######## archer_dmem_loader_ctrl_flat ########
`config.mk`:
```
export PLATFORM = sky130hd
export DESIGN_NAME = archer_dmem_loader_ctrl_flat
export DESIGN_NICKNAME = d
export VERILOG_FILES = /design/src/rtl/archer_dmem_loader_ctrl_pkg.sv /design/src/rtl/archer_dmem_loader_ctrl_if.sv /design/src/rtl/archer_dmem_port_mux.sv /design/src/rtl/archer_dmem_loader_ctrl.sv /design/src/flat_wrapper.sv
export SDC_FILE = /design/constraint.sdc
export NUM_CORES = 1
export LEC_CHECK = 0
export CAP_MARGIN = 20
export CORE_ASPECT_RATIO = 2
export CORE_MARGIN = 5
export CORE_UTILIZATION = 22
export DETAILED_ROUTE_END_ITERATION = 7
export PLACE_DENSITY = 0.86
export SLEW_MARGIN = 20
export SYNTH_ARGS = -nofsm -noshare
export SYNTH_HDL_FRONTEND = slang
export SYNTH_SLANG_ARGS = --single-unit
```
`constraint.sdc`:
```
create_clock -name clk -period 1.8 [get_ports clk]
set_clock_uncertainty 0.1 [all_clocks]
set_input_delay 0.36 -clock clk [delete_from_list [all_inputs] [get_ports clk]]
set_output_delay 0.36 -clock clk [all_outputs]
set_load 0.03 [all_outputs]
```
`src/rtl/archer_dmem_loader_ctrl_pkg.sv`:
```
// -----------------------------------------------------------------------------
// archer_dmem_loader_ctrl_pkg
// Shared definitions for the Archer data-memory boot loader.
//   - XLEN / ADDRLEN defaults. When the core's own defines are already
//     present, those are used instead.
//   - ARCHER_CYCLE_LIMIT: the default RUN-cycle budget. It only matters when
//     ARCHER_CYCLE_LIMIT_EN is defined.
//   - ld_state_e: the loader FSM encoding. LD_HALT exists only with
//     ARCHER_CYCLE_LIMIT_EN.
//   - ld_word_addr(): the byte address of the idx-th loaded word. It wraps
//     modulo 2^ADDRLEN.
// -----------------------------------------------------------------------------
`ifndef XLEN
`define XLEN 32
`endif
`ifndef ADDRLEN
`define ADDRLEN 32
`endif
`ifndef ARCHER_CYCLE_LIMIT
`define ARCHER_CYCLE_LIMIT 5700
`endif

package archer_dmem_loader_ctrl_pkg;

   typedef enum logic [2:0] {
      LD_LOAD   = 3'd0,
      LD_SETTLE = 3'd1,
      LD_RUN    = 3'd2,
      LD_ERR    = 3'd3
`ifdef ARCHER_CYCLE_LIMIT_EN
      ,
      LD_HALT   = 3'd4
`endif
   } ld_state_e;

   function automatic logic [`ADDRLEN-1:0] ld_word_addr(input logic [`ADDRLEN-1:0] base,
                                                        input logic [`ADDRLEN-1:0] idx);
      return base + (idx << 2);
   endfunction

endpackage

```
`src/rtl/archer_dmem_loader_ctrl_if.sv`:
```
// -----------------------------------------------------------------------------
// archer_dmem_loader_ctrl_if
// This interface bundles three groups of signals around the loader:
//   - host : host image stream (host_valid/host_ready/host_data/host_last)
//   - core : the core's data-memory port (core_addr/core_datain/core_wen/
//            core_ben/core_dataout)
//   - mem  : the SRAM port (mem_addr/mem_datain/mem_wen/mem_ben/mem_dataout)
// Modports:
//   - slave  : the loader's view of the interface.
//   - master : the surroundings' view (host, core and SRAM).
// -----------------------------------------------------------------------------
interface archer_dmem_loader_ctrl_if;

   logic                host_valid;
   logic                host_ready;
   logic [`XLEN-1:0]    host_data;
   logic                host_last;

   logic [`ADDRLEN-1:0] core_addr;
   logic [`XLEN-1:0]    core_datain;
   logic                core_wen;
   logic [3:0]          core_ben;
   logic [`XLEN-1:0]    core_dataout;

   logic [`ADDRLEN-1:0] mem_addr;
   logic [`XLEN-1:0]    mem_datain;
   logic                mem_wen;
   logic [3:0]          mem_ben;
   logic [`XLEN-1:0]    mem_dataout;

   modport slave (
      input  host_valid, host_data, host_last,
      input  core_addr, core_datain, core_wen, core_ben,
      input  mem_dataout,
      output host_ready, core_dataout,
      output mem_addr, mem_datain, mem_wen, mem_ben
   );

   modport master (
      output host_valid, host_data, host_last,
      output core_addr, core_datain, core_wen, core_ben,
      output mem_dataout,
      input  host_ready, core_dataout,
      input  mem_addr, mem_datain, mem_wen, mem_ben
   );

endinterface

```
`src/rtl/archer_dmem_port_mux.sv`:
```
// -----------------------------------------------------------------------------
// archer_dmem_port_mux
// This is the combinational owner select for the data SRAM port.
//   - When core_own_i is 1, the core drives the SRAM directly.
//   - Otherwise the loader's write port drives it. The core's write enable is
//     then dropped, so the core cannot write outside RUN.
//   - Read data always passes straight back to the core.
// Ports:
//   core_own_i                          core owns the port (RUN)
//   ld_addr_i/ld_datain_i/ld_wen_i/ld_ben_i        loader write port
//   core_addr_i/core_datain_i/core_wen_i/core_ben_i core port
//   mem_addr_o/mem_datain_o/mem_wen_o/mem_ben_o     SRAM port
//   mem_dataout_i -> core_dataout_o                 read data return
// -----------------------------------------------------------------------------
module archer_dmem_port_mux (
   input  logic                core_own_i,
   input  logic [`ADDRLEN-1:0] ld_addr_i,
   input  logic [`XLEN-1:0]    ld_datain_i,
   input  logic                ld_wen_i,
   input  logic [3:0]          ld_ben_i,
   input  logic [`ADDRLEN-1:0] core_addr_i,
   input  logic [`XLEN-1:0]    core_datain_i,
   input  logic                core_wen_i,
   input  logic [3:0]          core_ben_i,
   input  logic [`XLEN-1:0]    mem_dataout_i,
   output logic [`ADDRLEN-1:0] mem_addr_o,
   output logic [`XLEN-1:0]    mem_datain_o,
   output logic                mem_wen_o,
   output logic [3:0]          mem_ben_o,
   output logic [`XLEN-1:0]    core_dataout_o
);

   assign mem_addr_o     = core_own_i ? core_addr_i   : ld_addr_i;
   assign mem_datain_o   = core_own_i ? core_datain_i : ld_datain_i;
   assign mem_wen_o      = core_own_i ? core_wen_i    : ld_wen_i;
   assign mem_ben_o      = core_own_i ? core_ben_i    : ld_ben_i;
   assign core_dataout_o = mem_dataout_i;

endmodule

```
`src/rtl/archer_dmem_loader_ctrl.sv`:
```
// -----------------------------------------------------------------------------
// archer_dmem_loader_ctrl
// Boot sequencer and data-memory port arbiter for the Archer RV32IM core.
// The block moves through these phases:
//   LOAD   : holds the core in reset. Host words are written straight into the
//            SRAM at LOAD_BASE + 4*load_count.
//   SETTLE : waits SETTLE_CYCLES cycles after the last word is written.
//   RUN    : core_rst_n is released and the core owns the SRAM port.
//   ERR    : an image longer than MAX_WORDS without host_last. The core stays
//            in reset.
//   HALT   : the RUN budget (CYCLE_LIMIT cycles) has expired. This phase
//            exists only when ARCHER_CYCLE_LIMIT_EN is defined.
// Ports:
//   clk, rst_n  - clock; synchronous active-low reset
//   bus         - archer_dmem_loader_ctrl_if.slave (host, core and mem groups)
//   core_rst_n  - reset to the core (active low, registered)
//   load_count  - number of words accepted
//   load_err    - sticky overflow flag
//   running     - high while in RUN
//   halted      - high in HALT (only with ARCHER_CYCLE_LIMIT_EN)
// Optional feature macro: ARCHER_CYCLE_LIMIT_EN
// -----------------------------------------------------------------------------
module archer_dmem_loader_ctrl
   import archer_dmem_loader_ctrl_pkg::*;
#(
   parameter logic [`ADDRLEN-1:0] LOAD_BASE     = '0,
   parameter int                  MAX_WORDS     = 1024,
   parameter int                  SETTLE_CYCLES = 2,
   parameter int                  CYCLE_LIMIT   = `ARCHER_CYCLE_LIMIT
) (
   input  logic                               clk,
   input  logic                               rst_n,
   archer_dmem_loader_ctrl_if.slave           bus,
   output logic                               core_rst_n,
   output logic [$clog2(MAX_WORDS+1)-1:0]     load_count,
   output logic                               load_err,
   output logic                               running
`ifdef ARCHER_CYCLE_LIMIT_EN
   ,
   output logic                               halted
`endif
);

   localparam int LCW = $clog2(MAX_WORDS+1);
   localparam logic [LCW-1:0] LAST_IDX = LCW'(MAX_WORDS-1);
   // A SETTLE_CYCLES of 0 still costs one cycle, because SETTLE is a real state.
   localparam int SCW = (SETTLE_CYCLES < 2) ? 1 : $clog2(SETTLE_CYCLES);
   localparam logic [SCW-1:0] SETTLE_LAST = (SETTLE_CYCLES < 1) ? '0 : SCW'(SETTLE_CYCLES-1);

   if (LOAD_BASE[1:0] != 2'b00) begin : g_bad_base
      $error("LOAD_BASE must be word-aligned");
   end
   if (MAX_WORDS < 1 || CYCLE_LIMIT < 1) begin : g_bad_size
      $error("MAX_WORDS and CYCLE_LIMIT must be at least 1");
   end

   ld_state_e        state_q, state_d;
   logic [LCW-1:0]   load_count_q, load_count_d;
   logic [SCW-1:0]   settle_cnt_q, settle_cnt_d;
   logic             host_ready_q, host_ready_d;
   logic             core_rst_n_q, core_rst_n_d;
   logic             load_err_q, load_err_d;
   logic             running_q, running_d;
   logic             accept;
   logic [`ADDRLEN-1:0] ld_addr;

`ifdef ARCHER_CYCLE_LIMIT_EN
   localparam int RCW = (CYCLE_LIMIT < 2) ? 1 : $clog2(CYCLE_LIMIT);
   localparam logic [RCW-1:0] RUN_LAST = RCW'(CYCLE_LIMIT-1);
   logic [RCW-1:0]   run_cnt_q, run_cnt_d;
   logic             halted_q, halted_d;
`endif

   // host_ready_q is only ever 1 in LOAD; the state term keeps that explicit.
   assign accept  = bus.host_valid && host_ready_q && (state_q == LD_LOAD);
   assign ld_addr = ld_word_addr(LOAD_BASE, `ADDRLEN'(load_count_q));

   always_comb begin
      state_d      = state_q;
      load_count_d = load_count_q;
      settle_cnt_d = '0;
`ifdef ARCHER_CYCLE_LIMIT_EN
      run_cnt_d    = '0;
`endif
      case (state_q)
         LD_LOAD: begin
            if (accept) begin
               load_count_d = load_count_q + 1'b1;
               // host_last wins over overflow: a full-length image is legal.
               if (bus.host_last)
                  state_d = LD_SETTLE;
               else if (load_count_q == LAST_IDX)
                  state_d = LD_ERR;
            end
         end
         LD_SETTLE: begin
            if (settle_cnt_q == SETTLE_LAST)
               state_d = LD_RUN;
            else
               settle_cnt_d = settle_cnt_q + 1'b1;
         end
         LD_RUN: begin
`ifdef ARCHER_CYCLE_LIMIT_EN
            run_cnt_d = run_cnt_q + 1'b1;
            if (run_cnt_q == RUN_LAST)
               state_d = LD_HALT;
`endif
         end
         default: state_d = state_q;
      endcase

      // The status outputs are registered from the next state, so they
      // change on the same edge as the state register.
      host_ready_d = (state_d == LD_LOAD);
      core_rst_n_d = (state_d == LD_RUN);
      running_d    = (state_d == LD_RUN);
      load_err_d   = load_err_q || (state_d == LD_ERR);
`ifdef ARCHER_CYCLE_LIMIT_EN
      halted_d     = (state_d == LD_HALT);
`endif
   end

   always_ff @(posedge clk) begin
      if (!rst_n) begin
         state_q      <= LD_LOAD;
         load_count_q <= '0;
         settle_cnt_q <= '0;
         host_ready_q <= 1'b0;
         core_rst_n_q <= 1'b0;
         load_err_q   <= 1'b0;
         running_q    <= 1'b0;
`ifdef ARCHER_CYCLE_LIMIT_EN
         run_cnt_q    <= '0;
         halted_q     <= 1'b0;
`endif
      end else begin
         state_q      <= state_d;
         load_count_q <= load_count_d;
         settle_cnt_q <= settle_cnt_d;
         host_ready_q <= host_ready_d;
         core_rst_n_q <= core_rst_n_d;
         load_err_q   <= load_err_d;
         running_q    <= running_d;
`ifdef ARCHER_CYCLE_LIMIT_EN
         run_cnt_q    <= run_cnt_d;
         halted_q     <= halted_d;
`endif
      end
   end

   archer_dmem_port_mux u_port_mux (
      .core_own_i     (state_q == LD_RUN),
      .ld_addr_i      (ld_addr),
      .ld_datain_i    (bus.host_data),
      .ld_wen_i       (accept),
      .ld_ben_i       (accept ? 4'hF : 4'h0),
      .core_addr_i    (bus.core_addr),
      .core_datain_i  (bus.core_datain),
      .core_wen_i     (bus.core_wen),
      .core_ben_i     (bus.core_ben),
      .mem_dataout_i  (bus.mem_dataout),
      .mem_addr_o     (bus.mem_addr),
      .mem_datain_o   (bus.mem_datain),
      .mem_wen_o      (bus.mem_wen),
      .mem_ben_o      (bus.mem_ben),
      .core_dataout_o (bus.core_dataout)
   );

   assign bus.host_ready = host_ready_q;
   assign core_rst_n     = core_rst_n_q;
   assign load_count     = load_count_q;
   assign load_err       = load_err_q;
   assign running        = running_q;
`ifdef ARCHER_CYCLE_LIMIT_EN
   assign halted         = halted_q;
`endif

endmodule

```
`src/flat_wrapper.sv`:
```
// flat-port wrapper written by rule: the top's interface ports become plain ports
module archer_dmem_loader_ctrl_flat import archer_dmem_loader_ctrl_pkg::*;
#(
   parameter logic [`ADDRLEN-1:0] LOAD_BASE     = '0,
   parameter int                  MAX_WORDS     = 1024,
   parameter int                  SETTLE_CYCLES = 2,
   parameter int                  CYCLE_LIMIT   = `ARCHER_CYCLE_LIMIT
)
  (clk, rst_n, core_rst_n, load_count, load_err, running, bus_host_valid, bus_host_data, bus_host_last, bus_core_addr, bus_core_datain, bus_core_wen, bus_core_ben, bus_mem_dataout, bus_host_ready, bus_core_dataout, bus_mem_addr, bus_mem_datain, bus_mem_wen, bus_mem_ben);
  archer_dmem_loader_ctrl_if bus_i ();
  input  logic clk;
  input  logic rst_n;
  output logic core_rst_n;
  output logic [$clog2(MAX_WORDS+1)-1:0] load_count;
  output logic load_err;
  output logic running;
  input wire logic [$bits(bus_i.host_valid)-1:0] bus_host_valid;
  input wire logic [$bits(bus_i.host_data)-1:0] bus_host_data;
  input wire logic [$bits(bus_i.host_last)-1:0] bus_host_last;
  input wire logic [$bits(bus_i.core_addr)-1:0] bus_core_addr;
  input wire logic [$bits(bus_i.core_datain)-1:0] bus_core_datain;
  input wire logic [$bits(bus_i.core_wen)-1:0] bus_core_wen;
  input wire logic [$bits(bus_i.core_ben)-1:0] bus_core_ben;
  input wire logic [$bits(bus_i.mem_dataout)-1:0] bus_mem_dataout;
  output wire logic [$bits(bus_i.host_ready)-1:0] bus_host_ready;
  output wire logic [$bits(bus_i.core_dataout)-1:0] bus_core_dataout;
  output wire logic [$bits(bus_i.mem_addr)-1:0] bus_mem_addr;
  output wire logic [$bits(bus_i.mem_datain)-1:0] bus_mem_datain;
  output wire logic [$bits(bus_i.mem_wen)-1:0] bus_mem_wen;
  output wire logic [$bits(bus_i.mem_ben)-1:0] bus_mem_ben;
  assign bus_i.host_valid = bus_host_valid;
  assign bus_i.host_data = bus_host_data;
  assign bus_i.host_last = bus_host_last;
  assign bus_i.core_addr = bus_core_addr;
  assign bus_i.core_datain = bus_core_datain;
  assign bus_i.core_wen = bus_core_wen;
  assign bus_i.core_ben = bus_core_ben;
  assign bus_i.mem_dataout = bus_mem_dataout;
  assign bus_host_ready = bus_i.host_ready;
  assign bus_core_dataout = bus_i.core_dataout;
  assign bus_mem_addr = bus_i.mem_addr;
  assign bus_mem_datain = bus_i.mem_datain;
  assign bus_mem_wen = bus_i.mem_wen;
  assign bus_mem_ben = bus_i.mem_ben;
  archer_dmem_loader_ctrl #(.LOAD_BASE(LOAD_BASE), .MAX_WORDS(MAX_WORDS), .SETTLE_CYCLES(SETTLE_CYCLES), .CYCLE_LIMIT(CYCLE_LIMIT)) u_core (.clk(clk), .rst_n(rst_n), .bus(bus_i), .core_rst_n(core_rst_n), .load_count(load_count), .load_err(load_err), .running(running));
endmodule
```
######## wave_scale_pipe_flat ########
<file path="config.mk">
export PLATFORM = sky130hd
export DESIGN_NAME = wave_scale_pipe_flat
export DESIGN_NICKNAME = d
export VERILOG_FILES = /design/src/rtl/wave_scale_pipe_pkg.sv /design/src/rtl/wave_scale_pipe_if.sv /design/src/rtl/wave_sat_round.sv /design/src/rtl/wave_scale_pipe.sv /design/src/flat_wrapper.sv
export SDC_FILE = /design/constraint.sdc
export NUM_CORES = 1
export LEC_CHECK = 0
export CAP_MARGIN = 0
export CORE_AREA = 2 2 286 288
export CTS_CLUSTER_DIAMETER = 40
export DETAILED_ROUTE_END_ITERATION = 12
export DIE_AREA = 0 0 288 290
export SYNTH_ARGS = -nofsm -noshare
export SYNTH_HDL_FRONTEND = slang
export SYNTH_SLANG_ARGS = --single-unit
</file>
<file path="constraint.sdc">
create_clock -name mclk -period 7.6 [get_ports mclk]
set_input_delay 0.76 -clock mclk [delete_from_list [all_inputs] [get_ports mclk]]
set_output_delay 0.76 -clock mclk [all_outputs]
set_load 0.05 [all_outputs]
</file>
<file path="src/rtl/wave_scale_pipe_pkg.sv">
// Shared widths, defaults and types for the gain/offset scaling pipeline
// that sits between the SDRAM read stream and the DAC flow controller.
package wave_scale_pipe_pkg;

    localparam int WSP_DATA_NBIT = 20;   // AD5791 code width
    localparam int WSP_GAIN_NBIT = 16;   // signed Q1.(GAIN_NBIT-1)
    localparam int WSP_OUT_NBIT  = 32;   // SDRAM data width
    localparam int WSP_NSEL      = 8;
    localparam int WSP_SEL_NBIT  = 3;
    localparam int SAT_CNT_NBIT  = 16;

    // Per-stage control bits that travel alongside each sample.
    typedef struct packed {
        logic valid;
        logic last;
        logic sat;
    } stage_flags_t;

    // Largest positive Q1.(nbit-1) value, the closest representable gain to 1.0.
    function automatic logic [31:0] unity_gain(input int nbit);
        return (32'd1 << (nbit - 1)) - 32'd1;
    endfunction

endpackage

</file>
<file path="src/rtl/wave_scale_pipe_if.sv">
// Sample stream bundle: one word plus frame marker, with valid/ready flow control.
// A word transfers on every mclk edge where valid and ready are both high; the
// master holds valid, data and last stable until that edge, and ready may depend on valid.
interface wave_scale_pipe_if #(
    parameter int W = 20
);
    logic         valid;
    logic         ready;
    logic         last;
    logic [W-1:0] data;

    modport master (output valid, output data, output last, input ready);
    modport slave  (input valid, input data, input last, output ready);
endinterface

</file>
<file path="src/rtl/wave_sat_round.sv">
// Combinational round-half-up right shift followed by saturation to a signed
// OUT_NBIT range; ovf flags that the result was clamped.
module wave_sat_round #(
    parameter int IN_NBIT  = 36,
    parameter int OUT_NBIT = 20,
    parameter int SHIFT    = 15
) (
    input  logic signed [IN_NBIT-1:0]  din,
    output logic signed [OUT_NBIT-1:0] dout,
    output logic                       ovf
);
    // One guard bit so adding the rounding half can never wrap.
    localparam int EXT_NBIT = IN_NBIT + 1;
    localparam logic signed [EXT_NBIT-1:0] HALF = EXT_NBIT'((2 ** SHIFT) / 2);
    localparam logic signed [EXT_NBIT-1:0] MAXV =
        {{(EXT_NBIT - OUT_NBIT + 1){1'b0}}, {(OUT_NBIT - 1){1'b1}}};
    localparam logic signed [EXT_NBIT-1:0] MINV = ~MAXV;

    logic signed [EXT_NBIT-1:0] ext;
    logic signed [EXT_NBIT-1:0] rnd;
    logic signed [EXT_NBIT-1:0] shf;

    always_comb begin
        ext = {din[IN_NBIT-1], din};
        rnd = ext + HALF;
        shf = rnd >>> SHIFT;
        if (shf > MAXV) begin
            dout = MAXV[OUT_NBIT-1:0];
            ovf  = 1'b1;
        end else if (shf < MINV) begin
            dout = MINV[OUT_NBIT-1:0];
            ovf  = 1'b1;
        end else begin
            dout = shf[OUT_NBIT-1:0];
            ovf  = 1'b0;
        end
    end
endmodule

</file>
<file path="src/rtl/wave_scale_pipe.sv">
// Three-stage offset -> gain -> round/saturate pipeline with a run-time coefficient
// table whose active entry only changes at frame boundaries or when idle.
module wave_scale_pipe
    import wave_scale_pipe_pkg::*;
#(
    parameter int DATA_NBIT = WSP_DATA_NBIT,
    parameter int GAIN_NBIT = WSP_GAIN_NBIT,
    parameter int OUT_NBIT  = WSP_OUT_NBIT,
    parameter int NSEL      = WSP_NSEL,
    parameter int SEL_NBIT  = WSP_SEL_NBIT
) (
    input  logic                    mclk,
    input  logic                    rst_n,
    wave_scale_pipe_if.slave        s,
    wave_scale_pipe_if.master       m,
    input  logic [SEL_NBIT-1:0]     sel,
    input  logic                    bypass,
    input  logic                    cfg_we,
    input  logic [SEL_NBIT-1:0]     cfg_addr,
    input  logic [GAIN_NBIT-1:0]    cfg_gain,
    input  logic [DATA_NBIT-1:0]    cfg_offset,
    input  logic                    sat_clr,
    output logic [SAT_CNT_NBIT-1:0] sat_cnt,
    output logic [SEL_NBIT-1:0]     active_sel
);
    localparam int PROD_NBIT = DATA_NBIT + GAIN_NBIT;
    localparam logic [GAIN_NBIT-1:0] GAIN_1 = GAIN_NBIT'(unity_gain(GAIN_NBIT));

    logic [GAIN_NBIT-1:0] tbl_gain [NSEL];
    logic [DATA_NBIT-1:0] tbl_off  [NSEL];

    logic signed [GAIN_NBIT-1:0] gain_act;
    logic signed [DATA_NBIT-1:0] off_act;
    logic                        bypass_act;

    stage_flags_t f1, f2, f3;
    logic signed [DATA_NBIT-1:0] sum1;
    logic signed [GAIN_NBIT-1:0] gain1;
    logic                        byp1;
    logic signed [PROD_NBIT-1:0] prod2;
    logic        [OUT_NBIT-1:0]  data3;

    logic                        en;
    logic                        accept;
    logic                        latch;
    logic signed [DATA_NBIT:0]   sum_wide;
    logic signed [DATA_NBIT-1:0] sum_sat;
    logic                        ovf1;
    logic signed [PROD_NBIT-1:0] prod_c;
    logic signed [DATA_NBIT-1:0] r3;
    logic                        ovf3;

    // Every stage advances together; a full output stage blocks the whole pipe.
    assign en      = ~f3.valid | m.ready;
    assign s.ready = en;
    assign accept  = s.valid & en;
    assign latch   = (accept & s.last) | (~(f1.valid | f2.valid | f3.valid) & ~s.valid);

    assign m.valid = f3.valid;
    assign m.data  = data3;
    assign m.last  = f3.last;

    always_ff @(posedge mclk or negedge rst_n) begin
        if (!rst_n) begin
            for (int i = 0; i < NSEL; i++) begin
                tbl_gain[i] <= GAIN_1;
                tbl_off[i]  <= '0;
            end
        end else if (cfg_we) begin
            tbl_gain[cfg_addr] <= cfg_gain;
            tbl_off[cfg_addr]  <= cfg_offset;
        end
    end

    // Same-edge table writes are invisible here: the latch sees pre-write content.
    always_ff @(posedge mclk or negedge rst_n) begin
        if (!rst_n) begin
            gain_act   <= GAIN_1;
            off_act    <= '0;
            bypass_act <= 1'b0;
            active_sel <= '0;
        end else if (latch) begin
            gain_act   <= tbl_gain[sel];
            off_act    <= tbl_off[sel];
            bypass_act <= bypass;
            active_sel <= sel;
        end
    end

    assign sum_wide = {s.data[DATA_NBIT-1], s.data} + {off_act[DATA_NBIT-1], off_act};

    wave_sat_round #(
        .IN_NBIT  (DATA_NBIT + 1),
        .OUT_NBIT (DATA_NBIT),
        .SHIFT    (0)
    ) u_sat_s1 (
        .din  (sum_wide),
        .dout (sum_sat),
        .ovf  (ovf1)
    );

    // Bypass scales by exactly 2^(GAIN_NBIT-1), which the S3 shift undoes losslessly.
    assign prod_c = byp1 ? (PROD_NBIT'(sum1) <<< (GAIN_NBIT - 1))
                         : PROD_NBIT'(sum1) * PROD_NBIT'(gain1);

    wave_sat_round #(
        .IN_NBIT  (PROD_NBIT),
        .OUT_NBIT (DATA_NBIT),
        .SHIFT    (GAIN_NBIT - 1)
    ) u_sat_s3 (
        .din  (prod2),
        .dout (r3),
        .ovf  (ovf3)
    );

    always_ff @(posedge mclk or negedge rst_n) begin
        if (!rst_n) begin
            f1    <= '0;
            f2    <= '0;
            f3    <= '0;
            sum1  <= '0;
            gain1 <= '0;
            byp1  <= 1'b0;
            prod2 <= '0;
            data3 <= '0;
        end else if (en) begin
            f1    <= '{valid: s.valid, last: s.valid & s.last, sat: ovf1 & ~bypass_act};
            sum1  <= bypass_act ? s.data : sum_sat;
            gain1 <= gain_act;
            byp1  <= bypass_act;
            f2    <= f1;
            prod2 <= prod_c;
            f3    <= '{valid: f2.valid, last: f2.last, sat: f2.sat | ovf3};
            data3 <= OUT_NBIT'(r3);
        end
    end

    always_ff @(posedge mclk or negedge rst_n) begin
        if (!rst_n) begin
            sat_cnt <= '0;
        end else if (sat_clr) begin
            sat_cnt <= '0;
        end else if (f3.valid && m.ready && f3.sat && (sat_cnt != '1)) begin
            sat_cnt <= sat_cnt + 1'b1;
        end
    end
endmodule

</file>
<file path="src/flat_wrapper.sv">
// flat-port wrapper written by rule: the top's interface ports become plain ports
module wave_scale_pipe_flat import wave_scale_pipe_pkg::*;
#(
    parameter int DATA_NBIT = WSP_DATA_NBIT,
    parameter int GAIN_NBIT = WSP_GAIN_NBIT,
    parameter int OUT_NBIT  = WSP_OUT_NBIT,
    parameter int NSEL      = WSP_NSEL,
    parameter int SEL_NBIT  = WSP_SEL_NBIT
)
  (mclk, rst_n, sel, bypass, cfg_we, cfg_addr, cfg_gain, cfg_offset, sat_clr, sat_cnt, active_sel, s_valid, s_data, s_last, s_ready, m_valid, m_data, m_last, m_ready);
  wave_scale_pipe_if #(.W(20)) s_i ();
  wave_scale_pipe_if #(.W(32)) m_i ();
  input  logic mclk;
  input  logic rst_n;
  input  logic [SEL_NBIT-1:0] sel;
  input  logic bypass;
  input  logic cfg_we;
  input  logic [SEL_NBIT-1:0] cfg_addr;
  input  logic [GAIN_NBIT-1:0] cfg_gain;
  input  logic [DATA_NBIT-1:0] cfg_offset;
  input  logic sat_clr;
  output logic [SAT_CNT_NBIT-1:0] sat_cnt;
  output logic [SEL_NBIT-1:0] active_sel;
  input wire logic [$bits(s_i.valid)-1:0] s_valid;
  input wire logic [$bits(s_i.data)-1:0] s_data;
  input wire logic [$bits(s_i.last)-1:0] s_last;
  output wire logic [$bits(s_i.ready)-1:0] s_ready;
  output wire logic [$bits(m_i.valid)-1:0] m_valid;
  output wire logic [$bits(m_i.data)-1:0] m_data;
  output wire logic [$bits(m_i.last)-1:0] m_last;
  input wire logic [$bits(m_i.ready)-1:0] m_ready;
  assign s_i.valid = s_valid;
  assign s_i.data = s_data;
  assign s_i.last = s_last;
  assign s_ready = s_i.ready;
  assign m_valid = m_i.valid;
  assign m_data = m_i.data;
  assign m_last = m_i.last;
  assign m_i.ready = m_ready;
  wave_scale_pipe #(.DATA_NBIT(DATA_NBIT), .GAIN_NBIT(GAIN_NBIT), .OUT_NBIT(OUT_NBIT), .NSEL(NSEL), .SEL_NBIT(SEL_NBIT)) u_core (.mclk(mclk), .rst_n(rst_n), .s(s_i), .m(m_i), .sel(sel), .bypass(bypass), .cfg_we(cfg_we), .cfg_addr(cfg_addr), .cfg_gain(cfg_gain), .cfg_offset(cfg_offset), .sat_clr(sat_clr), .sat_cnt(sat_cnt), .active_sel(active_sel));
endmodule
</file>
######## aes_uart_ctrl ########
## src/rtl/aes_uart_pkg.sv

```systemverilog
// Shared types and constants for the UART-to-AES frame controller.
package aes_uart_pkg;

    typedef enum logic [2:0] {
        IDLE,
        RX_PAYLOAD,
        AES_START,
        AES_WAIT,
        TX_LOAD,
        TX_WAIT_BUSY,
        TX_WAIT_DONE
    } ctrl_state_t;

    localparam logic [7:0] CMD_KEY_DEFAULT = 8'h4B;
    localparam logic [7:0] CMD_ENC_DEFAULT = 8'h45;
    localparam logic [7:0] RSP_ERR         = 8'h3F;
    localparam int         FRAME_BYTES     = 16;

endpackage

```

## src/rtl/aes_uart_tx_seq.sv

```systemverilog
// Transmit sequencer: streams 1 or 16 bytes MSB-first through the UART
// transmitter using the start / ready-low / ready-high handshake.
module aes_uart_tx_seq
    import aes_uart_pkg::*;
(
    input  logic         clk,
    input  logic         rst_n,
    input  logic         load,
    input  logic [127:0] load_data,
    input  logic         load_single,
    input  logic         tx_ready,
    output logic [7:0]   tx_data,
    output logic         tx_start,
    output logic         busy
);

    ctrl_state_t  phase_q, phase_d;
    logic [127:0] shift_q, shift_d;
    logic [4:0]   cnt_q, cnt_d;
    logic [7:0]   data_q, data_d;
    logic         start_q, start_d;

    always_comb begin
        phase_d = phase_q;
        shift_d = shift_q;
        cnt_d   = cnt_q;
        data_d  = data_q;
        start_d = 1'b0;
        case (phase_q)
            IDLE: begin
                if (load) begin
                    shift_d = load_data;
                    cnt_d   = load_single ? 5'd1 : 5'(FRAME_BYTES);
                    phase_d = TX_LOAD;
                end
            end
            TX_LOAD: begin
                if (tx_ready) begin
                    data_d  = shift_q[127:120];
                    start_d = 1'b1;
                    phase_d = TX_WAIT_BUSY;
                end
            end
            TX_WAIT_BUSY: begin
                if (!tx_ready) phase_d = TX_WAIT_DONE;
            end
            TX_WAIT_DONE: begin
                if (tx_ready) begin
                    shift_d = shift_q << 8;
                    cnt_d   = cnt_q - 5'd1;
                    phase_d = (cnt_q == 5'd1) ? IDLE : TX_LOAD;
                end
            end
            default: phase_d = IDLE;
        endcase
    end

    always_ff @(posedge clk or negedge rst_n) begin
        if (!rst_n) begin
            phase_q <= IDLE;
            shift_q <= '0;
            cnt_q   <= '0;
            data_q  <= '0;
            start_q <= 1'b0;
        end else begin
            phase_q <= phase_d;
            shift_q <= shift_d;
            cnt_q   <= cnt_d;
            data_q  <= data_d;
            start_q <= start_d;
        end
    end

    assign tx_data  = data_q;
    assign tx_start = start_q;
    assign busy     = (phase_q != IDLE);

endmodule

```

## src/rtl/aes_uart_ctrl.sv

```systemverilog
// Frame controller: assembles UART command frames, loads the AES key or runs
// an encryption, and returns the ciphertext or a one-byte response.
module aes_uart_ctrl
    import aes_uart_pkg::*;
#(
    parameter logic [23:0] TIMEOUT_CYCLES = 24'd100000,
    parameter logic [7:0]  CMD_KEY        = CMD_KEY_DEFAULT,
    parameter logic [7:0]  CMD_ENC        = CMD_ENC_DEFAULT
) (
    input  logic         uart_clock,
    input  logic         uart_reset,
    input  logic [7:0]   uart_received_data,
    input  logic         uart_rx_valid,
    input  logic         uart_tx_ready,
    output logic [7:0]   uart_transmit_data,
    output logic         uart_tx_start,
    output logic [127:0] aes_key,
    output logic [127:0] aes_plaintext,
    output logic         aes_start,
    input  logic [127:0] aes_ciphertext,
    input  logic         aes_done,
    output logic         ctrl_busy,
    output logic         ctrl_error
);

    ctrl_state_t  state_q, state_d;
    logic         rx_prev_q, rx_prev_d;
    logic         evt_q, evt_d;
    logic [7:0]   byte_q, byte_d;
    logic [7:0]   cmd_q, cmd_d;
    logic [127:0] asm_q, asm_d;
    logic [3:0]   cnt_q, cnt_d;
    logic [23:0]  timer_q, timer_d;
    logic [127:0] key_q, key_d;
    logic [127:0] pt_q, pt_d;
    logic         start_q, start_d;
    logic         busy_q, busy_d;
    logic         err_q, err_d;
    logic         tx_load, tx_single, tx_busy;
    logic [127:0] tx_load_data;

    always_comb begin
        rx_prev_d    = uart_rx_valid;
        evt_d        = uart_rx_valid & ~rx_prev_q;
        byte_d       = uart_received_data;
        state_d      = state_q;
        cmd_d        = cmd_q;
        asm_d        = asm_q;
        cnt_d        = cnt_q;
        key_d        = key_q;
        pt_d         = pt_q;
        err_d        = err_q;
        start_d      = 1'b0;
        tx_load      = 1'b0;
        tx_single    = 1'b1;
        tx_load_data = '0;
        // Timer only runs while a frame is partially received; any byte restarts it.
        timer_d      = (state_q == RX_PAYLOAD && !evt_q) ? timer_q + 24'd1 : 24'd0;

        case (state_q)
            IDLE: begin
                if (evt_q) begin
                    cmd_d = byte_q;
                    if (byte_q == CMD_KEY || byte_q == CMD_ENC) begin
                        cnt_d   = 4'd0;
                        state_d = RX_PAYLOAD;
                    end else begin
                        err_d        = 1'b1;
                        tx_load      = 1'b1;
                        tx_load_data = {RSP_ERR, 120'h0};
                        state_d      = TX_LOAD;
                    end
                end
            end
            RX_PAYLOAD: begin
                if (evt_q) begin
                    asm_d = {asm_q[119:0], byte_q};
                    cnt_d = cnt_q + 4'd1;
                    if (cnt_q == 4'd15) begin
                        if (cmd_q == CMD_KEY) begin
                            key_d        = asm_d;
                            tx_load      = 1'b1;
                            tx_load_data = {CMD_KEY, 120'h0};
                            state_d      = TX_LOAD;
                        end else begin
                            pt_d    = asm_d;
                            state_d = AES_START;
                        end
                    end
                end else if (timer_q >= TIMEOUT_CYCLES) begin
                    err_d   = 1'b1;
                    state_d = IDLE;
                end
            end
            AES_START: begin
                start_d = 1'b1;
                state_d = AES_WAIT;
            end
            AES_WAIT: begin
                if (aes_done) begin
                    tx_load      = 1'b1;
                    tx_single    = 1'b0;
                    tx_load_data = aes_ciphertext;
                    state_d      = TX_LOAD;
                end
            end
            // The sequencer owns the byte handshake; wait here until it drains.
            default: begin
                if (!tx_busy) state_d = IDLE;
            end
        endcase

        if (evt_q && state_q != IDLE && state_q != RX_PAYLOAD) err_d = 1'b1;
        busy_d = (state_d != IDLE);
    end

    always_ff @(posedge uart_clock or negedge uart_reset) begin
        if (!uart_reset) begin
            state_q   <= IDLE;
            rx_prev_q <= 1'b1;
            evt_q     <= 1'b0;
            byte_q    <= '0;
            cmd_q     <= '0;
            asm_q     <= '0;
            cnt_q     <= '0;
            timer_q   <= '0;
            key_q     <= '0;
            pt_q      <= '0;
            start_q   <= 1'b0;
            busy_q    <= 1'b0;
            err_q     <= 1'b0;
        end else begin
            state_q   <= state_d;
            rx_prev_q <= rx_prev_d;
            evt_q     <= evt_d;
            byte_q    <= byte_d;
            cmd_q     <= cmd_d;
            asm_q     <= asm_d;
            cnt_q     <= cnt_d;
            timer_q   <= timer_d;
            key_q     <= key_d;
            pt_q      <= pt_d;
            start_q   <= start_d;
            busy_q    <= busy_d;
            err_q     <= err_d;
        end
    end

    aes_uart_tx_seq u_tx_seq (
        .clk         (uart_clock),
        .rst_n       (uart_reset),
        .load        (tx_load),
        .load_data   (tx_load_data),
        .load_single (tx_single),
        .tx_ready    (uart_tx_ready),
        .tx_data     (uart_transmit_data),
        .tx_start    (uart_tx_start),
        .busy        (tx_busy)
    );

    assign aes_key       = key_q;
    assign aes_plaintext = pt_q;
    assign aes_start     = start_q;
    assign ctrl_busy     = busy_q;
    assign ctrl_error    = err_q;

endmodule
```

## config.mk

```make
export PLATFORM = sky130hd
export DESIGN_NAME = aes_uart_ctrl
export DESIGN_NICKNAME = d
export VERILOG_FILES = /design/src/rtl/aes_uart_pkg.sv /design/src/rtl/aes_uart_tx_seq.sv /design/src/rtl/aes_uart_ctrl.sv
export SDC_FILE = /design/constraint.sdc
export NUM_CORES = 1
export LEC_CHECK = 0
export CORE_MARGIN = 10
export CORE_UTILIZATION = 53
export DETAILED_ROUTE_END_ITERATION = 8
export PLACE_DENSITY = 0.79
export SYNTH_ARGS = -nofsm -noshare
export SYNTH_HDL_FRONTEND = slang
export SYNTH_HIERARCHICAL = 1
export SYNTH_SLANG_ARGS = --single-unit
```

## constraint.sdc

```tcl
create_clock -name uart_clock -period 3.83 [get_ports uart_clock]
set_input_delay 0.766 -clock uart_clock [delete_from_list [all_inputs] [get_ports uart_clock]]
set_output_delay 0.766 -clock uart_clock [all_outputs]
set_load 0.03 [all_outputs]
```


==> layout pictures side by side <==
Signal wires on met2.
picture 1
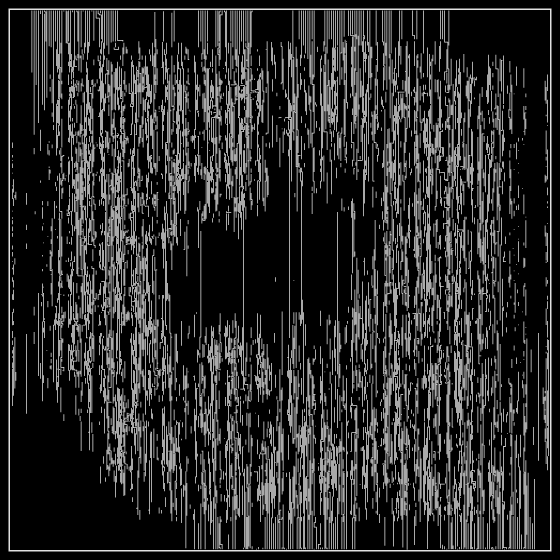
picture 2
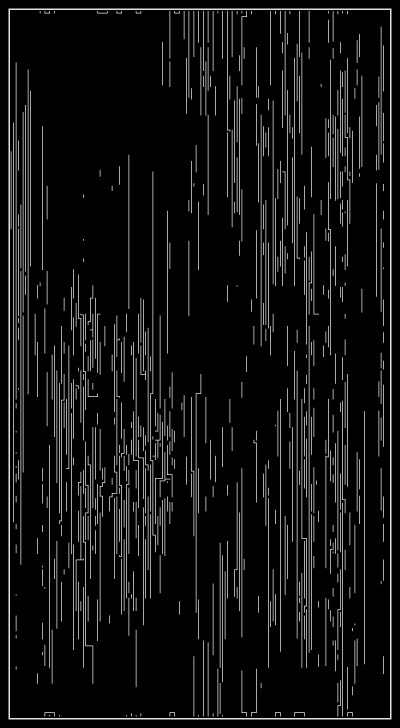
picture 3
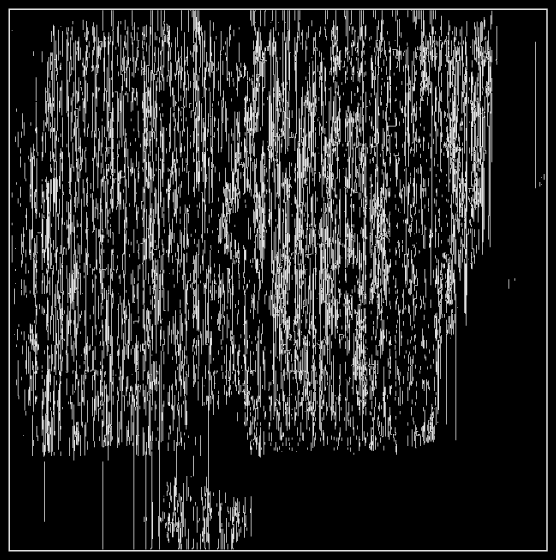
- wave_scale_pipe_flat = picture 3
- aes_uart_ctrl = picture 1
- archer_dmem_loader_ctrl_flat = picture 2

Key to picture 3:
The wires run mostly vertical. The layer holds 47% of the routed length. The layer carries 37.7 mm of wire. 2938 nets have wire on it.

### Met1 routing, aes_uart_ctrl

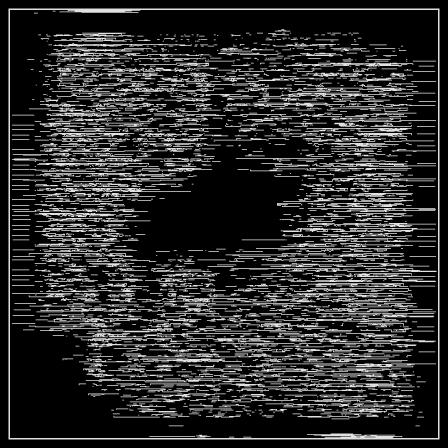
2447 nets have wire on it. The layer carries 27.8 mm of wire. The longest straight run is 69.0 µm. The layer holds 42% of the routed length.

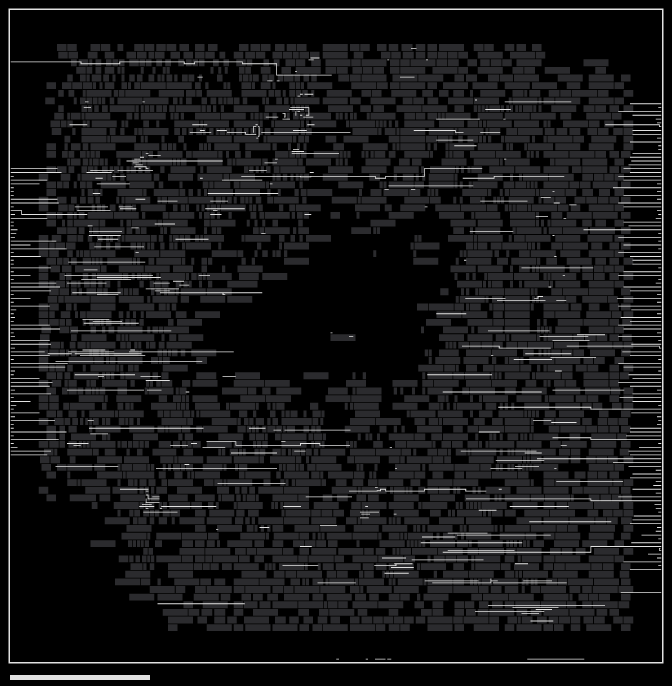
*Signal wires on met3, aes_uart_ctrl*
Scale bar: 50 µm. Cells faint in the background.
The wires run mostly horizontal. The longest straight run is 52.7 µm. 340 nets have wire on it.

==> impl_metrics.tcl, aes_uart_ctrl <==
# metrics dict for downstream scripts
set metrics [dict create \
    outcome "complete, no violations" \
    finalCritPeriodShare_pct 84.7 \
    area_delta_synth_final_pct 26.8 \
    seq-cell-share_pct 47.3 \
    end_kind "flip-flop" \
    port_buffers 408 \
    nets 2672 \
    yosysWarnings 6 \
    compound_area_share_pct 4.47 \
    die_h_um 232 \
    ys_top_logic_family "simple AND/OR/NAND/NOR gates" \
    warnings 35 \
    drt_iter0_drc 1765 \
    postCtsHoldBufs 0 \
    rsz0062_at_grt "no" \
    grt_antenna_before_repair 0 \
]
-- aes_uart_ctrl: critical path: stages, from the launching register on --
cell,delay (ps)
dfrtp_1,380
or4b_1,610
nor4_4,390
a21oi_1,170
nand2_1,190
nor4b_4,380
buf_4,680
nor3_1,130
a31oi_1,190
-- aes_uart_ctrl: metal layers --
metal	wire [µm]	global-route usage (%)
met3	4620	4.74
met1	27800	31.2
met4	1640	6.62
met2	32500	39.7
met5	0	0
-- aes_uart_ctrl: registers in the layout (all words and copies together) (netlist names), 4 cells and up --
register / count
aes_key: 128
aes_plaintext: 128
u_tx_seq/shift_q: 128
asm_q: 120
timer_q: 24
byte_q: 8
cmd_q: 8
u_tx_seq/tx_data: 8
u_tx_seq/cnt_q: 5
cnt_q: 4
-- aes_uart_ctrl: path summary, 6_finish.rpt --
path	endpoint	cells after the start
max	u_tx_seq/shift_q[82]	8
min	aes_key[91]	1
max reg2reg	u_tx_seq/shift_q[82]	8
min reg2reg	aes_key[77]	1
max in group asynchronous	u_tx_seq/shift_q[58]	2
min in group uart_clock	aes_key[77]	1
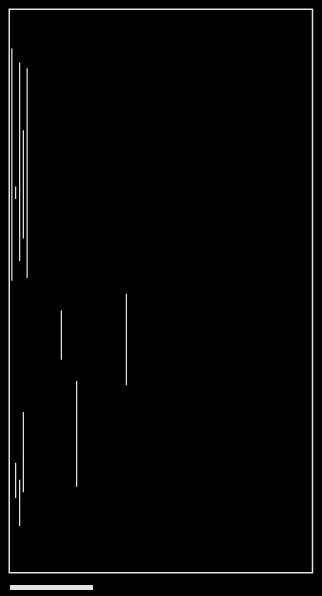
*The metal 4 layer, archer_dmem_loader_ctrl_flat*
Scale bar: 20 µm.
The layer carries 279 µm of wire. The layer holds 2.4% of the routed length.

==> impl_metrics.tcl, archer_dmem_loader_ctrl_flat <==
# metrics dict for downstream scripts
set metrics [dict create \
    setup_violations 78 \
    slew_headroom_pct 67.3 \
    initCoreUtil_pct 22.2 \
    n_antenna_cell 0 \
    slew_viol_final 0 \
    worst-endpoint-arrival_ps 1710 \
    ys_sh_mux_pct 27.8 \
    dr_total_vias 2298 \
    wl_met2_um 4930 \
    gr-total-overflow 0 \
    layout_top_cells "110 x clkdlybuf4s50_1, 69 x buf_6, 33 x mux2_4" \
    grt_first_pass_wirelength_um 16100 \
    place_hpwl_um 8880 \
    r2r_slack_ps -180 \
    wl_um 11600 \
    critPathLaunchType "flip-flop" \
    violations "negative setup slack" \
    yosysWarnings 0 \
    area_delta_synth_final_pct 160 \
    post_dp_cell_area_mm2 0.00362 \
    cp_max_fo 6 \
    setup_ws_ps -374 \
    end_kind "primary output" \
    syn_area_per_cell_um2 8.94 \
    highest_layer "met4" \
    ys_cells 194 \
    cpMostUsedCell "buf_6" \
    cts_resized 221 \
    die_area_mm2 0.00987 \
    grtUsageTotal_pct 22.5 \
    outcome "finished with violations" \
    final_cell_area_mm2 0.00450 \
    crit_family "buffers and inverters" \
    grt_max_degree 13 \
    place.gp.congestion 0.879 \
    finalCriticalPeriod_ps 2170 \
]
[archer_dmem_loader_ctrl_flat: cell type report]
| cell class | count | area (µm²) |
|---|---|---|
| clock buffers | 4 | 88.8 |
| flip-flops and latches | 18 | 368 |
| repair buffers | 234 | 2560 |
| fillers | 648 | 3320 |
| well taps | 96 | 120 |
| inverters | 4 | 15.0 |
| multi-input cells | 130 | 1350 |
[archer_dmem_loader_ctrl_flat: synthesized netlist by cell type, drive strengths merged]
library cell	number	area, µm²
o21ai	5	25.0
o41ai	1	8.76
o31ai	1	12.5
inv	4	15.0
nor3b	2	20.0
and4	1	8.76
and3	2	12.5
ha	1	12.5
dfxtp	18	360
xor2	2	17.5
nor2	8	30.0
o41a	1	11.3
or3	4	27.5
xnor2	4	35.0
mux2i	1	10.0
clkbuf	4	15.0
nand3b	1	7.51
mux2	42	473
a31oi	1	6.26
a22oi	1	7.51
nor4b	2	32.5
buf	38	273
nand3	4	20.0
a21oi	4	20.0
nand2	5	18.8
nand4	5	46.3
a21o	5	37.5
and2	27	170
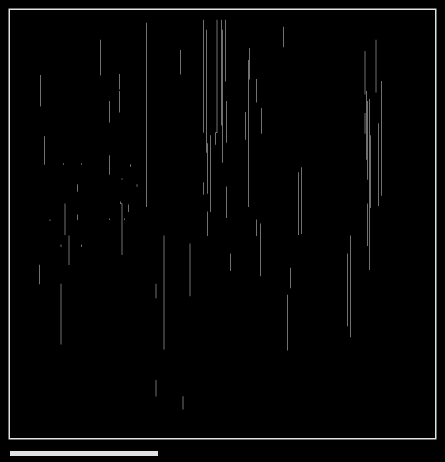
*The metal 4 layer, wave_scale_pipe_flat*
Scale bar: 100 µm.
The layer holds 2.7% of the routed length. The wires run mostly vertical. The longest straight run is 124 µm. The layer carries 2160 µm of wire. 46 nets have wire on it.

==> impl_metrics.tcl, wave_scale_pipe_flat <==
# metrics dict for downstream scripts
set metrics [dict create \
    use_met1_pct 25.6 \
    ff_count 432 \
    post_dp_cell_area_mm2 0.0340 \
    dp.cells 3887 \
    synth_cell_type_count 73 \
    vias_per_cell 5.23 \
    ff_type "dfrtp_1" \
    post_drt_wl_per_cell_um 19.7 \
    cts_resized 0 \
    finalSetupTns_ps 0 \
    fin_util_pct 45.5 \
    clkSlewWorstSetupHoldPaths_ps 50 \
    finalCritPeriodShare_pct 94.8 \
    critPathKind "flip-flop to flip-flop" \
    seq_area_mm2 0.0110 \
    netlist_area_mm2 0.0318 \
    synth_flops 432 \
    worstSkewPairLatency_ps 630 \
    nNonClkInverters 374 \
    dieWidth_um 288 \
    r2r_start "u_core.gain1[2]" \
    setup_ws_ps 395 \
    met1_length_um 34000 \
    worst_slew_pin_slew_ps 1040 \
    wl_met3_um 5310 \
    rsz0062_at_grt "no" \
    htreeDepth 3 \
    postCtsHoldBufs 0 \
    grt_most_used_layer "met2" \
    clk_root_buffer_cell "clkbuf_16" \
    cts_max_path_buffers 3 \
    slew_viol_final 0 \
    syn_nets 3326 \
    outcome "complete, no violations" \
    largest_reg_flops 160 \
    layout_top_cells "372 x inv_1, 318 x fa_1, 305 x nand2_1" \
    die_area_mm2 0.0835 \
    seq-cell-share_pct 30.1 \
]
[wave_scale_pipe_flat: worst max-delay path, stage by stage (launching register included)]
cell,delay [ps]
dfrtp_1,780
nand2_1,190
inv_1,110
fa_1,560
fa_1,890
fa_1,520
fa_1,510
fa_1,490
inv_1,50
fa_1,470
inv_1,40
ha_1,380
nand3_1,110
nor4_1,530
or4b_1,510
o22ai_2,290
o21a_1,200
nor2_1,50
xnor2_1,120
a221o_1,290
[wave_scale_pipe_flat: cells by family (layout without fill, tap and decap cells)]
kind of cell / after synthesis / after routing / synth area share, %
other: 0 / 2 / 0
buffers and inverters: 535 / 661 / 6.46
and+or+nand+nor: 668 / 668 / 10.1
DFF: 432 / 432 / 34.5
xor gates and xnor gates: 74 / 74 / 2.04
AOI/OAI and AO/OA: 287 / 287 / 5.87
muxes: 406 / 406 / 16.8
adders and majority gates: 427 / 427 / 24.3

######## serial_max_flat ########
### Where the registers sit, serial_max_flat

Scale bar: 10 µm. Other sequential cells in the stronger grey, the rest of the logic in the fainter grey.
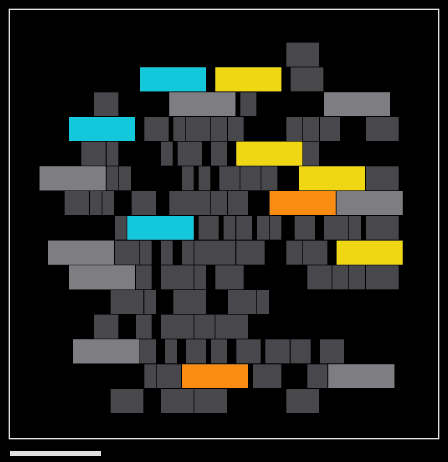

==> config.mk <==
export PLATFORM = sky130hd
export DESIGN_NAME = serial_max_flat
export DESIGN_NICKNAME = d
export VERILOG_FILES = /design/src/rtl/serial_max_pkg.sv /design/src/rtl/serial_max_if.sv /design/src/rtl/serial_max_fsm.sv /design/src/rtl/serial_max.sv /design/src/flat_wrapper.sv
export SDC_FILE = /design/constraint.sdc
export NUM_CORES = 1
export LEC_CHECK = 0
export CAP_MARGIN = 20
export CORE_MARGIN = 2
export CORE_UTILIZATION = 42
export CTS_CLUSTER_DIAMETER = 60
export DETAILED_ROUTE_END_ITERATION = 7
export PLACE_DENSITY = 0.76
export SYNTH_ARGS = -nofsm -noshare
export SYNTH_HDL_FRONTEND = slang
export SYNTH_SLANG_ARGS = --single-unit
==> constraint.sdc <==
create_clock -name clk -period 2.6 [get_ports clk]
set_input_delay 0.26 -clock clk [delete_from_list [all_inputs] [get_ports clk]]
set_output_delay 0.26 -clock clk [all_outputs]
set_load 0.02 [all_outputs]
==> src/rtl/serial_max_pkg.sv <==
// Shared types and helpers for the serial_max bit-serial comparator.
// Optional min_out is enabled by defining SERIAL_MAX_MIN_EN.
package serial_max_pkg;

   typedef enum logic [1:0] {
      IDLE = 2'd0,
      EQ   = 2'd1,
      A_GT = 2'd2,
      B_GT = 2'd3
   } state_t;

   localparam int WIDTH_DEFAULT = 4;

   // Bits needed to hold values 0..value-1 (at least 1).
   function automatic int clog2(input int value);
      int r;
      r = 1;
      for (int i = 1; i < 31; i++) begin
         if ((1 << i) < value) r = i + 1;
      end
      return r;
   endfunction

endpackage

==> src/rtl/serial_max_if.sv <==
// Handshake and result bundle for serial_max.
// min_out exists only when SERIAL_MAX_MIN_EN is defined.
interface serial_max_if
   import serial_max_pkg::*;
#(
   parameter int WIDTH = WIDTH_DEFAULT
);
   logic             start;
   logic             a_bit;
   logic             b_bit;
   logic             busy;
   logic             done;
   logic [WIDTH-1:0] max_out;
   logic             a_gt_b;
   logic             a_eq_b;
`ifdef SERIAL_MAX_MIN_EN
   logic [WIDTH-1:0] min_out;
`endif

   modport master (
      output start, a_bit, b_bit,
`ifdef SERIAL_MAX_MIN_EN
      input  min_out,
`endif
      input  busy, done, max_out, a_gt_b, a_eq_b
   );

   modport slave (
      input  start, a_bit, b_bit,
`ifdef SERIAL_MAX_MIN_EN
      output min_out,
`endif
      output busy, done, max_out, a_gt_b, a_eq_b
   );
endinterface

==> src/rtl/serial_max_fsm.sv <==
// Comparison FSM and bit counter for serial_max; exposes the decision that
// includes the bit pair currently on the inputs so results can be registered on the last bit.
//
//   state | meaning
//   IDLE  | waiting for start
//   EQ    | all bits so far equal
//   A_GT  | A already known greater (sticky)
//   B_GT  | B already known greater (sticky)
module serial_max_fsm
   import serial_max_pkg::*;
#(
   parameter int WIDTH = WIDTH_DEFAULT
) (
   input  logic   clk,
   input  logic   rst_n,
   input  logic   start,
   input  logic   a_bit,
   input  logic   b_bit,
   output state_t state,
   output state_t decided,
   output logic   shift,
   output logic   last
);
   localparam int CW = clog2(WIDTH);

   state_t        state_nxt;
   state_t        base;
   logic [CW-1:0] bit_cnt;
   logic [CW-1:0] cnt_nxt;

   always_ff @(posedge clk) begin
      if (!rst_n) begin
         state   <= IDLE;
         bit_cnt <= '0;
      end else begin
         state   <= state_nxt;
         bit_cnt <= cnt_nxt;
      end
   end

   always_comb begin
      state_nxt = state;
      cnt_nxt   = bit_cnt;
      shift     = 1'b0;
      last      = 1'b0;
      base      = (state == IDLE) ? EQ : state;
      decided   = base;
      if (base == EQ) begin
         if (a_bit && !b_bit)      decided = A_GT;
         else if (!a_bit && b_bit) decided = B_GT;
      end
      case (state)
         IDLE: begin
            if (start) begin
               shift     = 1'b1;
               state_nxt = decided;
               cnt_nxt   = CW'(WIDTH - 1);
            end
         end
         default: begin
            shift   = 1'b1;
            cnt_nxt = bit_cnt - CW'(1);
            if (bit_cnt == CW'(1)) begin
               last      = 1'b1;
               state_nxt = IDLE;
            end else begin
               state_nxt = decided;
            end
         end
      endcase
   end
endmodule

==> src/rtl/serial_max.sv <==
// Bit-serial unsigned max of two MSB-first operands; shift and result registers.
// Define SERIAL_MAX_MIN_EN to also produce min_out.
module serial_max
   import serial_max_pkg::*;
#(
   parameter int WIDTH = WIDTH_DEFAULT
) (
   input logic      clk,
   input logic      rst_n,
   serial_max_if.slave bus
);
   state_t           state;
   state_t           decided;
   logic             shift;
   logic             last;
   logic [WIDTH-1:0] a_sr;
   logic [WIDTH-1:0] b_sr;
   logic [WIDTH-1:0] a_full;
   logic [WIDTH-1:0] b_full;
   logic [WIDTH-1:0] max_q;
   logic             done_q;
   logic             gt_q;
   logic             eq_q;
`ifdef SERIAL_MAX_MIN_EN
   logic [WIDTH-1:0] min_q;
`endif

   serial_max_fsm #(.WIDTH(WIDTH)) u_fsm (
      .clk     (clk),
      .rst_n   (rst_n),
      .start   (bus.start),
      .a_bit   (bus.a_bit),
      .b_bit   (bus.b_bit),
      .state   (state),
      .decided (decided),
      .shift   (shift),
      .last    (last)
   );

   // Operand values including the bit pair currently on the inputs.
   assign a_full = {a_sr[WIDTH-2:0], bus.a_bit};
   assign b_full = {b_sr[WIDTH-2:0], bus.b_bit};

   always_ff @(posedge clk) begin
      if (!rst_n) begin
         a_sr   <= '0;
         b_sr   <= '0;
         max_q  <= '0;
         done_q <= 1'b0;
         gt_q   <= 1'b0;
         eq_q   <= 1'b0;
`ifdef SERIAL_MAX_MIN_EN
         min_q  <= '0;
`endif
      end else begin
         done_q <= last;
         if (shift) begin
            a_sr <= a_full;
            b_sr <= b_full;
         end
         if (last) begin
            max_q <= (decided == B_GT) ? b_full : a_full;
            gt_q  <= (decided == A_GT);
            eq_q  <= (decided == EQ);
`ifdef SERIAL_MAX_MIN_EN
            min_q <= (decided == B_GT) ? a_full : b_full;
`endif
         end
      end
   end

   // An accepted start counts as busy in its own cycle, so back-to-back runs keep busy high.
   assign bus.busy    = (state != IDLE) || (bus.start && rst_n);
   assign bus.done    = done_q;
   assign bus.max_out = max_q;
   assign bus.a_gt_b  = gt_q;
   assign bus.a_eq_b  = eq_q;
`ifdef SERIAL_MAX_MIN_EN
   assign bus.min_out = min_q;
`endif
endmodule

==> src/flat_wrapper.sv <==
// flat-port wrapper written by rule: the top's interface ports become plain ports
module serial_max_flat import serial_max_pkg::*;
#(
   parameter int WIDTH = WIDTH_DEFAULT
)
  (clk, rst_n, bus_start, bus_a_bit, bus_b_bit, bus_busy, bus_done, bus_max_out, bus_a_gt_b, bus_a_eq_b);
  serial_max_if #(.WIDTH(WIDTH)) bus_i ();
  input logic clk;
  input logic rst_n;
  input wire logic [$bits(bus_i.start)-1:0] bus_start;
  input wire logic [$bits(bus_i.a_bit)-1:0] bus_a_bit;
  input wire logic [$bits(bus_i.b_bit)-1:0] bus_b_bit;
  output wire logic [$bits(bus_i.busy)-1:0] bus_busy;
  output wire logic [$bits(bus_i.done)-1:0] bus_done;
  output wire logic [$bits(bus_i.max_out)-1:0] bus_max_out;
  output wire logic [$bits(bus_i.a_gt_b)-1:0] bus_a_gt_b;
  output wire logic [$bits(bus_i.a_eq_b)-1:0] bus_a_eq_b;
  assign bus_i.start = bus_start;
  assign bus_i.a_bit = bus_a_bit;
  assign bus_i.b_bit = bus_b_bit;
  assign bus_busy = bus_i.busy;
  assign bus_done = bus_i.done;
  assign bus_max_out = bus_i.max_out;
  assign bus_a_gt_b = bus_i.a_gt_b;
  assign bus_a_eq_b = bus_i.a_eq_b;
  serial_max #(.WIDTH(WIDTH)) u_core (.clk(clk), .rst_n(rst_n), .bus(bus_i));
endmodule
######## bram_fifo_ctrl ########
File: src/rtl/bram_fifo_ctrl.sv
// bram_fifo_ctrl: drives an external 1-cycle-latency block RAM as a FIFO, with a 2-entry show-ahead output queue
module bram_fifo_ctrl #(
  parameter int ADDR_W = 4,
  parameter int DATA_W = 8
) (
  input  logic              clk,
  input  logic              rst,
  input  logic              in_valid,
  output logic              in_ready,
  input  logic [DATA_W-1:0] in_data,
  output logic              out_valid,
  input  logic              out_ready,
  output logic [DATA_W-1:0] out_data,
  output logic [ADDR_W+1:0] count,
  output logic              ram_w_en,
  output logic [ADDR_W-1:0] ram_w_addr,
  output logic [DATA_W-1:0] ram_w_data,
  output logic              ram_r_en,
  output logic [ADDR_W-1:0] ram_r_addr,
  input  logic [DATA_W-1:0] ram_r_data
);
  logic [ADDR_W-1:0] wr_ptr_q, wr_ptr_d, rd_ptr_q, rd_ptr_d;
  logic [ADDR_W:0]   ram_cnt_q, ram_cnt_d;
  logic              rd_pend_q;
  logic [1:0]        q_cnt_q, q_cnt_d, q_pos;
  logic [DATA_W-1:0] q0_q, q0_d, q1_q, q1_d;
  logic [2:0]        occ;
  logic              push, pop;
  always_comb begin
    in_ready   = !rst && !ram_cnt_q[ADDR_W];
    push       = in_valid && in_ready;
    out_valid  = q_cnt_q != 2'd0;
    pop        = out_valid && out_ready;
    out_data   = q0_q;
    ram_w_en   = push;
    ram_w_addr = wr_ptr_q;
    ram_w_data = in_data;
    // queue slots still claimed after this cycle's pop; issue only if one stays free for the read
    occ        = {1'b0, q_cnt_q} + {2'b00, rd_pend_q} - {2'b00, pop};
    ram_r_en   = (ram_cnt_q != '0) && (occ <= 3'd1);
    ram_r_addr = rd_ptr_q;
    count      = {1'b0, ram_cnt_q} + (ADDR_W+2)'(rd_pend_q) + (ADDR_W+2)'(q_cnt_q);
    wr_ptr_d   = wr_ptr_q + ADDR_W'(push);
    rd_ptr_d   = rd_ptr_q + ADDR_W'(ram_r_en);
    ram_cnt_d  = ram_cnt_q + (ADDR_W+1)'(push) - (ADDR_W+1)'(ram_r_en);
    q_pos      = q_cnt_q - {1'b0, pop};
    q_cnt_d    = q_pos + {1'b0, rd_pend_q};
    q0_d       = (rd_pend_q && q_pos == 2'd0) ? ram_r_data : pop ? q1_q : q0_q;
    q1_d       = (rd_pend_q && q_pos == 2'd1) ? ram_r_data : q1_q;
  end
  always_ff @(posedge clk or posedge rst) begin
    if (rst) begin
      wr_ptr_q  <= '0;
      rd_ptr_q  <= '0;
      ram_cnt_q <= '0;
      rd_pend_q <= 1'b0;
      q_cnt_q   <= '0;
      q0_q      <= '0;
      q1_q      <= '0;
    end else begin
      wr_ptr_q  <= wr_ptr_d;
      rd_ptr_q  <= rd_ptr_d;
      ram_cnt_q <= ram_cnt_d;
      rd_pend_q <= ram_r_en;
      q_cnt_q   <= q_cnt_d;
      q0_q      <= q0_d;
      q1_q      <= q1_d;
    end
  end
endmodule

File: config.mk
export PLATFORM = sky130hd
export DESIGN_NAME = bram_fifo_ctrl
export DESIGN_NICKNAME = d
export VERILOG_FILES = /design/src/rtl/bram_fifo_ctrl.sv
export SDC_FILE = /design/constraint.sdc
export NUM_CORES = 1
export LEC_CHECK = 0
export CORE_UTILIZATION = 30
export DETAILED_ROUTE_END_ITERATION = 8
export GPL_TIMING_DRIVEN = 0
export PLACE_DENSITY = 0.56
export SETUP_SLACK_MARGIN = 0.15
export SYNTH_ARGS = -nofsm -noshare
export SYNTH_HDL_FRONTEND = slang
export SYNTH_SLANG_ARGS = --single-unit
export TNS_END_PERCENT = 1
File: constraint.sdc
create_clock -name clk -period 5.94 [get_ports clk]
set_clock_uncertainty 0.15 [all_clocks]
set_input_delay 1.782 -clock clk [delete_from_list [all_inputs] [get_ports clk]]
set_output_delay 1.782 -clock clk [all_outputs]
set_load 0.005 [all_outputs]
### Signal wires on met3, bram_fifo_ctrl

Scale bar: 20 µm. Cells faint in the background.
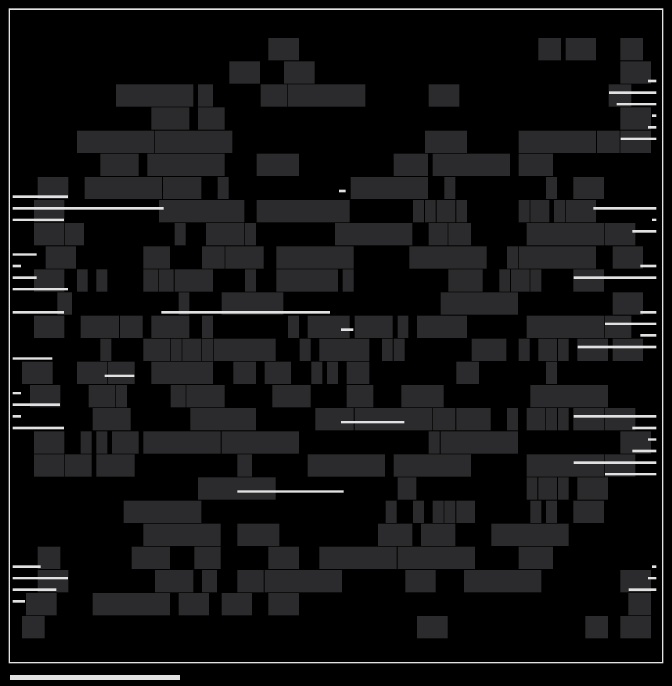
43 nets have wire on it. The longest straight run is 19.5 µm. The layer holds 6.5% of the routed length. The wires run mostly horizontal.

==> impl_metrics.tcl, bram_fifo_ctrl <==
# metrics dict for downstream scripts
set metrics [dict create \
    outcome "complete, no violations" \
    grt_max_degree 33 \
    synth_cell_type_count 22 \
    fin_util_pct 45.8 \
    worstSkewPairLatency_ps 280 \
    power-per-cell-area_mw_per_mm2 586 \
    p_sw_uw 497 \
    r2r_slack_ps 2230 \
    worst-endpoint-arrival_ps 3610 \
    end_kind "primary output" \
    cp-endpoint "ram_r_en" \
    total_power_mw 1.41 \
    grt_most_used_layer "met2" \
    finalCriticalPeriod_ps 5540 \
    critPathKind "input port to primary output" \
    pre_cts_ws_ps -885 \
    ys_cells 150 \
    htreeDepth 2 \
    wl_met2_um 1470 \
    p_seq_uw 426 \
    clkSlewWorstSetupHoldPaths_ps 70 \
    clk_share_pct 4.48 \
    slew_viol_final 0 \
    port_buffers 45 \
    clock_power_share_pct 14.4 \
    row_count 26 \
    grt_pass1_vias 1156 \
    cts_sinks 32 \
    cts_max_path_buffers 2 \
    most_common_cell "dfrtp_1" \
    place.gp.congestion 0.732 \
]
bram_fifo_ctrl: kinds of logic (layout without fill, tap and decap cells):
kind of cell | after synthesis | in the layout | synth area share (%)
and+or+nand+nor | 36 | 36 | 9.49
AOI/OAI and AO/OA | 15 | 15 | 5.68
muxes | 8 | 8 | 5.38
adders and majority gates | 21 | 21 | 17.5
xor gates and xnor gates | 12 | 12 | 6.28
buffers and inverters | 26 | 83 | 7.85
DFF | 32 | 32 | 47.8
bram_fifo_ctrl: timing repair:
item	4_1_cts	5_1_grt
setup buffers	3	0
pin swaps	0	0
resized	7	2
setup endpoints to repair	1	1
hold buffers	0	0
bram_fifo_ctrl: cells in the final DEF, fill, tap and decap left out, types with 2 or more instances in the layout:
cell type	n
a21oi_1	2
a31oi_1	8
buf_4	12
clkbuf_8	5
clkdlybuf4s50_1	43
dfrtp_1	32
fa_1	4
ha_1	16
inv_1	14
mux2_2	8
nand2_1	19
nand3_1	2
nor2_1	11
xnor2_1	6
xor2_1	6
bram_fifo_ctrl: registers in the layout (all words and copies together), names as in the netlist:
name,count
out_data,8
q1_q,8
ram_cnt_q,5
ram_r_addr,4
ram_w_addr,4
q_cnt_q,2
rd_pend_q,1
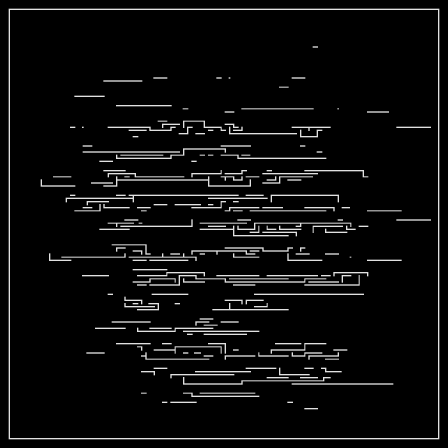
*Met1 routing, serial_max_flat*
The layer carries 717 µm of wire. The wires run mostly horizontal. The longest straight run is 12.0 µm. 101 nets have wire on it. The layer holds 49% of the routed length.

Notes on 'Where the registers sit' of serial_max_flat above:
Key: `u_core.bus.max_out` = yellow [placed flops 4]; `u_core.b_sr` = cyan [placed flops 3]; `u_core.u_fsm.state` = orange [placed flops 2]

==> impl_metrics.tcl, serial_max_flat <==
# metrics dict for downstream scripts
set metrics [dict create \
    outcome "complete, no violations" \
    row_count 15 \
    ff_count 17 \
    synth_flops 17 \
    ys_top_logic_family "AND-OR/OR-AND gates" \
    skew_ps 8.44 \
    synthArstFlopShare_pct 0 \
    netlist_area_um2 779 \
    ys_sh_mux_pct 1.28 \
    switching_share_pct 29.4 \
    comb_share_pct 43.2 \
    seq-cell-share_pct 36.5 \
    compound_area_share_pct 25.8 \
    rsz0062_at_grt "no" \
    yosysWarnings 0 \
    crit_required_ps 2340 \
    fmax_mhz 493 \
    cts_sinks 17 \
    cts_max_path_buffers 2 \
    clk_root_buffer_cell "clkbuf_4" \
    postRouteAntennaNets 0 \
    postCtsHoldBufs 0 \
    power_leader "sequential cells" \
    maxCapViolCount 0 \
    holdWs_ps 457 \
    postCtsSetupRepairBufs 0 \
]
[serial_max_flat: stage by stage]
step           utilization (%)  instance area [µm²]
3_5_place_dp              51.9                  906
6_report                  53.4                  932
5_1_grt                   53.4                  932
4_1_cts                   53.4                  932
3_3_place_gp              51.9                  906
2_1_floorplan                -                  779
[serial_max_flat: placed cells by master, fill, tap and decap left out]
master and n:
o21ai_0 9, clkdlybuf4s50_1 12, clkbuf_4 3, clkbuf_1 1, o21ai_1 2, o211ai_1 1, o21a_1 1, nand3b_1 1
inv_1 1, or3_1 3, a21boi_1 9, a21oi_1 4, xor2_1 1, and2_1 2, nand2b_1 1, nor3_2 1
nor2_1 4, a22o_1 1, or3b_1 2, a31oi_1 4, ha_1 1, nand3_1 2, nor3b_2 1, buf_4 1
nand2_1 16, dfxtp_1 17, mux2i_1 1, o211a_1 1
[serial_max_flat: registers in the layout (all words and copies together), names as in the netlist]
name	cells
u_core.bus.a_gt_b	1
u_core.bus.a_eq_b	1
u_core.bus.max_out	4
u_core.bus.done	1
u_core.u_fsm.state	2
u_core.u_fsm.bit_cnt	2
u_core.a_sr	3
u_core.b_sr	3

######## riscv_lsu_flat ########
### Routing congestion map, riscv_lsu_flat

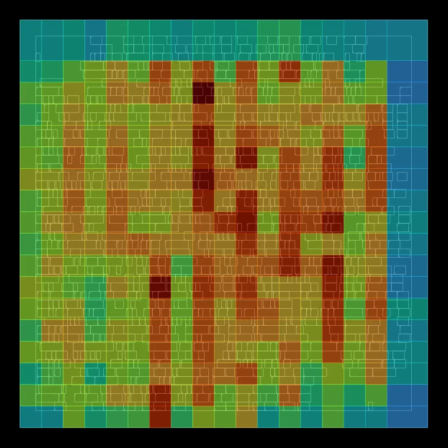

`src/rtl/riscv_lsu_if.sv`:
```
// Core-side request/response and memory-side strobe bundle for the load/store unit.
// The slave modport is the LSU view; master is the core/memory environment view.
interface riscv_lsu_if;
  logic        req_valid;
  logic        req_ready;
  logic        req_wr;
  logic [1:0]  req_size;
  logic        req_unsigned;
  logic [31:0] req_addr;
  logic [31:0] req_wdata;
  logic        resp_valid;
  logic [31:0] resp_rdata;
  logic        resp_err;
  logic [31:0] addr_riscv;
  logic [31:0] wdata_riscv;
  logic        wr_en_riscv;
  logic        cs_en_riscv;
  logic [31:0] rdata_mem;

  modport slave (
    input  req_valid, req_wr, req_size, req_unsigned, req_addr, req_wdata, rdata_mem,
    output req_ready, resp_valid, resp_rdata, resp_err,
    output addr_riscv, wdata_riscv, wr_en_riscv, cs_en_riscv
  );

  modport master (
    output req_valid, req_wr, req_size, req_unsigned, req_addr, req_wdata, rdata_mem,
    input  req_ready, resp_valid, resp_rdata, resp_err,
    input  addr_riscv, wdata_riscv, wr_en_riscv, cs_en_riscv
  );
endinterface

```
`src/rtl/riscv_lsu.sv`:
```
// Load/store unit in front of a word-addressed memory with one-cycle registered read.
// Sub-word stores are read-modify-write; misaligned accesses complete with an error.
module riscv_lsu (
  input  logic        clk,
  input  logic        rst,
  riscv_lsu_if.slave  bus
);

  typedef enum logic [2:0] {StIdle, StIssue, StWait, StWb, StDone} state_e;

  state_e      state_q, state_d;
  logic        wr_q, wr_d;
  logic [1:0]  size_q, size_d;
  logic        uns_q, uns_d;
  logic [31:0] addr_q, addr_d;
  logic [31:0] wdata_q, wdata_d;
  logic [31:0] merge_q, merge_d;
  logic [31:0] rdata_q, rdata_d;
  logic        err_q, err_d;

  logic        accept;
  logic        misalign;
  logic        word_store;
  logic [7:0]  byte_lane;
  logic [15:0] half_lane;
  logic [31:0] load_data;
  logic [31:0] merged;
  logic        cs_en, wr_en;
  logic [31:0] mem_wdata;

  assign bus.req_ready   = (state_q == StIdle) & ~rst;
  assign accept          = bus.req_valid & bus.req_ready;
  assign bus.resp_valid  = (state_q == StDone);
  assign bus.resp_rdata  = rdata_q;
  assign bus.resp_err    = err_q;
  assign bus.addr_riscv  = {addr_q[31:2], 2'b00};
  assign bus.cs_en_riscv = cs_en;
  assign bus.wr_en_riscv = wr_en;
  assign bus.wdata_riscv = mem_wdata;

  assign misalign = (bus.req_size == 2'b11) |
                    ((bus.req_size == 2'b01) & bus.req_addr[0]) |
                    ((bus.req_size == 2'b10) & (bus.req_addr[1:0] != 2'b00));

  assign word_store = wr_q & (size_q == 2'b10);

  // Lane selection and extension of the word returned in WAIT
  always_comb begin
    byte_lane = bus.rdata_mem[{addr_q[1:0], 3'b000} +: 8];
    half_lane = bus.rdata_mem[{addr_q[1], 4'b0000} +: 16];
    load_data = bus.rdata_mem;
    case (size_q)
      2'b00:   load_data = uns_q ? {24'h0, byte_lane} : {{24{byte_lane[7]}}, byte_lane};
      2'b01:   load_data = uns_q ? {16'h0, half_lane} : {{16{half_lane[15]}}, half_lane};
      default: load_data = bus.rdata_mem;
    endcase
  end

  // Replace the target lane of the fetched word with the right-aligned store data
  always_comb begin
    merged = bus.rdata_mem;
    case (size_q)
      2'b00:   merged[{addr_q[1:0], 3'b000} +: 8] = wdata_q[7:0];
      2'b01:   merged[{addr_q[1], 4'b0000} +: 16] = wdata_q[15:0];
      default: merged = bus.rdata_mem;
    endcase
  end

  always_comb begin
    state_d   = state_q;
    wr_d      = wr_q;
    size_d    = size_q;
    uns_d     = uns_q;
    addr_d    = addr_q;
    wdata_d   = wdata_q;
    merge_d   = merge_q;
    rdata_d   = rdata_q;
    err_d     = err_q;
    cs_en     = 1'b0;
    wr_en     = 1'b0;
    mem_wdata = 32'h0;

    unique case (state_q)
      StIdle: begin
        if (accept) begin
          wr_d    = bus.req_wr;
          size_d  = bus.req_size;
          uns_d   = bus.req_unsigned;
          addr_d  = bus.req_addr;
          wdata_d = bus.req_wdata;
          if (misalign) begin
            err_d   = 1'b1;
            rdata_d = 32'h0;
            state_d = StDone;
          end else begin
            state_d = StIssue;
          end
        end
      end
      StIssue: begin
        cs_en = 1'b1;
        if (word_store) begin
          wr_en     = 1'b1;
          mem_wdata = wdata_q;
          err_d     = 1'b0;
          rdata_d   = 32'h0;
          state_d   = StDone;
        end else begin
          state_d = StWait;
        end
      end
      StWait: begin
        if (wr_q) begin
          merge_d = merged;
          state_d = StWb;
        end else begin
          rdata_d = load_data;
          err_d   = 1'b0;
          state_d = StDone;
        end
      end
      StWb: begin
        cs_en     = 1'b1;
        wr_en     = 1'b1;
        mem_wdata = merge_q;
        err_d     = 1'b0;
        rdata_d   = 32'h0;
        state_d   = StDone;
      end
      StDone: begin
        state_d = StIdle;
      end
      default: begin
        state_d = StIdle;
      end
    endcase
  end

  always_ff @(posedge clk) begin
    if (rst) begin
      state_q <= StIdle;
      wr_q    <= 1'b0;
      size_q  <= 2'b00;
      uns_q   <= 1'b0;
      addr_q  <= 32'h0;
      wdata_q <= 32'h0;
      merge_q <= 32'h0;
      rdata_q <= 32'h0;
      err_q   <= 1'b0;
    end else begin
      state_q <= state_d;
      wr_q    <= wr_d;
      size_q  <= size_d;
      uns_q   <= uns_d;
      addr_q  <= addr_d;
      wdata_q <= wdata_d;
      merge_q <= merge_d;
      rdata_q <= rdata_d;
      err_q   <= err_d;
    end
  end

endmodule

```
`src/flat_wrapper.sv`:
```
// flat-port wrapper written by rule: the top's interface ports become plain ports
module riscv_lsu_flat 
  (clk, rst, bus_req_valid, bus_req_wr, bus_req_size, bus_req_unsigned, bus_req_addr, bus_req_wdata, bus_rdata_mem, bus_req_ready, bus_resp_valid, bus_resp_rdata, bus_resp_err, bus_addr_riscv, bus_wdata_riscv, bus_wr_en_riscv, bus_cs_en_riscv);
  riscv_lsu_if bus_i ();
  input  logic clk;
  input  logic rst;
  input wire logic [$bits(bus_i.req_valid)-1:0] bus_req_valid;
  input wire logic [$bits(bus_i.req_wr)-1:0] bus_req_wr;
  input wire logic [$bits(bus_i.req_size)-1:0] bus_req_size;
  input wire logic [$bits(bus_i.req_unsigned)-1:0] bus_req_unsigned;
  input wire logic [$bits(bus_i.req_addr)-1:0] bus_req_addr;
  input wire logic [$bits(bus_i.req_wdata)-1:0] bus_req_wdata;
  input wire logic [$bits(bus_i.rdata_mem)-1:0] bus_rdata_mem;
  output wire logic [$bits(bus_i.req_ready)-1:0] bus_req_ready;
  output wire logic [$bits(bus_i.resp_valid)-1:0] bus_resp_valid;
  output wire logic [$bits(bus_i.resp_rdata)-1:0] bus_resp_rdata;
  output wire logic [$bits(bus_i.resp_err)-1:0] bus_resp_err;
  output wire logic [$bits(bus_i.addr_riscv)-1:0] bus_addr_riscv;
  output wire logic [$bits(bus_i.wdata_riscv)-1:0] bus_wdata_riscv;
  output wire logic [$bits(bus_i.wr_en_riscv)-1:0] bus_wr_en_riscv;
  output wire logic [$bits(bus_i.cs_en_riscv)-1:0] bus_cs_en_riscv;
  assign bus_i.req_valid = bus_req_valid;
  assign bus_i.req_wr = bus_req_wr;
  assign bus_i.req_size = bus_req_size;
  assign bus_i.req_unsigned = bus_req_unsigned;
  assign bus_i.req_addr = bus_req_addr;
  assign bus_i.req_wdata = bus_req_wdata;
  assign bus_i.rdata_mem = bus_rdata_mem;
  assign bus_req_ready = bus_i.req_ready;
  assign bus_resp_valid = bus_i.resp_valid;
  assign bus_resp_rdata = bus_i.resp_rdata;
  assign bus_resp_err = bus_i.resp_err;
  assign bus_addr_riscv = bus_i.addr_riscv;
  assign bus_wdata_riscv = bus_i.wdata_riscv;
  assign bus_wr_en_riscv = bus_i.wr_en_riscv;
  assign bus_cs_en_riscv = bus_i.cs_en_riscv;
  riscv_lsu u_core (.clk(clk), .rst(rst), .bus(bus_i));
endmodule
```
`config.mk`:
```
export PLATFORM = sky130hd
export DESIGN_NAME = riscv_lsu_flat
export DESIGN_NICKNAME = d
export VERILOG_FILES = /design/src/rtl/riscv_lsu_if.sv /design/src/rtl/riscv_lsu.sv /design/src/flat_wrapper.sv
export SDC_FILE = /design/constraint.sdc
export NUM_CORES = 1
export LEC_CHECK = 0
export ABC_CLOCK_PERIOD_IN_PS = 2400
export CORE_MARGIN = 5
export CORE_UTILIZATION = 48
export DETAILED_ROUTE_END_ITERATION = 8
export GPL_TIMING_DRIVEN = 1
export PLACE_DENSITY_LB_ADDON = 0.2
export SLEW_MARGIN = 20
export SYNTH_ARGS = -nofsm -noshare
export SYNTH_HDL_FRONTEND = slang
export SYNTH_SLANG_ARGS = --single-unit
```
`constraint.sdc`:
```
create_clock -name clk -period 2.4 [get_ports clk]
set_input_delay 0.24 -clock clk [delete_from_list [all_inputs] [get_ports clk]]
set_output_delay 0.24 -clock clk [all_outputs]
set_load 0.01 [all_outputs]
```
######## relm_custom_sched_flat ########
==> src/rtl/relm_custom_sched_if.sv <==
// Request, micro-op issue and completion bus of the custom float/div scheduler.
//   slave  : scheduler side (consumes requests and the datapath result, drives grant/micro-op/completion)
//   master : requester/datapath side (drives requests and the datapath result)
interface relm_custom_sched_if #(
    parameter int unsigned WD = 32
);
    logic          req0_in;
    logic          req1_in;
    logic [2:0]    req0_op_in;
    logic [2:0]    req1_op_in;
    logic [WD-1:0] req0_a_in;
    logic [WD-1:0] req0_x_in;
    logic [WD-1:0] req1_a_in;
    logic [WD-1:0] req1_x_in;
    logic [1:0]    grant_out;
    logic [2:0]    dp_op_out;
    logic          dp_opb_out;
    logic [5:0]    dp_step_out;
    logic [WD-1:0] dp_a_out;
    logic [WD-1:0] dp_x_out;
    logic [WD-1:0] dp_a_in;
    logic [1:0]    done_out;
    logic          err_out;
    logic [WD-1:0] result_out;
    logic          busy_out;

    modport slave (
        input  req0_in, req1_in, req0_op_in, req1_op_in,
        input  req0_a_in, req0_x_in, req1_a_in, req1_x_in, dp_a_in,
        output grant_out, dp_op_out, dp_opb_out, dp_step_out, dp_a_out, dp_x_out,
        output done_out, err_out, result_out, busy_out
    );

    modport master (
        output req0_in, req1_in, req0_op_in, req1_op_in,
        output req0_a_in, req0_x_in, req1_a_in, req1_x_in, dp_a_in,
        input  grant_out, dp_op_out, dp_opb_out, dp_step_out, dp_a_out, dp_x_out,
        input  done_out, err_out, result_out, busy_out
    );
endinterface

==> src/rtl/relm_custom_sched.sv <==
// Two-requester round-robin scheduler that sequences multi-step micro-ops
// through an external combinational float/div datapath.
//   clk, rst_n : clock, asynchronous active-low reset
//   bus        : relm_custom_sched_if.slave (requests, micro-op issue, completion)
module relm_custom_sched #(
    parameter int unsigned WD  = 32,
    parameter int unsigned WOP = 5
) (
    input  logic                 clk,
    input  logic                 rst_n,
    relm_custom_sched_if.slave   bus
);
    localparam int unsigned KW      = 6;
    localparam logic [2:0]  OP_RSVD = 3'd7;
    // opb is only issued when its field position clears the 3-bit opcode
    localparam logic        OPB_EN  = (WOP >= 3);

    typedef enum logic [1:0] {ST_IDLE, ST_RUN, ST_DONE} state_t;

    state_t        r_state;
    state_t        w_state_nxt;
    logic [1:0]    r_grant;
    logic [1:0]    r_done;
    logic          r_last;
    logic          r_err;
    logic          r_busy;
    logic [WD-1:0] r_result;
    logic [WD-1:0] r_a;
    logic [WD-1:0] r_x;
    logic [2:0]    r_op;
    logic          r_opb;
    logic [KW-1:0] r_step;

    logic          w_accept;
    logic          w_sel1;
    logic [2:0]    w_op_sel;
    logic [WD-1:0] w_a_sel;
    logic [WD-1:0] w_x_sel;
    logic          w_owner_req;
    logic          w_final;

    // Index of the last step (N-1) of each op's sequence
    function automatic logic [KW-1:0] last_step(input logic [2:0] op);
        case (op)
            3'd0, 3'd1, 3'd3: last_step = KW'(1);
            3'd2:             last_step = KW'(2);
            3'd5, 3'd6:       last_step = KW'(33);
            default:          last_step = KW'(0);
        endcase
    endfunction

    // Round-robin: r_last=1 means requester 1 was granted last, so 0 wins a tie
    assign w_sel1      = bus.req1_in && (!bus.req0_in || !r_last);
    assign w_accept    = (r_state == ST_IDLE) && (bus.req0_in || bus.req1_in);
    assign w_op_sel    = w_sel1 ? bus.req1_op_in : bus.req0_op_in;
    assign w_a_sel     = w_sel1 ? bus.req1_a_in  : bus.req0_a_in;
    assign w_x_sel     = w_sel1 ? bus.req1_x_in  : bus.req0_x_in;
    assign w_owner_req = r_grant[1] ? bus.req1_in : bus.req0_in;
    assign w_final     = (r_step == last_step(r_op));

    // State register
    always_ff @(posedge clk or negedge rst_n) begin
        if (!rst_n) r_state <= ST_IDLE;
        else        r_state <= w_state_nxt;
    end

    // Next-state logic
    always_comb begin
        w_state_nxt = r_state;
        case (r_state)
            ST_IDLE: if (w_accept) w_state_nxt = (w_op_sel == OP_RSVD) ? ST_DONE : ST_RUN;
            ST_RUN: begin
                if (!w_owner_req)  w_state_nxt = ST_IDLE;
                else if (w_final)  w_state_nxt = ST_DONE;
            end
            ST_DONE: w_state_nxt = ST_IDLE;
            default: w_state_nxt = ST_IDLE;
        endcase
    end

    // Grant, micro-op issue and completion registers; issue regs are zero outside RUN
    always_ff @(posedge clk or negedge rst_n) begin
        if (!rst_n) begin
            r_grant  <= '0;
            r_done   <= '0;
            r_last   <= 1'b1;
            r_err    <= 1'b0;
            r_busy   <= 1'b0;
            r_result <= '0;
            r_a      <= '0;
            r_x      <= '0;
            r_op     <= '0;
            r_opb    <= 1'b0;
            r_step   <= '0;
        end else begin
            r_busy <= (w_state_nxt != ST_IDLE);
            case (r_state)
                ST_IDLE: begin
                    r_done <= '0;
                    if (w_accept) begin
                        r_grant <= w_sel1 ? 2'b10 : 2'b01;
                        r_last  <= w_sel1;
                        if (w_op_sel == OP_RSVD) begin
                            r_err    <= 1'b1;
                            r_result <= '0;
                            r_done   <= w_sel1 ? 2'b10 : 2'b01;
                        end else begin
                            r_op   <= w_op_sel;
                            r_opb  <= 1'b0;
                            r_step <= '0;
                            r_a    <= w_a_sel;
                            r_x    <= w_x_sel;
                        end
                    end
                end
                ST_RUN: begin
                    if (!w_owner_req || w_final) begin
                        r_op   <= '0;
                        r_opb  <= 1'b0;
                        r_step <= '0;
                        r_a    <= '0;
                        r_x    <= '0;
                        if (!w_owner_req) begin
                            r_grant <= '0;
                        end else begin
                            r_result <= bus.dp_a_in;
                            r_err    <= 1'b0;
                            r_done   <= r_grant;
                        end
                    end else begin
                        r_a    <= bus.dp_a_in;
                        r_step <= r_step + KW'(1);
                        r_opb  <= OPB_EN;
                    end
                end
                ST_DONE: begin
                    r_done  <= '0;
                    r_grant <= '0;
                end
                default: begin
                    r_done  <= '0;
                    r_grant <= '0;
                end
            endcase
        end
    end

    assign bus.grant_out   = r_grant;
    assign bus.dp_op_out   = r_op;
    assign bus.dp_opb_out  = r_opb;
    assign bus.dp_step_out = r_step;
    assign bus.dp_a_out    = r_a;
    assign bus.dp_x_out    = r_x;
    assign bus.done_out    = r_done;
    assign bus.err_out     = r_err;
    assign bus.result_out  = r_result;
    assign bus.busy_out    = r_busy;
endmodule

==> src/flat_wrapper.sv <==
// flat-port wrapper written by rule: the top's interface ports become plain ports
module relm_custom_sched_flat 
#(
    parameter int unsigned WD  = 32,
    parameter int unsigned WOP = 5
)
  (clk, rst_n, bus_req0_in, bus_req1_in, bus_req0_op_in, bus_req1_op_in, bus_req0_a_in, bus_req0_x_in, bus_req1_a_in, bus_req1_x_in, bus_dp_a_in, bus_grant_out, bus_dp_op_out, bus_dp_opb_out, bus_dp_step_out, bus_dp_a_out, bus_dp_x_out, bus_done_out, bus_err_out, bus_result_out, bus_busy_out);
  relm_custom_sched_if #(.WD(WD)) bus_i ();
  input  logic clk;
  input  logic rst_n;
  input wire logic [$bits(bus_i.req0_in)-1:0] bus_req0_in;
  input wire logic [$bits(bus_i.req1_in)-1:0] bus_req1_in;
  input wire logic [$bits(bus_i.req0_op_in)-1:0] bus_req0_op_in;
  input wire logic [$bits(bus_i.req1_op_in)-1:0] bus_req1_op_in;
  input wire logic [$bits(bus_i.req0_a_in)-1:0] bus_req0_a_in;
  input wire logic [$bits(bus_i.req0_x_in)-1:0] bus_req0_x_in;
  input wire logic [$bits(bus_i.req1_a_in)-1:0] bus_req1_a_in;
  input wire logic [$bits(bus_i.req1_x_in)-1:0] bus_req1_x_in;
  input wire logic [$bits(bus_i.dp_a_in)-1:0] bus_dp_a_in;
  output wire logic [$bits(bus_i.grant_out)-1:0] bus_grant_out;
  output wire logic [$bits(bus_i.dp_op_out)-1:0] bus_dp_op_out;
  output wire logic [$bits(bus_i.dp_opb_out)-1:0] bus_dp_opb_out;
  output wire logic [$bits(bus_i.dp_step_out)-1:0] bus_dp_step_out;
  output wire logic [$bits(bus_i.dp_a_out)-1:0] bus_dp_a_out;
  output wire logic [$bits(bus_i.dp_x_out)-1:0] bus_dp_x_out;
  output wire logic [$bits(bus_i.done_out)-1:0] bus_done_out;
  output wire logic [$bits(bus_i.err_out)-1:0] bus_err_out;
  output wire logic [$bits(bus_i.result_out)-1:0] bus_result_out;
  output wire logic [$bits(bus_i.busy_out)-1:0] bus_busy_out;
  assign bus_i.req0_in = bus_req0_in;
  assign bus_i.req1_in = bus_req1_in;
  assign bus_i.req0_op_in = bus_req0_op_in;
  assign bus_i.req1_op_in = bus_req1_op_in;
  assign bus_i.req0_a_in = bus_req0_a_in;
  assign bus_i.req0_x_in = bus_req0_x_in;
  assign bus_i.req1_a_in = bus_req1_a_in;
  assign bus_i.req1_x_in = bus_req1_x_in;
  assign bus_i.dp_a_in = bus_dp_a_in;
  assign bus_grant_out = bus_i.grant_out;
  assign bus_dp_op_out = bus_i.dp_op_out;
  assign bus_dp_opb_out = bus_i.dp_opb_out;
  assign bus_dp_step_out = bus_i.dp_step_out;
  assign bus_dp_a_out = bus_i.dp_a_out;
  assign bus_dp_x_out = bus_i.dp_x_out;
  assign bus_done_out = bus_i.done_out;
  assign bus_err_out = bus_i.err_out;
  assign bus_result_out = bus_i.result_out;
  assign bus_busy_out = bus_i.busy_out;
  relm_custom_sched #(.WD(WD), .WOP(WOP)) u_core (.clk(clk), .rst_n(rst_n), .bus(bus_i));
endmodule
==> config.mk <==
export PLATFORM = sky130hd
export DESIGN_NAME = relm_custom_sched_flat
export DESIGN_NICKNAME = d
export VERILOG_FILES = /design/src/rtl/relm_custom_sched_if.sv /design/src/rtl/relm_custom_sched.sv /design/src/flat_wrapper.sv
export SDC_FILE = /design/constraint.sdc
export NUM_CORES = 1
export LEC_CHECK = 0
export ABC_AREA = 1
export CORE_ASPECT_RATIO = 0.8
export CORE_UTILIZATION = 30
export CTS_CLUSTER_SIZE = 12
export DETAILED_ROUTE_END_ITERATION = 7
export PLACE_DENSITY_LB_ADDON = 0.25
export SYNTH_ARGS = -nofsm -noshare
export SYNTH_HDL_FRONTEND = slang
export SYNTH_SLANG_ARGS = --single-unit
==> constraint.sdc <==
create_clock -name clk -period 3.7 [get_ports clk]
set_clock_uncertainty 0.15 [all_clocks]
set_input_delay 0.74 -clock clk [delete_from_list [all_inputs] [get_ports clk]]
set_output_delay 0.74 -clock clk [all_outputs]
set_load 0.05 [all_outputs]

## Gallery

Signal wires on met2.
image #1
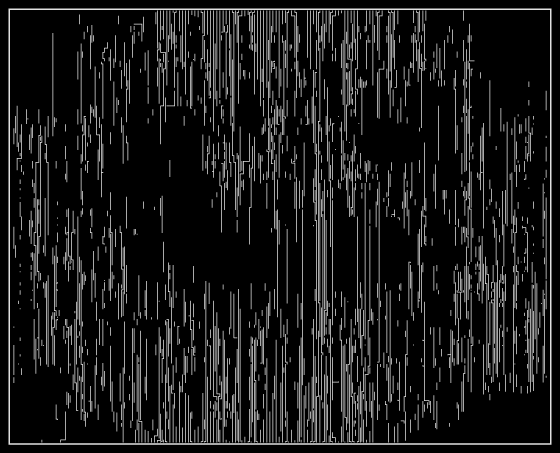
image #2
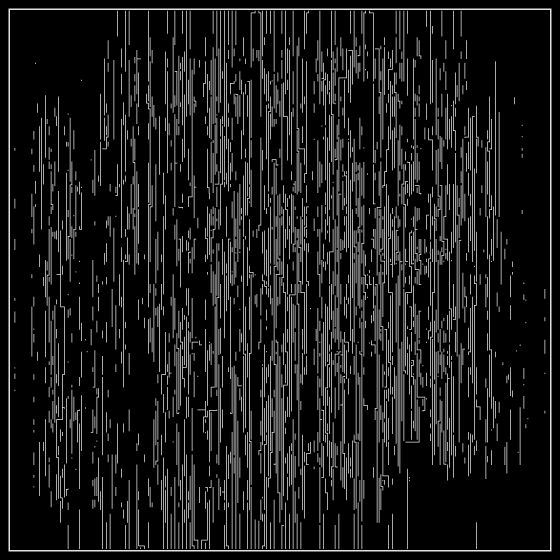
| from | picture |
|---|---|
| riscv_lsu_flat | image #2 |
| relm_custom_sched_flat | image #1 |

### Routing congestion map, relm_custom_sched_flat

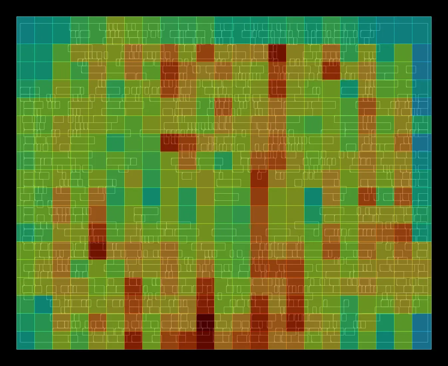
grt met3 use: 5.63%
Core Util, Final: 49.9%
busiest grt layer: met2
post-DR wirelength/cell: 16.4 µm

==> impl_metrics.tcl, relm_custom_sched_flat <==
# metrics dict for downstream scripts
set metrics [dict create \
    end_kind "flip-flop" \
    total_power_mw 9.07 \
    coreArea_mm2 0.0191 \
    cts_max_path_buffers 2 \
    outcome "complete, no violations" \
    holdWs_ps 210 \
    r2r_slack_ps 1030 \
    seq_area_mm2 0.00288 \
    netlist_area_mm2 0.00593 \
    reg2regPathDepth 10 \
    warnings 26 \
    power_leader "combinational logic" \
    synth_cell_type_count 31 \
    cp.depth 12 \
    cp-endpoint "u_core.bus.dp_x_out[23]" \
    setup_violations 0 \
    crit_required_ps 3850 \
    p_seq_mw 2.09 \
    die_area_mm2 0.0203 \
    htreeDepth 4 \
    r2r_start "u_core.bus.dp_op_out[1]" \
    clock_power_share_pct 20.4 \
    synth_top_cell_by_area "dfrtp_1" \
    syn_inst 745 \
    seq_area_frac_synth_pct 48.6 \
    crit_slowest_cell "inv_2" \
    syn_area_per_cell_um2 7.96 \
    crit_chain "clkdlybuf4s50_1 -> nand2_1 -> nand2_2 -> inv_2 -> nand2_1 -> nand2_1 -> nand4_1 -> nand2_2 -> inv_2 -> nand2_4 -> nand2_1 -> nand2_1" \
    cts_made_buffers 17 \
    p_sw_mw 4.42 \
    power-per-cell-area_mw_per_mm2 950 \
    wl_met2_um 9730 \
    finalNonFillerCells 1273 \
    comb_area_mm2 0.00271 \
    p_int_mw 4.65 \
    maxCapViolCount 0 \
    area_delta_synth_final_pct 61.1 \
    grtUsageTotal_pct 20.7 \
    powerComb_mw 5.12 \
    place.gp.congestion 0.773 \
    yosys.area_share.adder_pct 0.211 \
    route.detailed.drc 0 \
]
relm_custom_sched_flat: placed cells by master (no fill, tap or decap):
cell type,netlist,final
nand4_1,4,4
o21ai_1,1,1
buf_4,8,10
nand2_1,274,273
ha_1,1,1
nand3_1,113,113
clkbuf_8,0,3
clkbuf_16,0,17
nand3_4,1,1
clkinv_4,0,2
bufinv_16,0,5
clkdlybuf4s50_1,0,280
xor2_1,3,3
xnor2_1,1,1
inv_1,13,13
o211ai_1,58,58
o22ai_1,1,1
nor3_1,1,1
nand2_2,2,3
clkinv_2,0,1
nand2_4,3,3
a21oi_1,39,39
nor2_4,2,3
inv_2,5,5
buf_12,0,1
o31ai_1,1,1
clkinvlp_4,0,4
dfrtp_1,114,114
or2_2,28,28
nand3b_1,1,1
dfstp_2,1,1
o21ai_0,10,10
o21a_1,1,1
nor2_1,13,13
relm_custom_sched_flat: final cells by class:
type	instances	area share [%]
timing repair buffer	291	30.4
clock inverter	12	2.12
clock buffer	20	4.89
multi-input combinational	559	28.4
sequential	115	30.2
inverter	18	0.708
tap	258	3.38
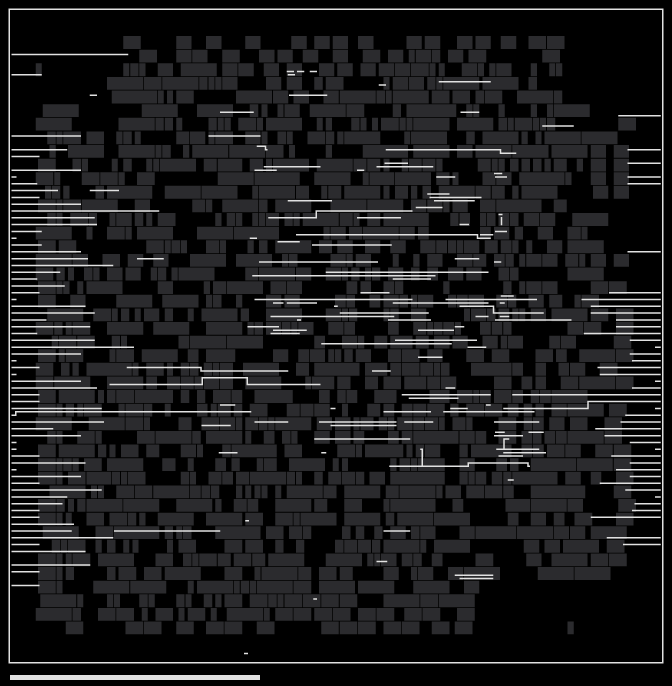
*Signal wires on met3, riscv_lsu_flat*
Scale bar: 50 µm. Cells faint in the background.
The layer carries 2030 µm of wire. The wires run mostly horizontal. 172 nets have wire on it.

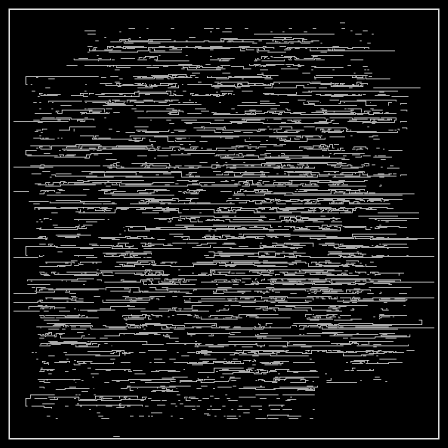
*Met1 routing, riscv_lsu_flat*
The layer holds 41% of the routed length. The longest straight run is 57.0 µm.

Notes on 'Routing congestion map' of riscv_lsu_flat above:
grt met3 use: 7.57%
post-DR wirelength/cell: 18.9 µm

==> impl_metrics.tcl, riscv_lsu_flat <==
# metrics dict for downstream scripts
set metrics [dict create \
    outcome "complete, no violations" \
    final_hold_viol_count 0 \
    r2r_start "u_core.addr_q[0]" \
    p_comb_share_pct 16.2 \
    compound_area_share_pct 29.6 \
    p_leak_nw 3.59 \
    yosysWarnings 0 \
    grt_most_used_layer "met2" \
    place.gp.congestion 0.932 \
    cp.depth 6 \
    dr_total_vias 7046 \
    top_cells_by_count "153 x nand2_1, 136 x dfxtp_1, 105 x a21oi_1" \
    crit_slowest_cell "dfxtp_1" \
    grtUsageTotal_pct 26.6 \
    maxCapViolCount 0 \
]
## riscv_lsu_flat: metrics by stage
stage | hold WS [ps] | util, % | worst slack [ps]
after CTS | 141 | 66.5 | 218
after global placement | 440 | 62.3 | 424
after detailed placement | 446 | 62.3 | 396
final | 142 | 66.5 | 217
after floorplan | 376 | - | 288
after global routing | 150 | 66.5 | 101
## riscv_lsu_flat: cells in the final DEF, fill, tap and decap left out, types with 6 or more instances in the layout
master,n
clkbuf_16,17
nand3b_1,9
o21ai_0,10
a22o_1,78
buf_4,30
nand2b_1,15
buf_12,6
nor3_1,10
dlygate4sd2_1,32
clkdlybuf4s50_1,168
a211oi_1,24
dfxtp_1,134
nand2_1,152
o21ai_1,9
inv_1,11
nor2b_1,31
o22ai_1,10
a21oi_1,105
a221oi_1,35
nor2_1,62
## riscv_lsu_flat: final cells by class
type | count | share of cell area (%)
flip-flops and latches | 136 | 28.5
clock inverters | 7 | 0.956
repair buffers | 237 | 24.4
well taps | 184 | 2.41
clock buffers | 25 | 5.18
multi-input cells | 612 | 38.0
inverters | 12 | 0.471

######## battle_sequencer ########
## config.mk

```make
export PLATFORM = sky130hd
export DESIGN_NAME = battle_sequencer
export DESIGN_NICKNAME = d
export VERILOG_FILES = /design/src/rtl/battle_pkg.sv /design/src/rtl/battle_hp_counter.sv /design/src/rtl/battle_sequencer.sv
export SDC_FILE = /design/constraint.sdc
export NUM_CORES = 1
export LEC_CHECK = 0
export CAP_MARGIN = 15
export CORE_UTILIZATION = 50
export DETAILED_ROUTE_END_ITERATION = 16
export PLACE_DENSITY = 0.85
export SLEW_MARGIN = 30
export SYNTH_ARGS = -nofsm -noshare
export SYNTH_HDL_FRONTEND = slang
export SYNTH_SLANG_ARGS = --single-unit
export TNS_END_PERCENT = 20
```

## constraint.sdc

```tcl
create_clock -name clk -period 2.9 [get_ports clk]
set_input_delay 0.435 -clock clk [delete_from_list [all_inputs] [get_ports clk]]
set_output_delay 0.435 -clock clk [all_outputs]
set_load 0.1 [all_outputs]
```

## src/rtl/battle_pkg.sv

```systemverilog
// Shared battle constants: state encoding seen by the renderer, default HP and
// damage values, and the saturating subtract used by the HP counters.
package battle_pkg;

  localparam int unsigned HP_W = 8;

  localparam logic [2:0] ST_IDLE    = 3'd0;
  localparam logic [2:0] ST_MENU    = 3'd1;
  localparam logic [2:0] ST_ATK_ARM = 3'd2;
  localparam logic [2:0] ST_ATK_RUN = 3'd3;
  localparam logic [2:0] ST_APPLY   = 3'd4;
  localparam logic [2:0] ST_DODGE   = 3'd5;
  localparam logic [2:0] ST_WIN     = 3'd6;
  localparam logic [2:0] ST_LOSE    = 3'd7;

  localparam logic [HP_W-1:0] ENEMY_HP_DEFAULT     = 8'd100;
  localparam logic [HP_W-1:0] PLAYER_HP_DEFAULT    = 8'd20;
  localparam logic [HP_W-1:0] HIT_DMG_DEFAULT      = 8'd4;
  localparam logic [15:0]     DODGE_CYCLES_DEFAULT = 16'd1000;

  // Borrow out of the 9-bit difference means the result would go negative.
  function automatic logic [HP_W-1:0] sat_sub(input logic [HP_W-1:0] a,
                                              input logic [HP_W-1:0] b);
    logic [HP_W:0] diff;
    diff = {1'b0, a} - {1'b0, b};
    return diff[HP_W] ? '0 : diff[HP_W-1:0];
  endfunction

endpackage

```

## src/rtl/battle_hp_counter.sv

```systemverilog
// HP register with load-to-initial, saturating decrement and a flag telling
// whether the value written at the coming edge will be zero.
module battle_hp_counter
  import battle_pkg::*;
#(
  parameter logic [HP_W-1:0] INIT = '0
) (
  input  logic            clk,
  input  logic            reset,
  input  logic            load,
  input  logic            dec,
  input  logic [HP_W-1:0] amount,
  output logic [HP_W-1:0] value,
  output logic            zero_next
);

  logic [HP_W-1:0] value_next;

  always_comb begin
    value_next = value;
    if (load)
      value_next = INIT;
    else if (dec)
      value_next = sat_sub(value, amount);
  end

  assign zero_next = (value_next == '0);

  always_ff @(posedge clk) begin
    if (reset)
      value <= INIT;
    else
      value <= value_next;
  end

endmodule

```

## src/rtl/battle_sequencer.sv

```systemverilog
// Turn sequencer for the battle screen: menu, attack gauge, damage apply,
// timed dodge phase and win/lose terminal states.
module battle_sequencer
  import battle_pkg::*;
#(
  parameter logic [HP_W-1:0] ENEMY_HP_INIT  = ENEMY_HP_DEFAULT,
  parameter logic [HP_W-1:0] PLAYER_HP_INIT = PLAYER_HP_DEFAULT,
  parameter logic [HP_W-1:0] HIT_DMG        = HIT_DMG_DEFAULT,
  parameter logic [15:0]     DODGE_CYCLES   = DODGE_CYCLES_DEFAULT
) (
  input  logic            clk,
  input  logic            reset,
  input  logic            start_game,
  input  logic            act_btn,
  input  logic            atk_pass,
  input  logic [HP_W-1:0] atk_damage,
  input  logic            player_hit,
  output logic            atk_reset,
  output logic            atk_start,
  output logic            dodge_en,
  output logic [HP_W-1:0] enemy_hp,
  output logic [HP_W-1:0] player_hp,
  output logic [2:0]      phase,
  output logic            win,
  output logic            lose
);

  localparam logic [15:0] DODGE_LAST = DODGE_CYCLES - 16'd1;

  logic [2:0]      state;
  logic [2:0]      state_next;
  logic [HP_W-1:0] dmg;
  logic [15:0]     dodge_cnt;
  logic            hp_load;
  logic            enemy_dec;
  logic            player_dec;
  logic            enemy_zero_next;
  logic            player_zero_next;

  assign phase = state;

  battle_hp_counter #(.INIT(ENEMY_HP_INIT)) u_enemy_hp (
    .clk       (clk),
    .reset     (reset),
    .load      (hp_load),
    .dec       (enemy_dec),
    .amount    (dmg),
    .value     (enemy_hp),
    .zero_next (enemy_zero_next)
  );

  battle_hp_counter #(.INIT(PLAYER_HP_INIT)) u_player_hp (
    .clk       (clk),
    .reset     (reset),
    .load      (hp_load),
    .dec       (player_dec),
    .amount    (HIT_DMG),
    .value     (player_hp),
    .zero_next (player_zero_next)
  );

  always_comb begin
    state_next = state;
    hp_load    = 1'b0;
    enemy_dec  = 1'b0;
    player_dec = 1'b0;
    case (state)
      ST_IDLE: begin
        if (start_game) begin
          state_next = ST_MENU;
          hp_load    = 1'b1;
        end
      end
      ST_MENU:    if (act_btn) state_next = ST_ATK_ARM;
      ST_ATK_ARM: state_next = ST_ATK_RUN;
      ST_ATK_RUN: if (atk_pass) state_next = ST_APPLY;
      ST_APPLY: begin
        enemy_dec  = 1'b1;
        state_next = enemy_zero_next ? ST_WIN : ST_DODGE;
      end
      ST_DODGE: begin
        // Hit lands before expiry is considered, so a fatal last-cycle hit loses.
        player_dec = player_hit;
        if (player_zero_next)
          state_next = ST_LOSE;
        else if (dodge_cnt == DODGE_LAST)
          state_next = ST_MENU;
      end
      ST_WIN, ST_LOSE: if (start_game) state_next = ST_IDLE;
      default:         state_next = ST_IDLE;
    endcase
  end

  // Outputs are decoded from the next state so they line up with phase.
  always_ff @(posedge clk) begin
    if (reset) begin
      state     <= ST_IDLE;
      dmg       <= '0;
      dodge_cnt <= '0;
      atk_reset <= 1'b0;
      atk_start <= 1'b0;
      dodge_en  <= 1'b0;
      win       <= 1'b0;
      lose      <= 1'b0;
    end else begin
      state <= state_next;
      if (state == ST_ATK_RUN && atk_pass)
        dmg <= atk_damage;
      if (state == ST_APPLY)
        dodge_cnt <= '0;
      else if (state == ST_DODGE)
        dodge_cnt <= dodge_cnt + 16'd1;
      atk_reset <= (state_next == ST_ATK_ARM);
      atk_start <= (state_next == ST_ATK_RUN);
      dodge_en  <= (state_next == ST_DODGE);
      win       <= (state_next == ST_WIN);
      lose      <= (state_next == ST_LOSE);
    end
  end

endmodule

```

######## mesm6_avalon_bridge ########
### src/rtl/mesm6_pkg.sv
// Shared definitions for the MESM-6 peripheral-bus to Avalon-MM bridge.
package mesm6_pkg;

    localparam int MESM_WORD_W = 48;
    localparam int MESM_ADDR_W = 15;

    typedef enum logic [1:0] {
        ST_IDLE,
        ST_ACCESS,
        ST_DONE
    } bridge_state_t;

    // Number of Avalon beats needed to move one 48-bit MESM word.
    function automatic int beats_for(input int dw);
        return (MESM_WORD_W + dw - 1) / dw;
    endfunction

endpackage

### src/rtl/mesm6_bridge_wdog.sv
// Stall watchdog: counts consecutive stalled cycles since the last load and
// flags the cycle in which the LIMIT-th stall occurs.
module mesm6_bridge_wdog #(
    parameter int LIMIT = 1023
) (
    input  logic clk,
    input  logic rst_n,
    input  logic load_i,
    input  logic stall_i,
    output logic expired_o
);

    logic [15:0] cnt_q, cnt_d;

    // Terminal when this stall would be the LIMIT-th one in a row.
    assign expired_o = stall_i && (cnt_q == 16'(LIMIT - 1));

    // Restart on every new beat, otherwise count stalled cycles.
    always_comb begin
        cnt_d = cnt_q;
        if (load_i)
            cnt_d = '0;
        else if (stall_i)
            cnt_d = cnt_q + 16'd1;
    end

    // Counter register.
    always_ff @(posedge clk or negedge rst_n) begin
        if (!rst_n)
            cnt_q <= '0;
        else
            cnt_q <= cnt_d;
    end

endmodule

### src/rtl/mesm6_avalon_bridge.sv
// MESM-6 peripheral bus (48-bit word) to Avalon-MM master bridge.
// Each access is split into BEATS Avalon beats; every output is registered.
// Optional stall watchdog enabled by defining MESM6_BRIDGE_TIMEOUT_EN.
module mesm6_avalon_bridge
    import mesm6_pkg::*;
#(
    parameter int  AV_DATA_W   = 32,
    parameter int  TIMEOUT_CYC = 1023,
    localparam int BEATS       = beats_for(AV_DATA_W),
    localparam int BW          = (BEATS > 1) ? $clog2(BEATS) : 1,
    localparam int AV_ADDR_W   = MESM_ADDR_W + BW
) (
    input  logic                   clk,
    input  logic                   reset_n,
    input  logic [MESM_ADDR_W-1:0] mesm_addr,
    input  logic                   mesm_read,
    input  logic                   mesm_write,
    input  logic [MESM_WORD_W-1:0] mesm_wdata,
    output logic [MESM_WORD_W-1:0] mesm_rdata,
    output logic                   mesm_done,
    output logic                   mesm_error,
    output logic [AV_ADDR_W-1:0]   av_address,
    output logic                   av_read,
    output logic                   av_write,
    output logic [AV_DATA_W-1:0]   av_writedata,
    input  logic [AV_DATA_W-1:0]   av_readdata,
    input  logic                   av_waitrequest
);

    bridge_state_t          state_q, state_d;
    logic [BW-1:0]          beat_q, beat_d, beat_nxt;
    logic [MESM_ADDR_W-1:0] addr_q, addr_d;
    logic [MESM_WORD_W-1:0] wdata_q, wdata_d;
    logic                   is_wr_q, is_wr_d;
    logic                   av_read_q, av_read_d;
    logic                   av_write_q, av_write_d;
    logic [AV_ADDR_W-1:0]   av_addr_q, av_addr_d;
    logic [AV_DATA_W-1:0]   av_wdata_q, av_wdata_d;
    logic [MESM_WORD_W-1:0] rdata_q, rdata_d;
    logic                   done_q, done_d;

    // Beat b of the word, zero-filled above bit 47.
    function automatic logic [AV_DATA_W-1:0] beat_slice(input logic [MESM_WORD_W-1:0] w,
                                                        input logic [BW-1:0] b);
        logic [AV_DATA_W-1:0] s;
        int k;
        s = '0;
        for (int j = 0; j < AV_DATA_W; j++) begin
            k = int'(b) * AV_DATA_W + j;
            if (k < MESM_WORD_W) s[j] = w[k];
        end
        return s;
    endfunction

    // Drop beat b of readdata into the word; readdata bits above 47 fall away.
    function automatic logic [MESM_WORD_W-1:0] beat_merge(input logic [MESM_WORD_W-1:0] cur,
                                                         input logic [AV_DATA_W-1:0] rd,
                                                         input logic [BW-1:0] b);
        logic [MESM_WORD_W-1:0] w;
        w = cur;
        for (int i = 0; i < MESM_WORD_W; i++)
            if (i / AV_DATA_W == int'(b)) w[i] = rd[i % AV_DATA_W];
        return w;
    endfunction

    assign beat_nxt     = beat_q + BW'(1);
    assign mesm_rdata   = rdata_q;
    assign mesm_done    = done_q;
    assign av_address   = av_addr_q;
    assign av_read      = av_read_q;
    assign av_write     = av_write_q;
    assign av_writedata = av_wdata_q;

`ifdef MESM6_BRIDGE_TIMEOUT_EN
    logic wd_load, wd_expired;
    logic err_q, err_d;

    mesm6_bridge_wdog #(.LIMIT(TIMEOUT_CYC)) u_wdog (
        .clk       (clk),
        .rst_n     (reset_n),
        .load_i    (wd_load),
        .stall_i   ((state_q == ST_ACCESS) && av_waitrequest),
        .expired_o (wd_expired)
    );

    assign mesm_error = err_q;
`else
    assign mesm_error = 1'b0;
`endif

    // Next-state and registered-output logic; the Avalon command for the next
    // cycle is computed here so nothing combinational reaches the av_* outputs.
    always_comb begin
        state_d    = state_q;
        beat_d     = beat_q;
        addr_d     = addr_q;
        wdata_d    = wdata_q;
        is_wr_d    = is_wr_q;
        av_read_d  = av_read_q;
        av_write_d = av_write_q;
        av_addr_d  = av_addr_q;
        av_wdata_d = av_wdata_q;
        rdata_d    = rdata_q;
        done_d     = 1'b0;
`ifdef MESM6_BRIDGE_TIMEOUT_EN
        err_d      = 1'b0;
        wd_load    = 1'b0;
`endif
        unique case (state_q)
            ST_IDLE: begin
                if (mesm_read || mesm_write) begin
                    state_d    = ST_ACCESS;
                    beat_d     = '0;
                    addr_d     = mesm_addr;
                    wdata_d    = mesm_wdata;
                    is_wr_d    = mesm_write;    // write wins when both are high
                    av_read_d  = !mesm_write;
                    av_write_d = mesm_write;
                    av_addr_d  = {mesm_addr, {BW{1'b0}}};
                    av_wdata_d = beat_slice(mesm_wdata, '0);
`ifdef MESM6_BRIDGE_TIMEOUT_EN
                    wd_load    = 1'b1;
`endif
                end
            end
            ST_ACCESS: begin
                if (!av_waitrequest) begin
                    if (!is_wr_q)
                        rdata_d = beat_merge(rdata_q, av_readdata, beat_q);
                    if (beat_q == BW'(BEATS - 1)) begin
                        state_d    = ST_DONE;
                        av_read_d  = 1'b0;
                        av_write_d = 1'b0;
                        done_d     = 1'b1;
                    end else begin
                        beat_d     = beat_nxt;
                        av_addr_d  = {addr_q, beat_nxt};
                        av_wdata_d = beat_slice(wdata_q, beat_nxt);
`ifdef MESM6_BRIDGE_TIMEOUT_EN
                        wd_load    = 1'b1;
`endif
                    end
                end
`ifdef MESM6_BRIDGE_TIMEOUT_EN
                else if (wd_expired) begin
                    state_d    = ST_DONE;
                    av_read_d  = 1'b0;
                    av_write_d = 1'b0;
                    done_d     = 1'b1;
                    err_d      = 1'b1;
                    if (!is_wr_q)
                        rdata_d = '1;
                end
`endif
            end
            ST_DONE:  state_d = ST_IDLE;
            default:  state_d = ST_IDLE;
        endcase
    end

    // State and output registers; reset drops any in-flight command at once.
    always_ff @(posedge clk or negedge reset_n) begin
        if (!reset_n) begin
            state_q    <= ST_IDLE;
            beat_q     <= '0;
            addr_q     <= '0;
            wdata_q    <= '0;
            is_wr_q    <= 1'b0;
            av_read_q  <= 1'b0;
            av_write_q <= 1'b0;
            av_addr_q  <= '0;
            av_wdata_q <= '0;
            rdata_q    <= '0;
            done_q     <= 1'b0;
`ifdef MESM6_BRIDGE_TIMEOUT_EN
            err_q      <= 1'b0;
`endif
        end else begin
            state_q    <= state_d;
            beat_q     <= beat_d;
            addr_q     <= addr_d;
            wdata_q    <= wdata_d;
            is_wr_q    <= is_wr_d;
            av_read_q  <= av_read_d;
            av_write_q <= av_write_d;
            av_addr_q  <= av_addr_d;
            av_wdata_q <= av_wdata_d;
            rdata_q    <= rdata_d;
            done_q     <= done_d;
`ifdef MESM6_BRIDGE_TIMEOUT_EN
            err_q      <= err_d;
`endif
        end
    end

endmodule

### config.mk
export PLATFORM = sky130hd
export DESIGN_NAME = mesm6_avalon_bridge
export DESIGN_NICKNAME = d
export VERILOG_FILES = /design/src/rtl/mesm6_pkg.sv /design/src/rtl/mesm6_bridge_wdog.sv /design/src/rtl/mesm6_avalon_bridge.sv
export SDC_FILE = /design/constraint.sdc
export NUM_CORES = 1
export LEC_CHECK = 0
export ABC_AREA = 1
export CELL_PAD_IN_SITES_DETAIL_PLACEMENT = 0
export CELL_PAD_IN_SITES_GLOBAL_PLACEMENT = 1
export CORE_MARGIN = 4
export CORE_UTILIZATION = 36
export DETAILED_ROUTE_END_ITERATION = 10
export PLACE_DENSITY = 0.86
export RECOVER_POWER = 25
export SLEW_MARGIN = 20
export SYNTH_ARGS = -nofsm -noshare
export SYNTH_HDL_FRONTEND = slang
export SYNTH_SLANG_ARGS = --single-unit
export TNS_END_PERCENT = 20
### constraint.sdc
create_clock -name clk -period 2.85 [get_ports clk]
set_input_delay 0.4275 -clock clk [delete_from_list [all_inputs] [get_ports clk]]
set_output_delay 0.4275 -clock clk [all_outputs]
set_load 0.03 [all_outputs]
### Signal wires on met2, battle_sequencer

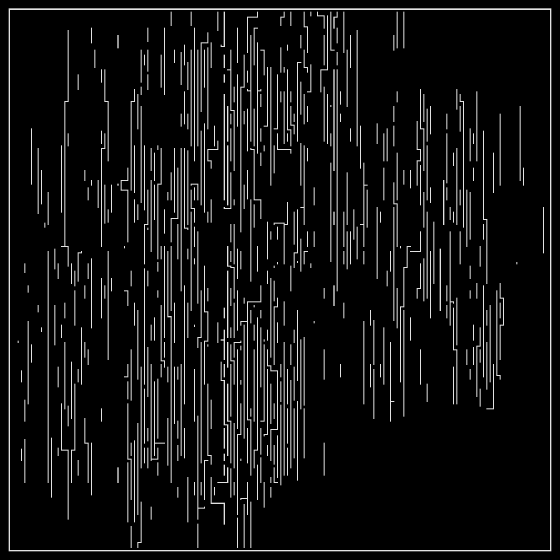
The layer carries 2860 µm of wire. The wires run mostly vertical. The layer holds 47% of the routed length. The longest straight run is 32.0 µm.

==> impl_metrics.tcl, battle_sequencer <==
# metrics dict for downstream scripts
set metrics [dict create \
    grt_antenna_before_repair 0 \
    top_cells_by_count "48 x dfxtp_1, 38 x nand2_1, 34 x nor2_1" \
    tritoncts "yes" \
    postRouteAntennaNets 0 \
    crit_slowest_cell "or4b_2" \
    coreArea_mm2 0.00511 \
    synth_flops 48 \
    pin_count 38 \
    cts_sinks 48 \
    final.fill_count 474 \
    critPathKind "flip-flop to flip-flop" \
    crit_chain "inv_1 -> ha_1 -> inv_1 -> fa_1 -> xor2_1 -> or4b_2 -> a21oi_1 -> o2111a_1 -> nand3_1 -> a211oi_1" \
    dp.cells 422 \
    reg2regPathDepth 10 \
    min_path_cells 2 \
    grt_first_pass_wirelength_um 10100 \
    comb_share_pct 50.0 \
    clk_root_buffer_cell "clkbuf_8" \
    outcome "complete, no violations" \
    critPathLaunchType "flip-flop" \
    worst-endpoint-arrival_ps 2890 \
    slew_viol_final 0 \
    startpoint "u_enemy_hp.value[0]" \
    yosysWarnings 0 \
    dieWidth_um 74.8 \
    p_seq_uw 680 \
    initCoreUtil_pct 51.8 \
    nNonClkInverters 16 \
    fmax_mhz 374 \
    layout_top_cells "46 x dfxtp_1, 38 x nand2_1, 34 x nor2_1" \
    powerComb_uw 160 \
    dr_total_vias 2455 \
    worstSkewPairLatency_ps 310 \
    nWellTaps 70 \
    end_kind "flip-flop" \
    p_int_uw 976 \
    seq_power_share_pct 51.2 \
    pre_cts_ws_ps 197 \
    gr-total-overflow 0 \
    crit_required_ps 3110 \
]
[battle_sequencer: kinds of logic after synthesis]
family	synth area share [%]
AND/OR/NAND/NOR	27.0
AND-OR/OR-AND	19.1
flip-flops	36.3
buffers and inverters	4.26
XOR/XNOR	6.62
adder cells (fa/ha/maj)	5.96
multiplexers	0.757
[battle_sequencer: tightest hold or removal path, cell delays in order (launching register included)]
cell     delay [ps]
dfxtp_1         320
nand2_1          50
a21oi_1          50
[battle_sequencer: layer usage]
layer | part of all wire (%) | GRT usage, % | vias up
li1 | - | - | 1218
met1 | 45 | 31.4 | 1151
met2 | 47 | 37.3 | 66
met3 | 4.8 | 4.95 | 20
met4 | 3.1 | 12.8 | 0
met5 | 0 | 0 | -
[battle_sequencer: sequential cells by signal (all words and copies together) (netlist names)]
register	count
u_enemy_hp.value	8
win	1
atk_start	1
lose	1
atk_reset	1
u_player_hp.value	8
phase	3
dodge_cnt	16
dodge_en	1
dmg	8
[battle_sequencer: path summary, 6_finish.rpt]
kind / endpoint / slack, ps
worst max-delay path: win / 220
worst min-delay path: dmg[4] / 460
worst max register to register: win / 220
worst min register to register: dmg[4] / 460
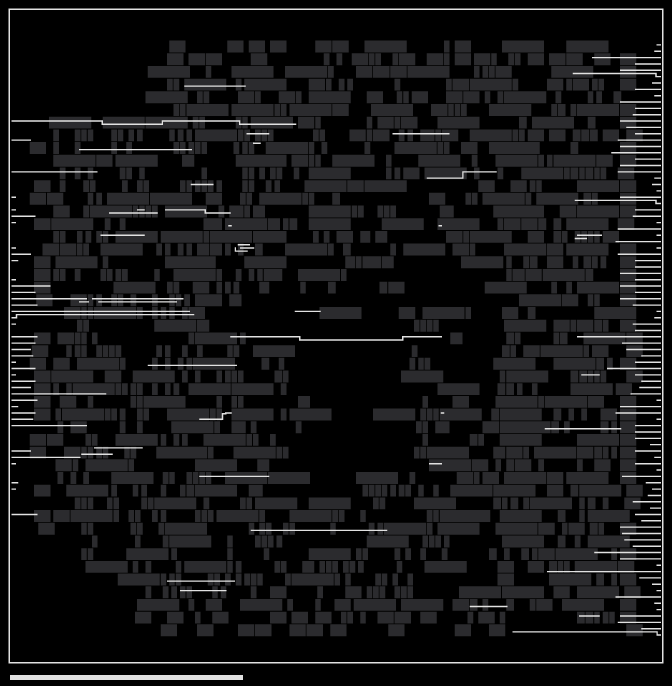
*Signal wires on met3, mesm6_avalon_bridge*
Scale bar: 50 µm. Cells faint in the background.
151 nets have wire on it. The longest straight run is 38.0 µm. The layer holds 7.1% of the routed length. The layer carries 1270 µm of wire. The wires run mostly horizontal.

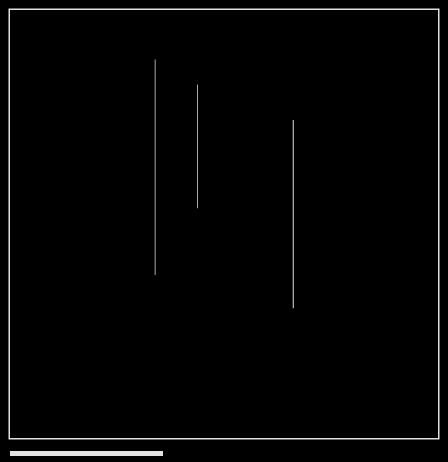
*The metal 4 layer, mesm6_avalon_bridge*
Scale bar: 50 µm.
The wires run mostly vertical. The longest straight run is 70.0 µm.

==> impl_metrics.tcl, mesm6_avalon_bridge <==
# metrics dict for downstream scripts
set metrics [dict create \
    fmax_mhz 515 \
    yosys_area_mm2 0.00625 \
    holdWs_ps 469 \
    final_hold_viol_count 0 \
    startpoint "av_address[14]" \
    cp-endpoint "av_address[14]" \
    largest_class "registers" \
    seq_area_frac_synth_pct 60.1 \
    dr_total_vias 5597 \
    postCtsSetupRepairBufs 0 \
    nNonClkInverters 25 \
    yosys.area_share.adder_pct 0 \
    synth_cell_type_count 18 \
    area_leaders "dfrtp_1 60%, nand2_1 30%, o21ai_0 2.4%" \
    grt_antenna_before_repair 0 \
    syn_nets 881 \
    layout_top_cells "498 x nand2_1, 197 x clkdlybuf4s50_1, 150 x dfrtp_1" \
    grt_pass1_vias 5446 \
    vias_per_cell 4.64 \
    fin_util_pct 54.5 \
    ff_type "dfrtp_1" \
    ff_count 150 \
    clk_share_pct 7.64 \
    outcome "finished with violations" \
    slew_viol_final 79 \
    cts_resized 0 \
    power-per-cell-area_mw_per_mm2 1290 \
    maxCapViolCount 1 \
    clkSlewWorstSetupHoldPaths_ps 60 \
    worst-endpoint-arrival_ps 1510 \
    gr-total-overflow 0 \
    nClkBuffers 17 \
    postCtsHoldBufs 0 \
    violations "max-capacitance violations, max-slew violations" \
    synthXorXnorAreaFrac_pct 0 \
]
==> mesm6_avalon_bridge: power breakdown <==
| group | leakage (nW) | internal [mW] | switching, mW |
|---|---|---|---|
| Combinational | 2.51 | 2.01 | 3.47 |
| Sequential | 1.88 | 3.12 | 0.555 |
| Clock | 0.338 | 1.74 | 0.909 |
==> mesm6_avalon_bridge: flip-flops by register name (all words and copies together), names as in the netlist <==
signal,cells
beat_q,1
is_wr_q,1
addr_q,15
mesm_done,1
av_write,1
av_address,16
av_read,1
state_q,2
av_writedata,32
wdata_q,32
mesm_rdata,48
==> mesm6_avalon_bridge: metrics by stage <==
step,cells,setup WS [ps],total power [mW]
finish,1206,909,11.8
global route,1206,618,12.6
CTS,1206,882,11.9
detailed placement,1174,751,9.24
global placement,1174,825,9.17
floorplan,781,1430,6.99
==> mesm6_avalon_bridge: routing by layer <==
layer	up-vias	share of wire (%)	track usage [%]	wire length, µm
li1	2756	-	-	-
met1	2624	46	26.1	8370
met2	206	46	29.2	8210
met3	11	7.1	4.73	1270
met4	0	0.95	4.74	171
met5	-	0	0	0

==> screenshots <==
Routing congestion map.
shot_01.png
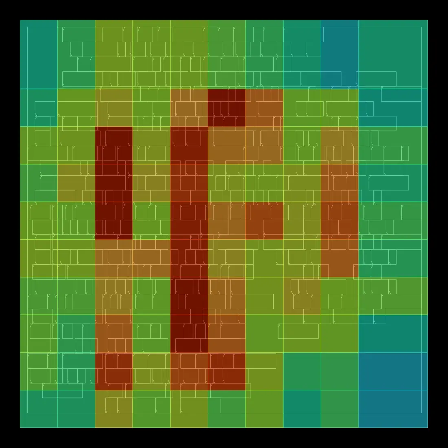
shot_02.png
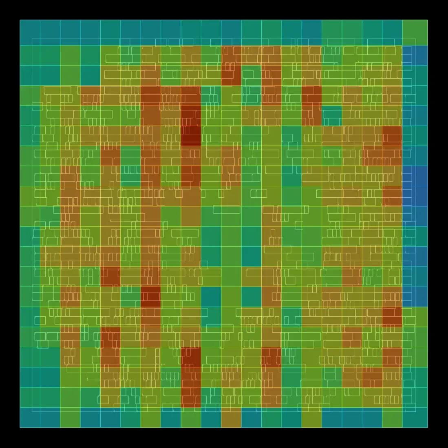
shot_01.png -> battle_sequencer
shot_02.png -> mesm6_avalon_bridge
Of these, highest track usage: shot_01.png



==> notes/layouts.md <==
Pictures saved along the way, in no particular order.

Signal wires on met2.
(a)
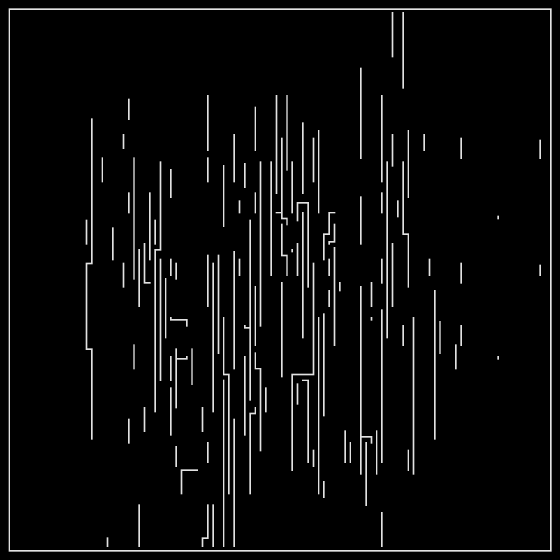
(b)
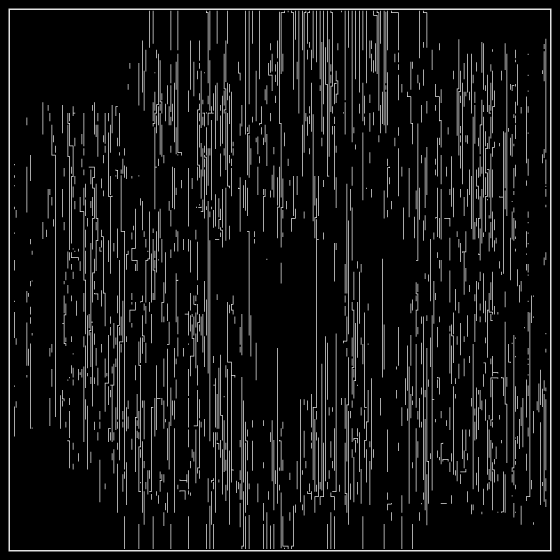
(c)
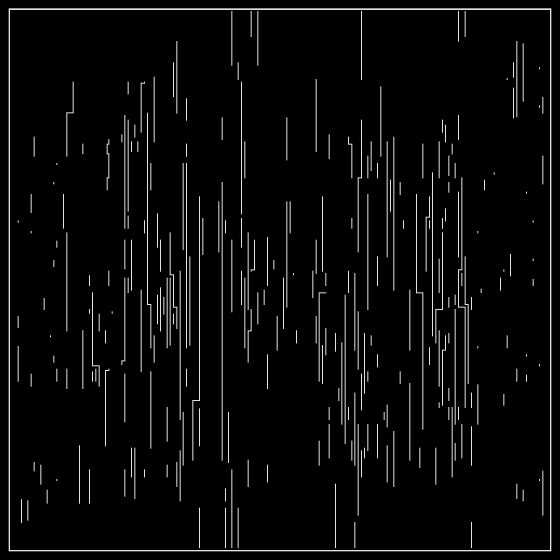
(c) comes from bram_fifo_ctrl.
(b) comes from mesm6_avalon_bridge.
(a) comes from serial_max_flat.


==> screenshots <==
Signal wires on met3.
panel A
Scale bar: 50 µm. Cells faint in the background.
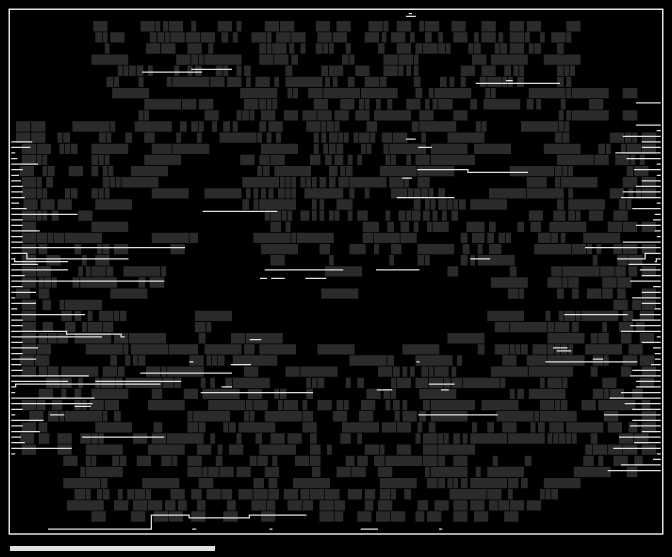
panel B
Scale bar: 20 µm. Cells faint in the background.
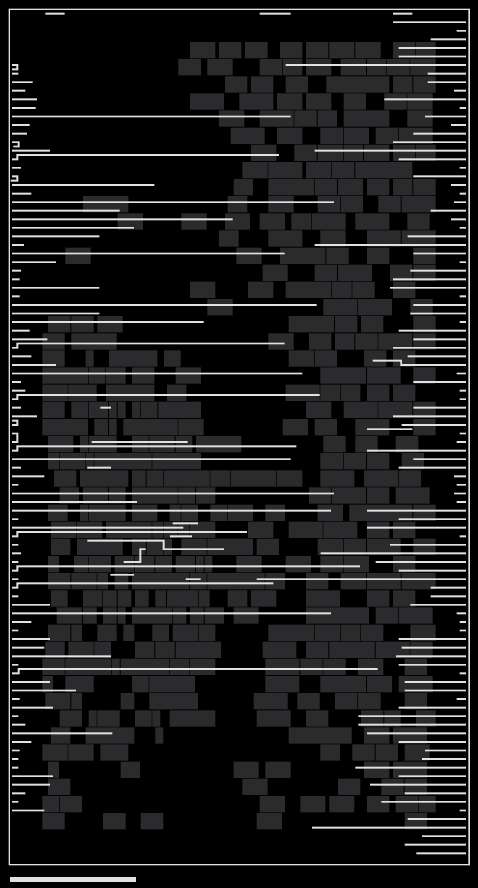
panel C
Scale bar: 10 µm. Cells faint in the background.
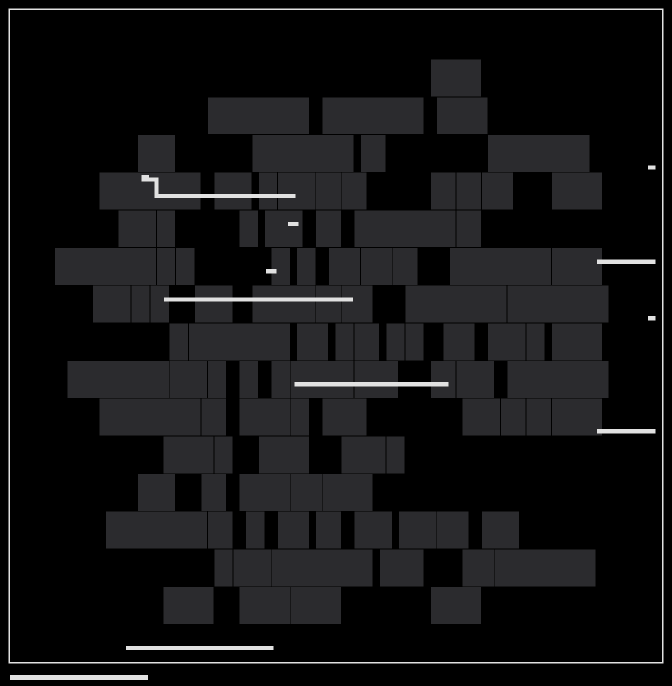
panel D
Scale bar: 100 µm. Cells faint in the background.
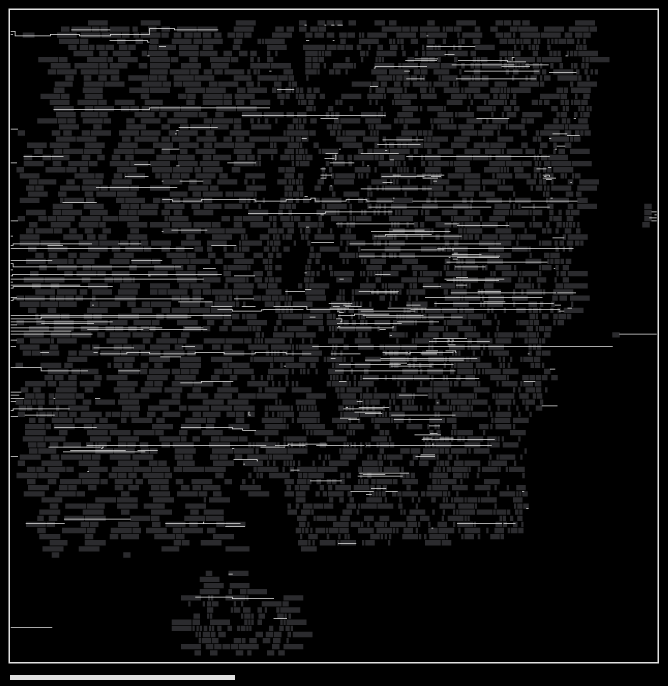
panel E
Scale bar: 20 µm. Cells faint in the background.
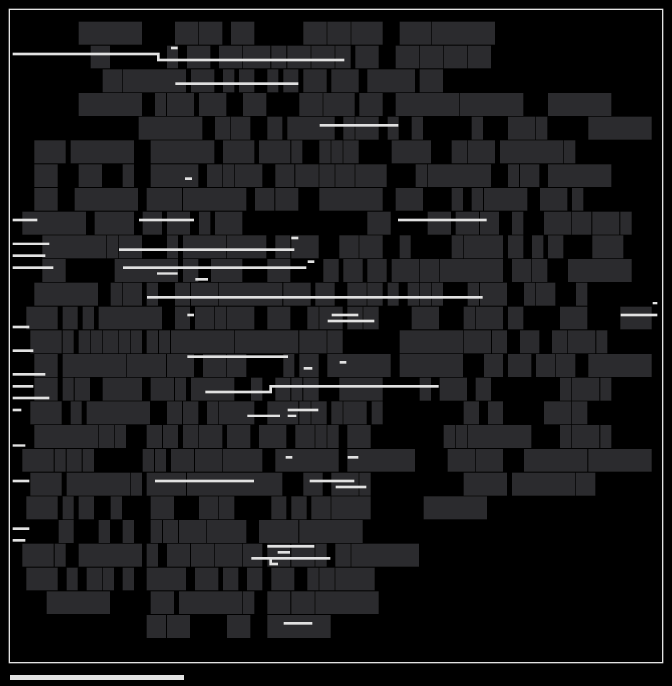
- smallest die: panel C
battle_sequencer is panel E.
wave_scale_pipe_flat is panel D.
relm_custom_sched_flat is panel A.
serial_max_flat is panel C.
archer_dmem_loader_ctrl_flat is panel B.

Key to panel B:
187 nets have wire on it. The layer holds 18% of the routed length.

Power is estimated from default activity; no workload was simulated.
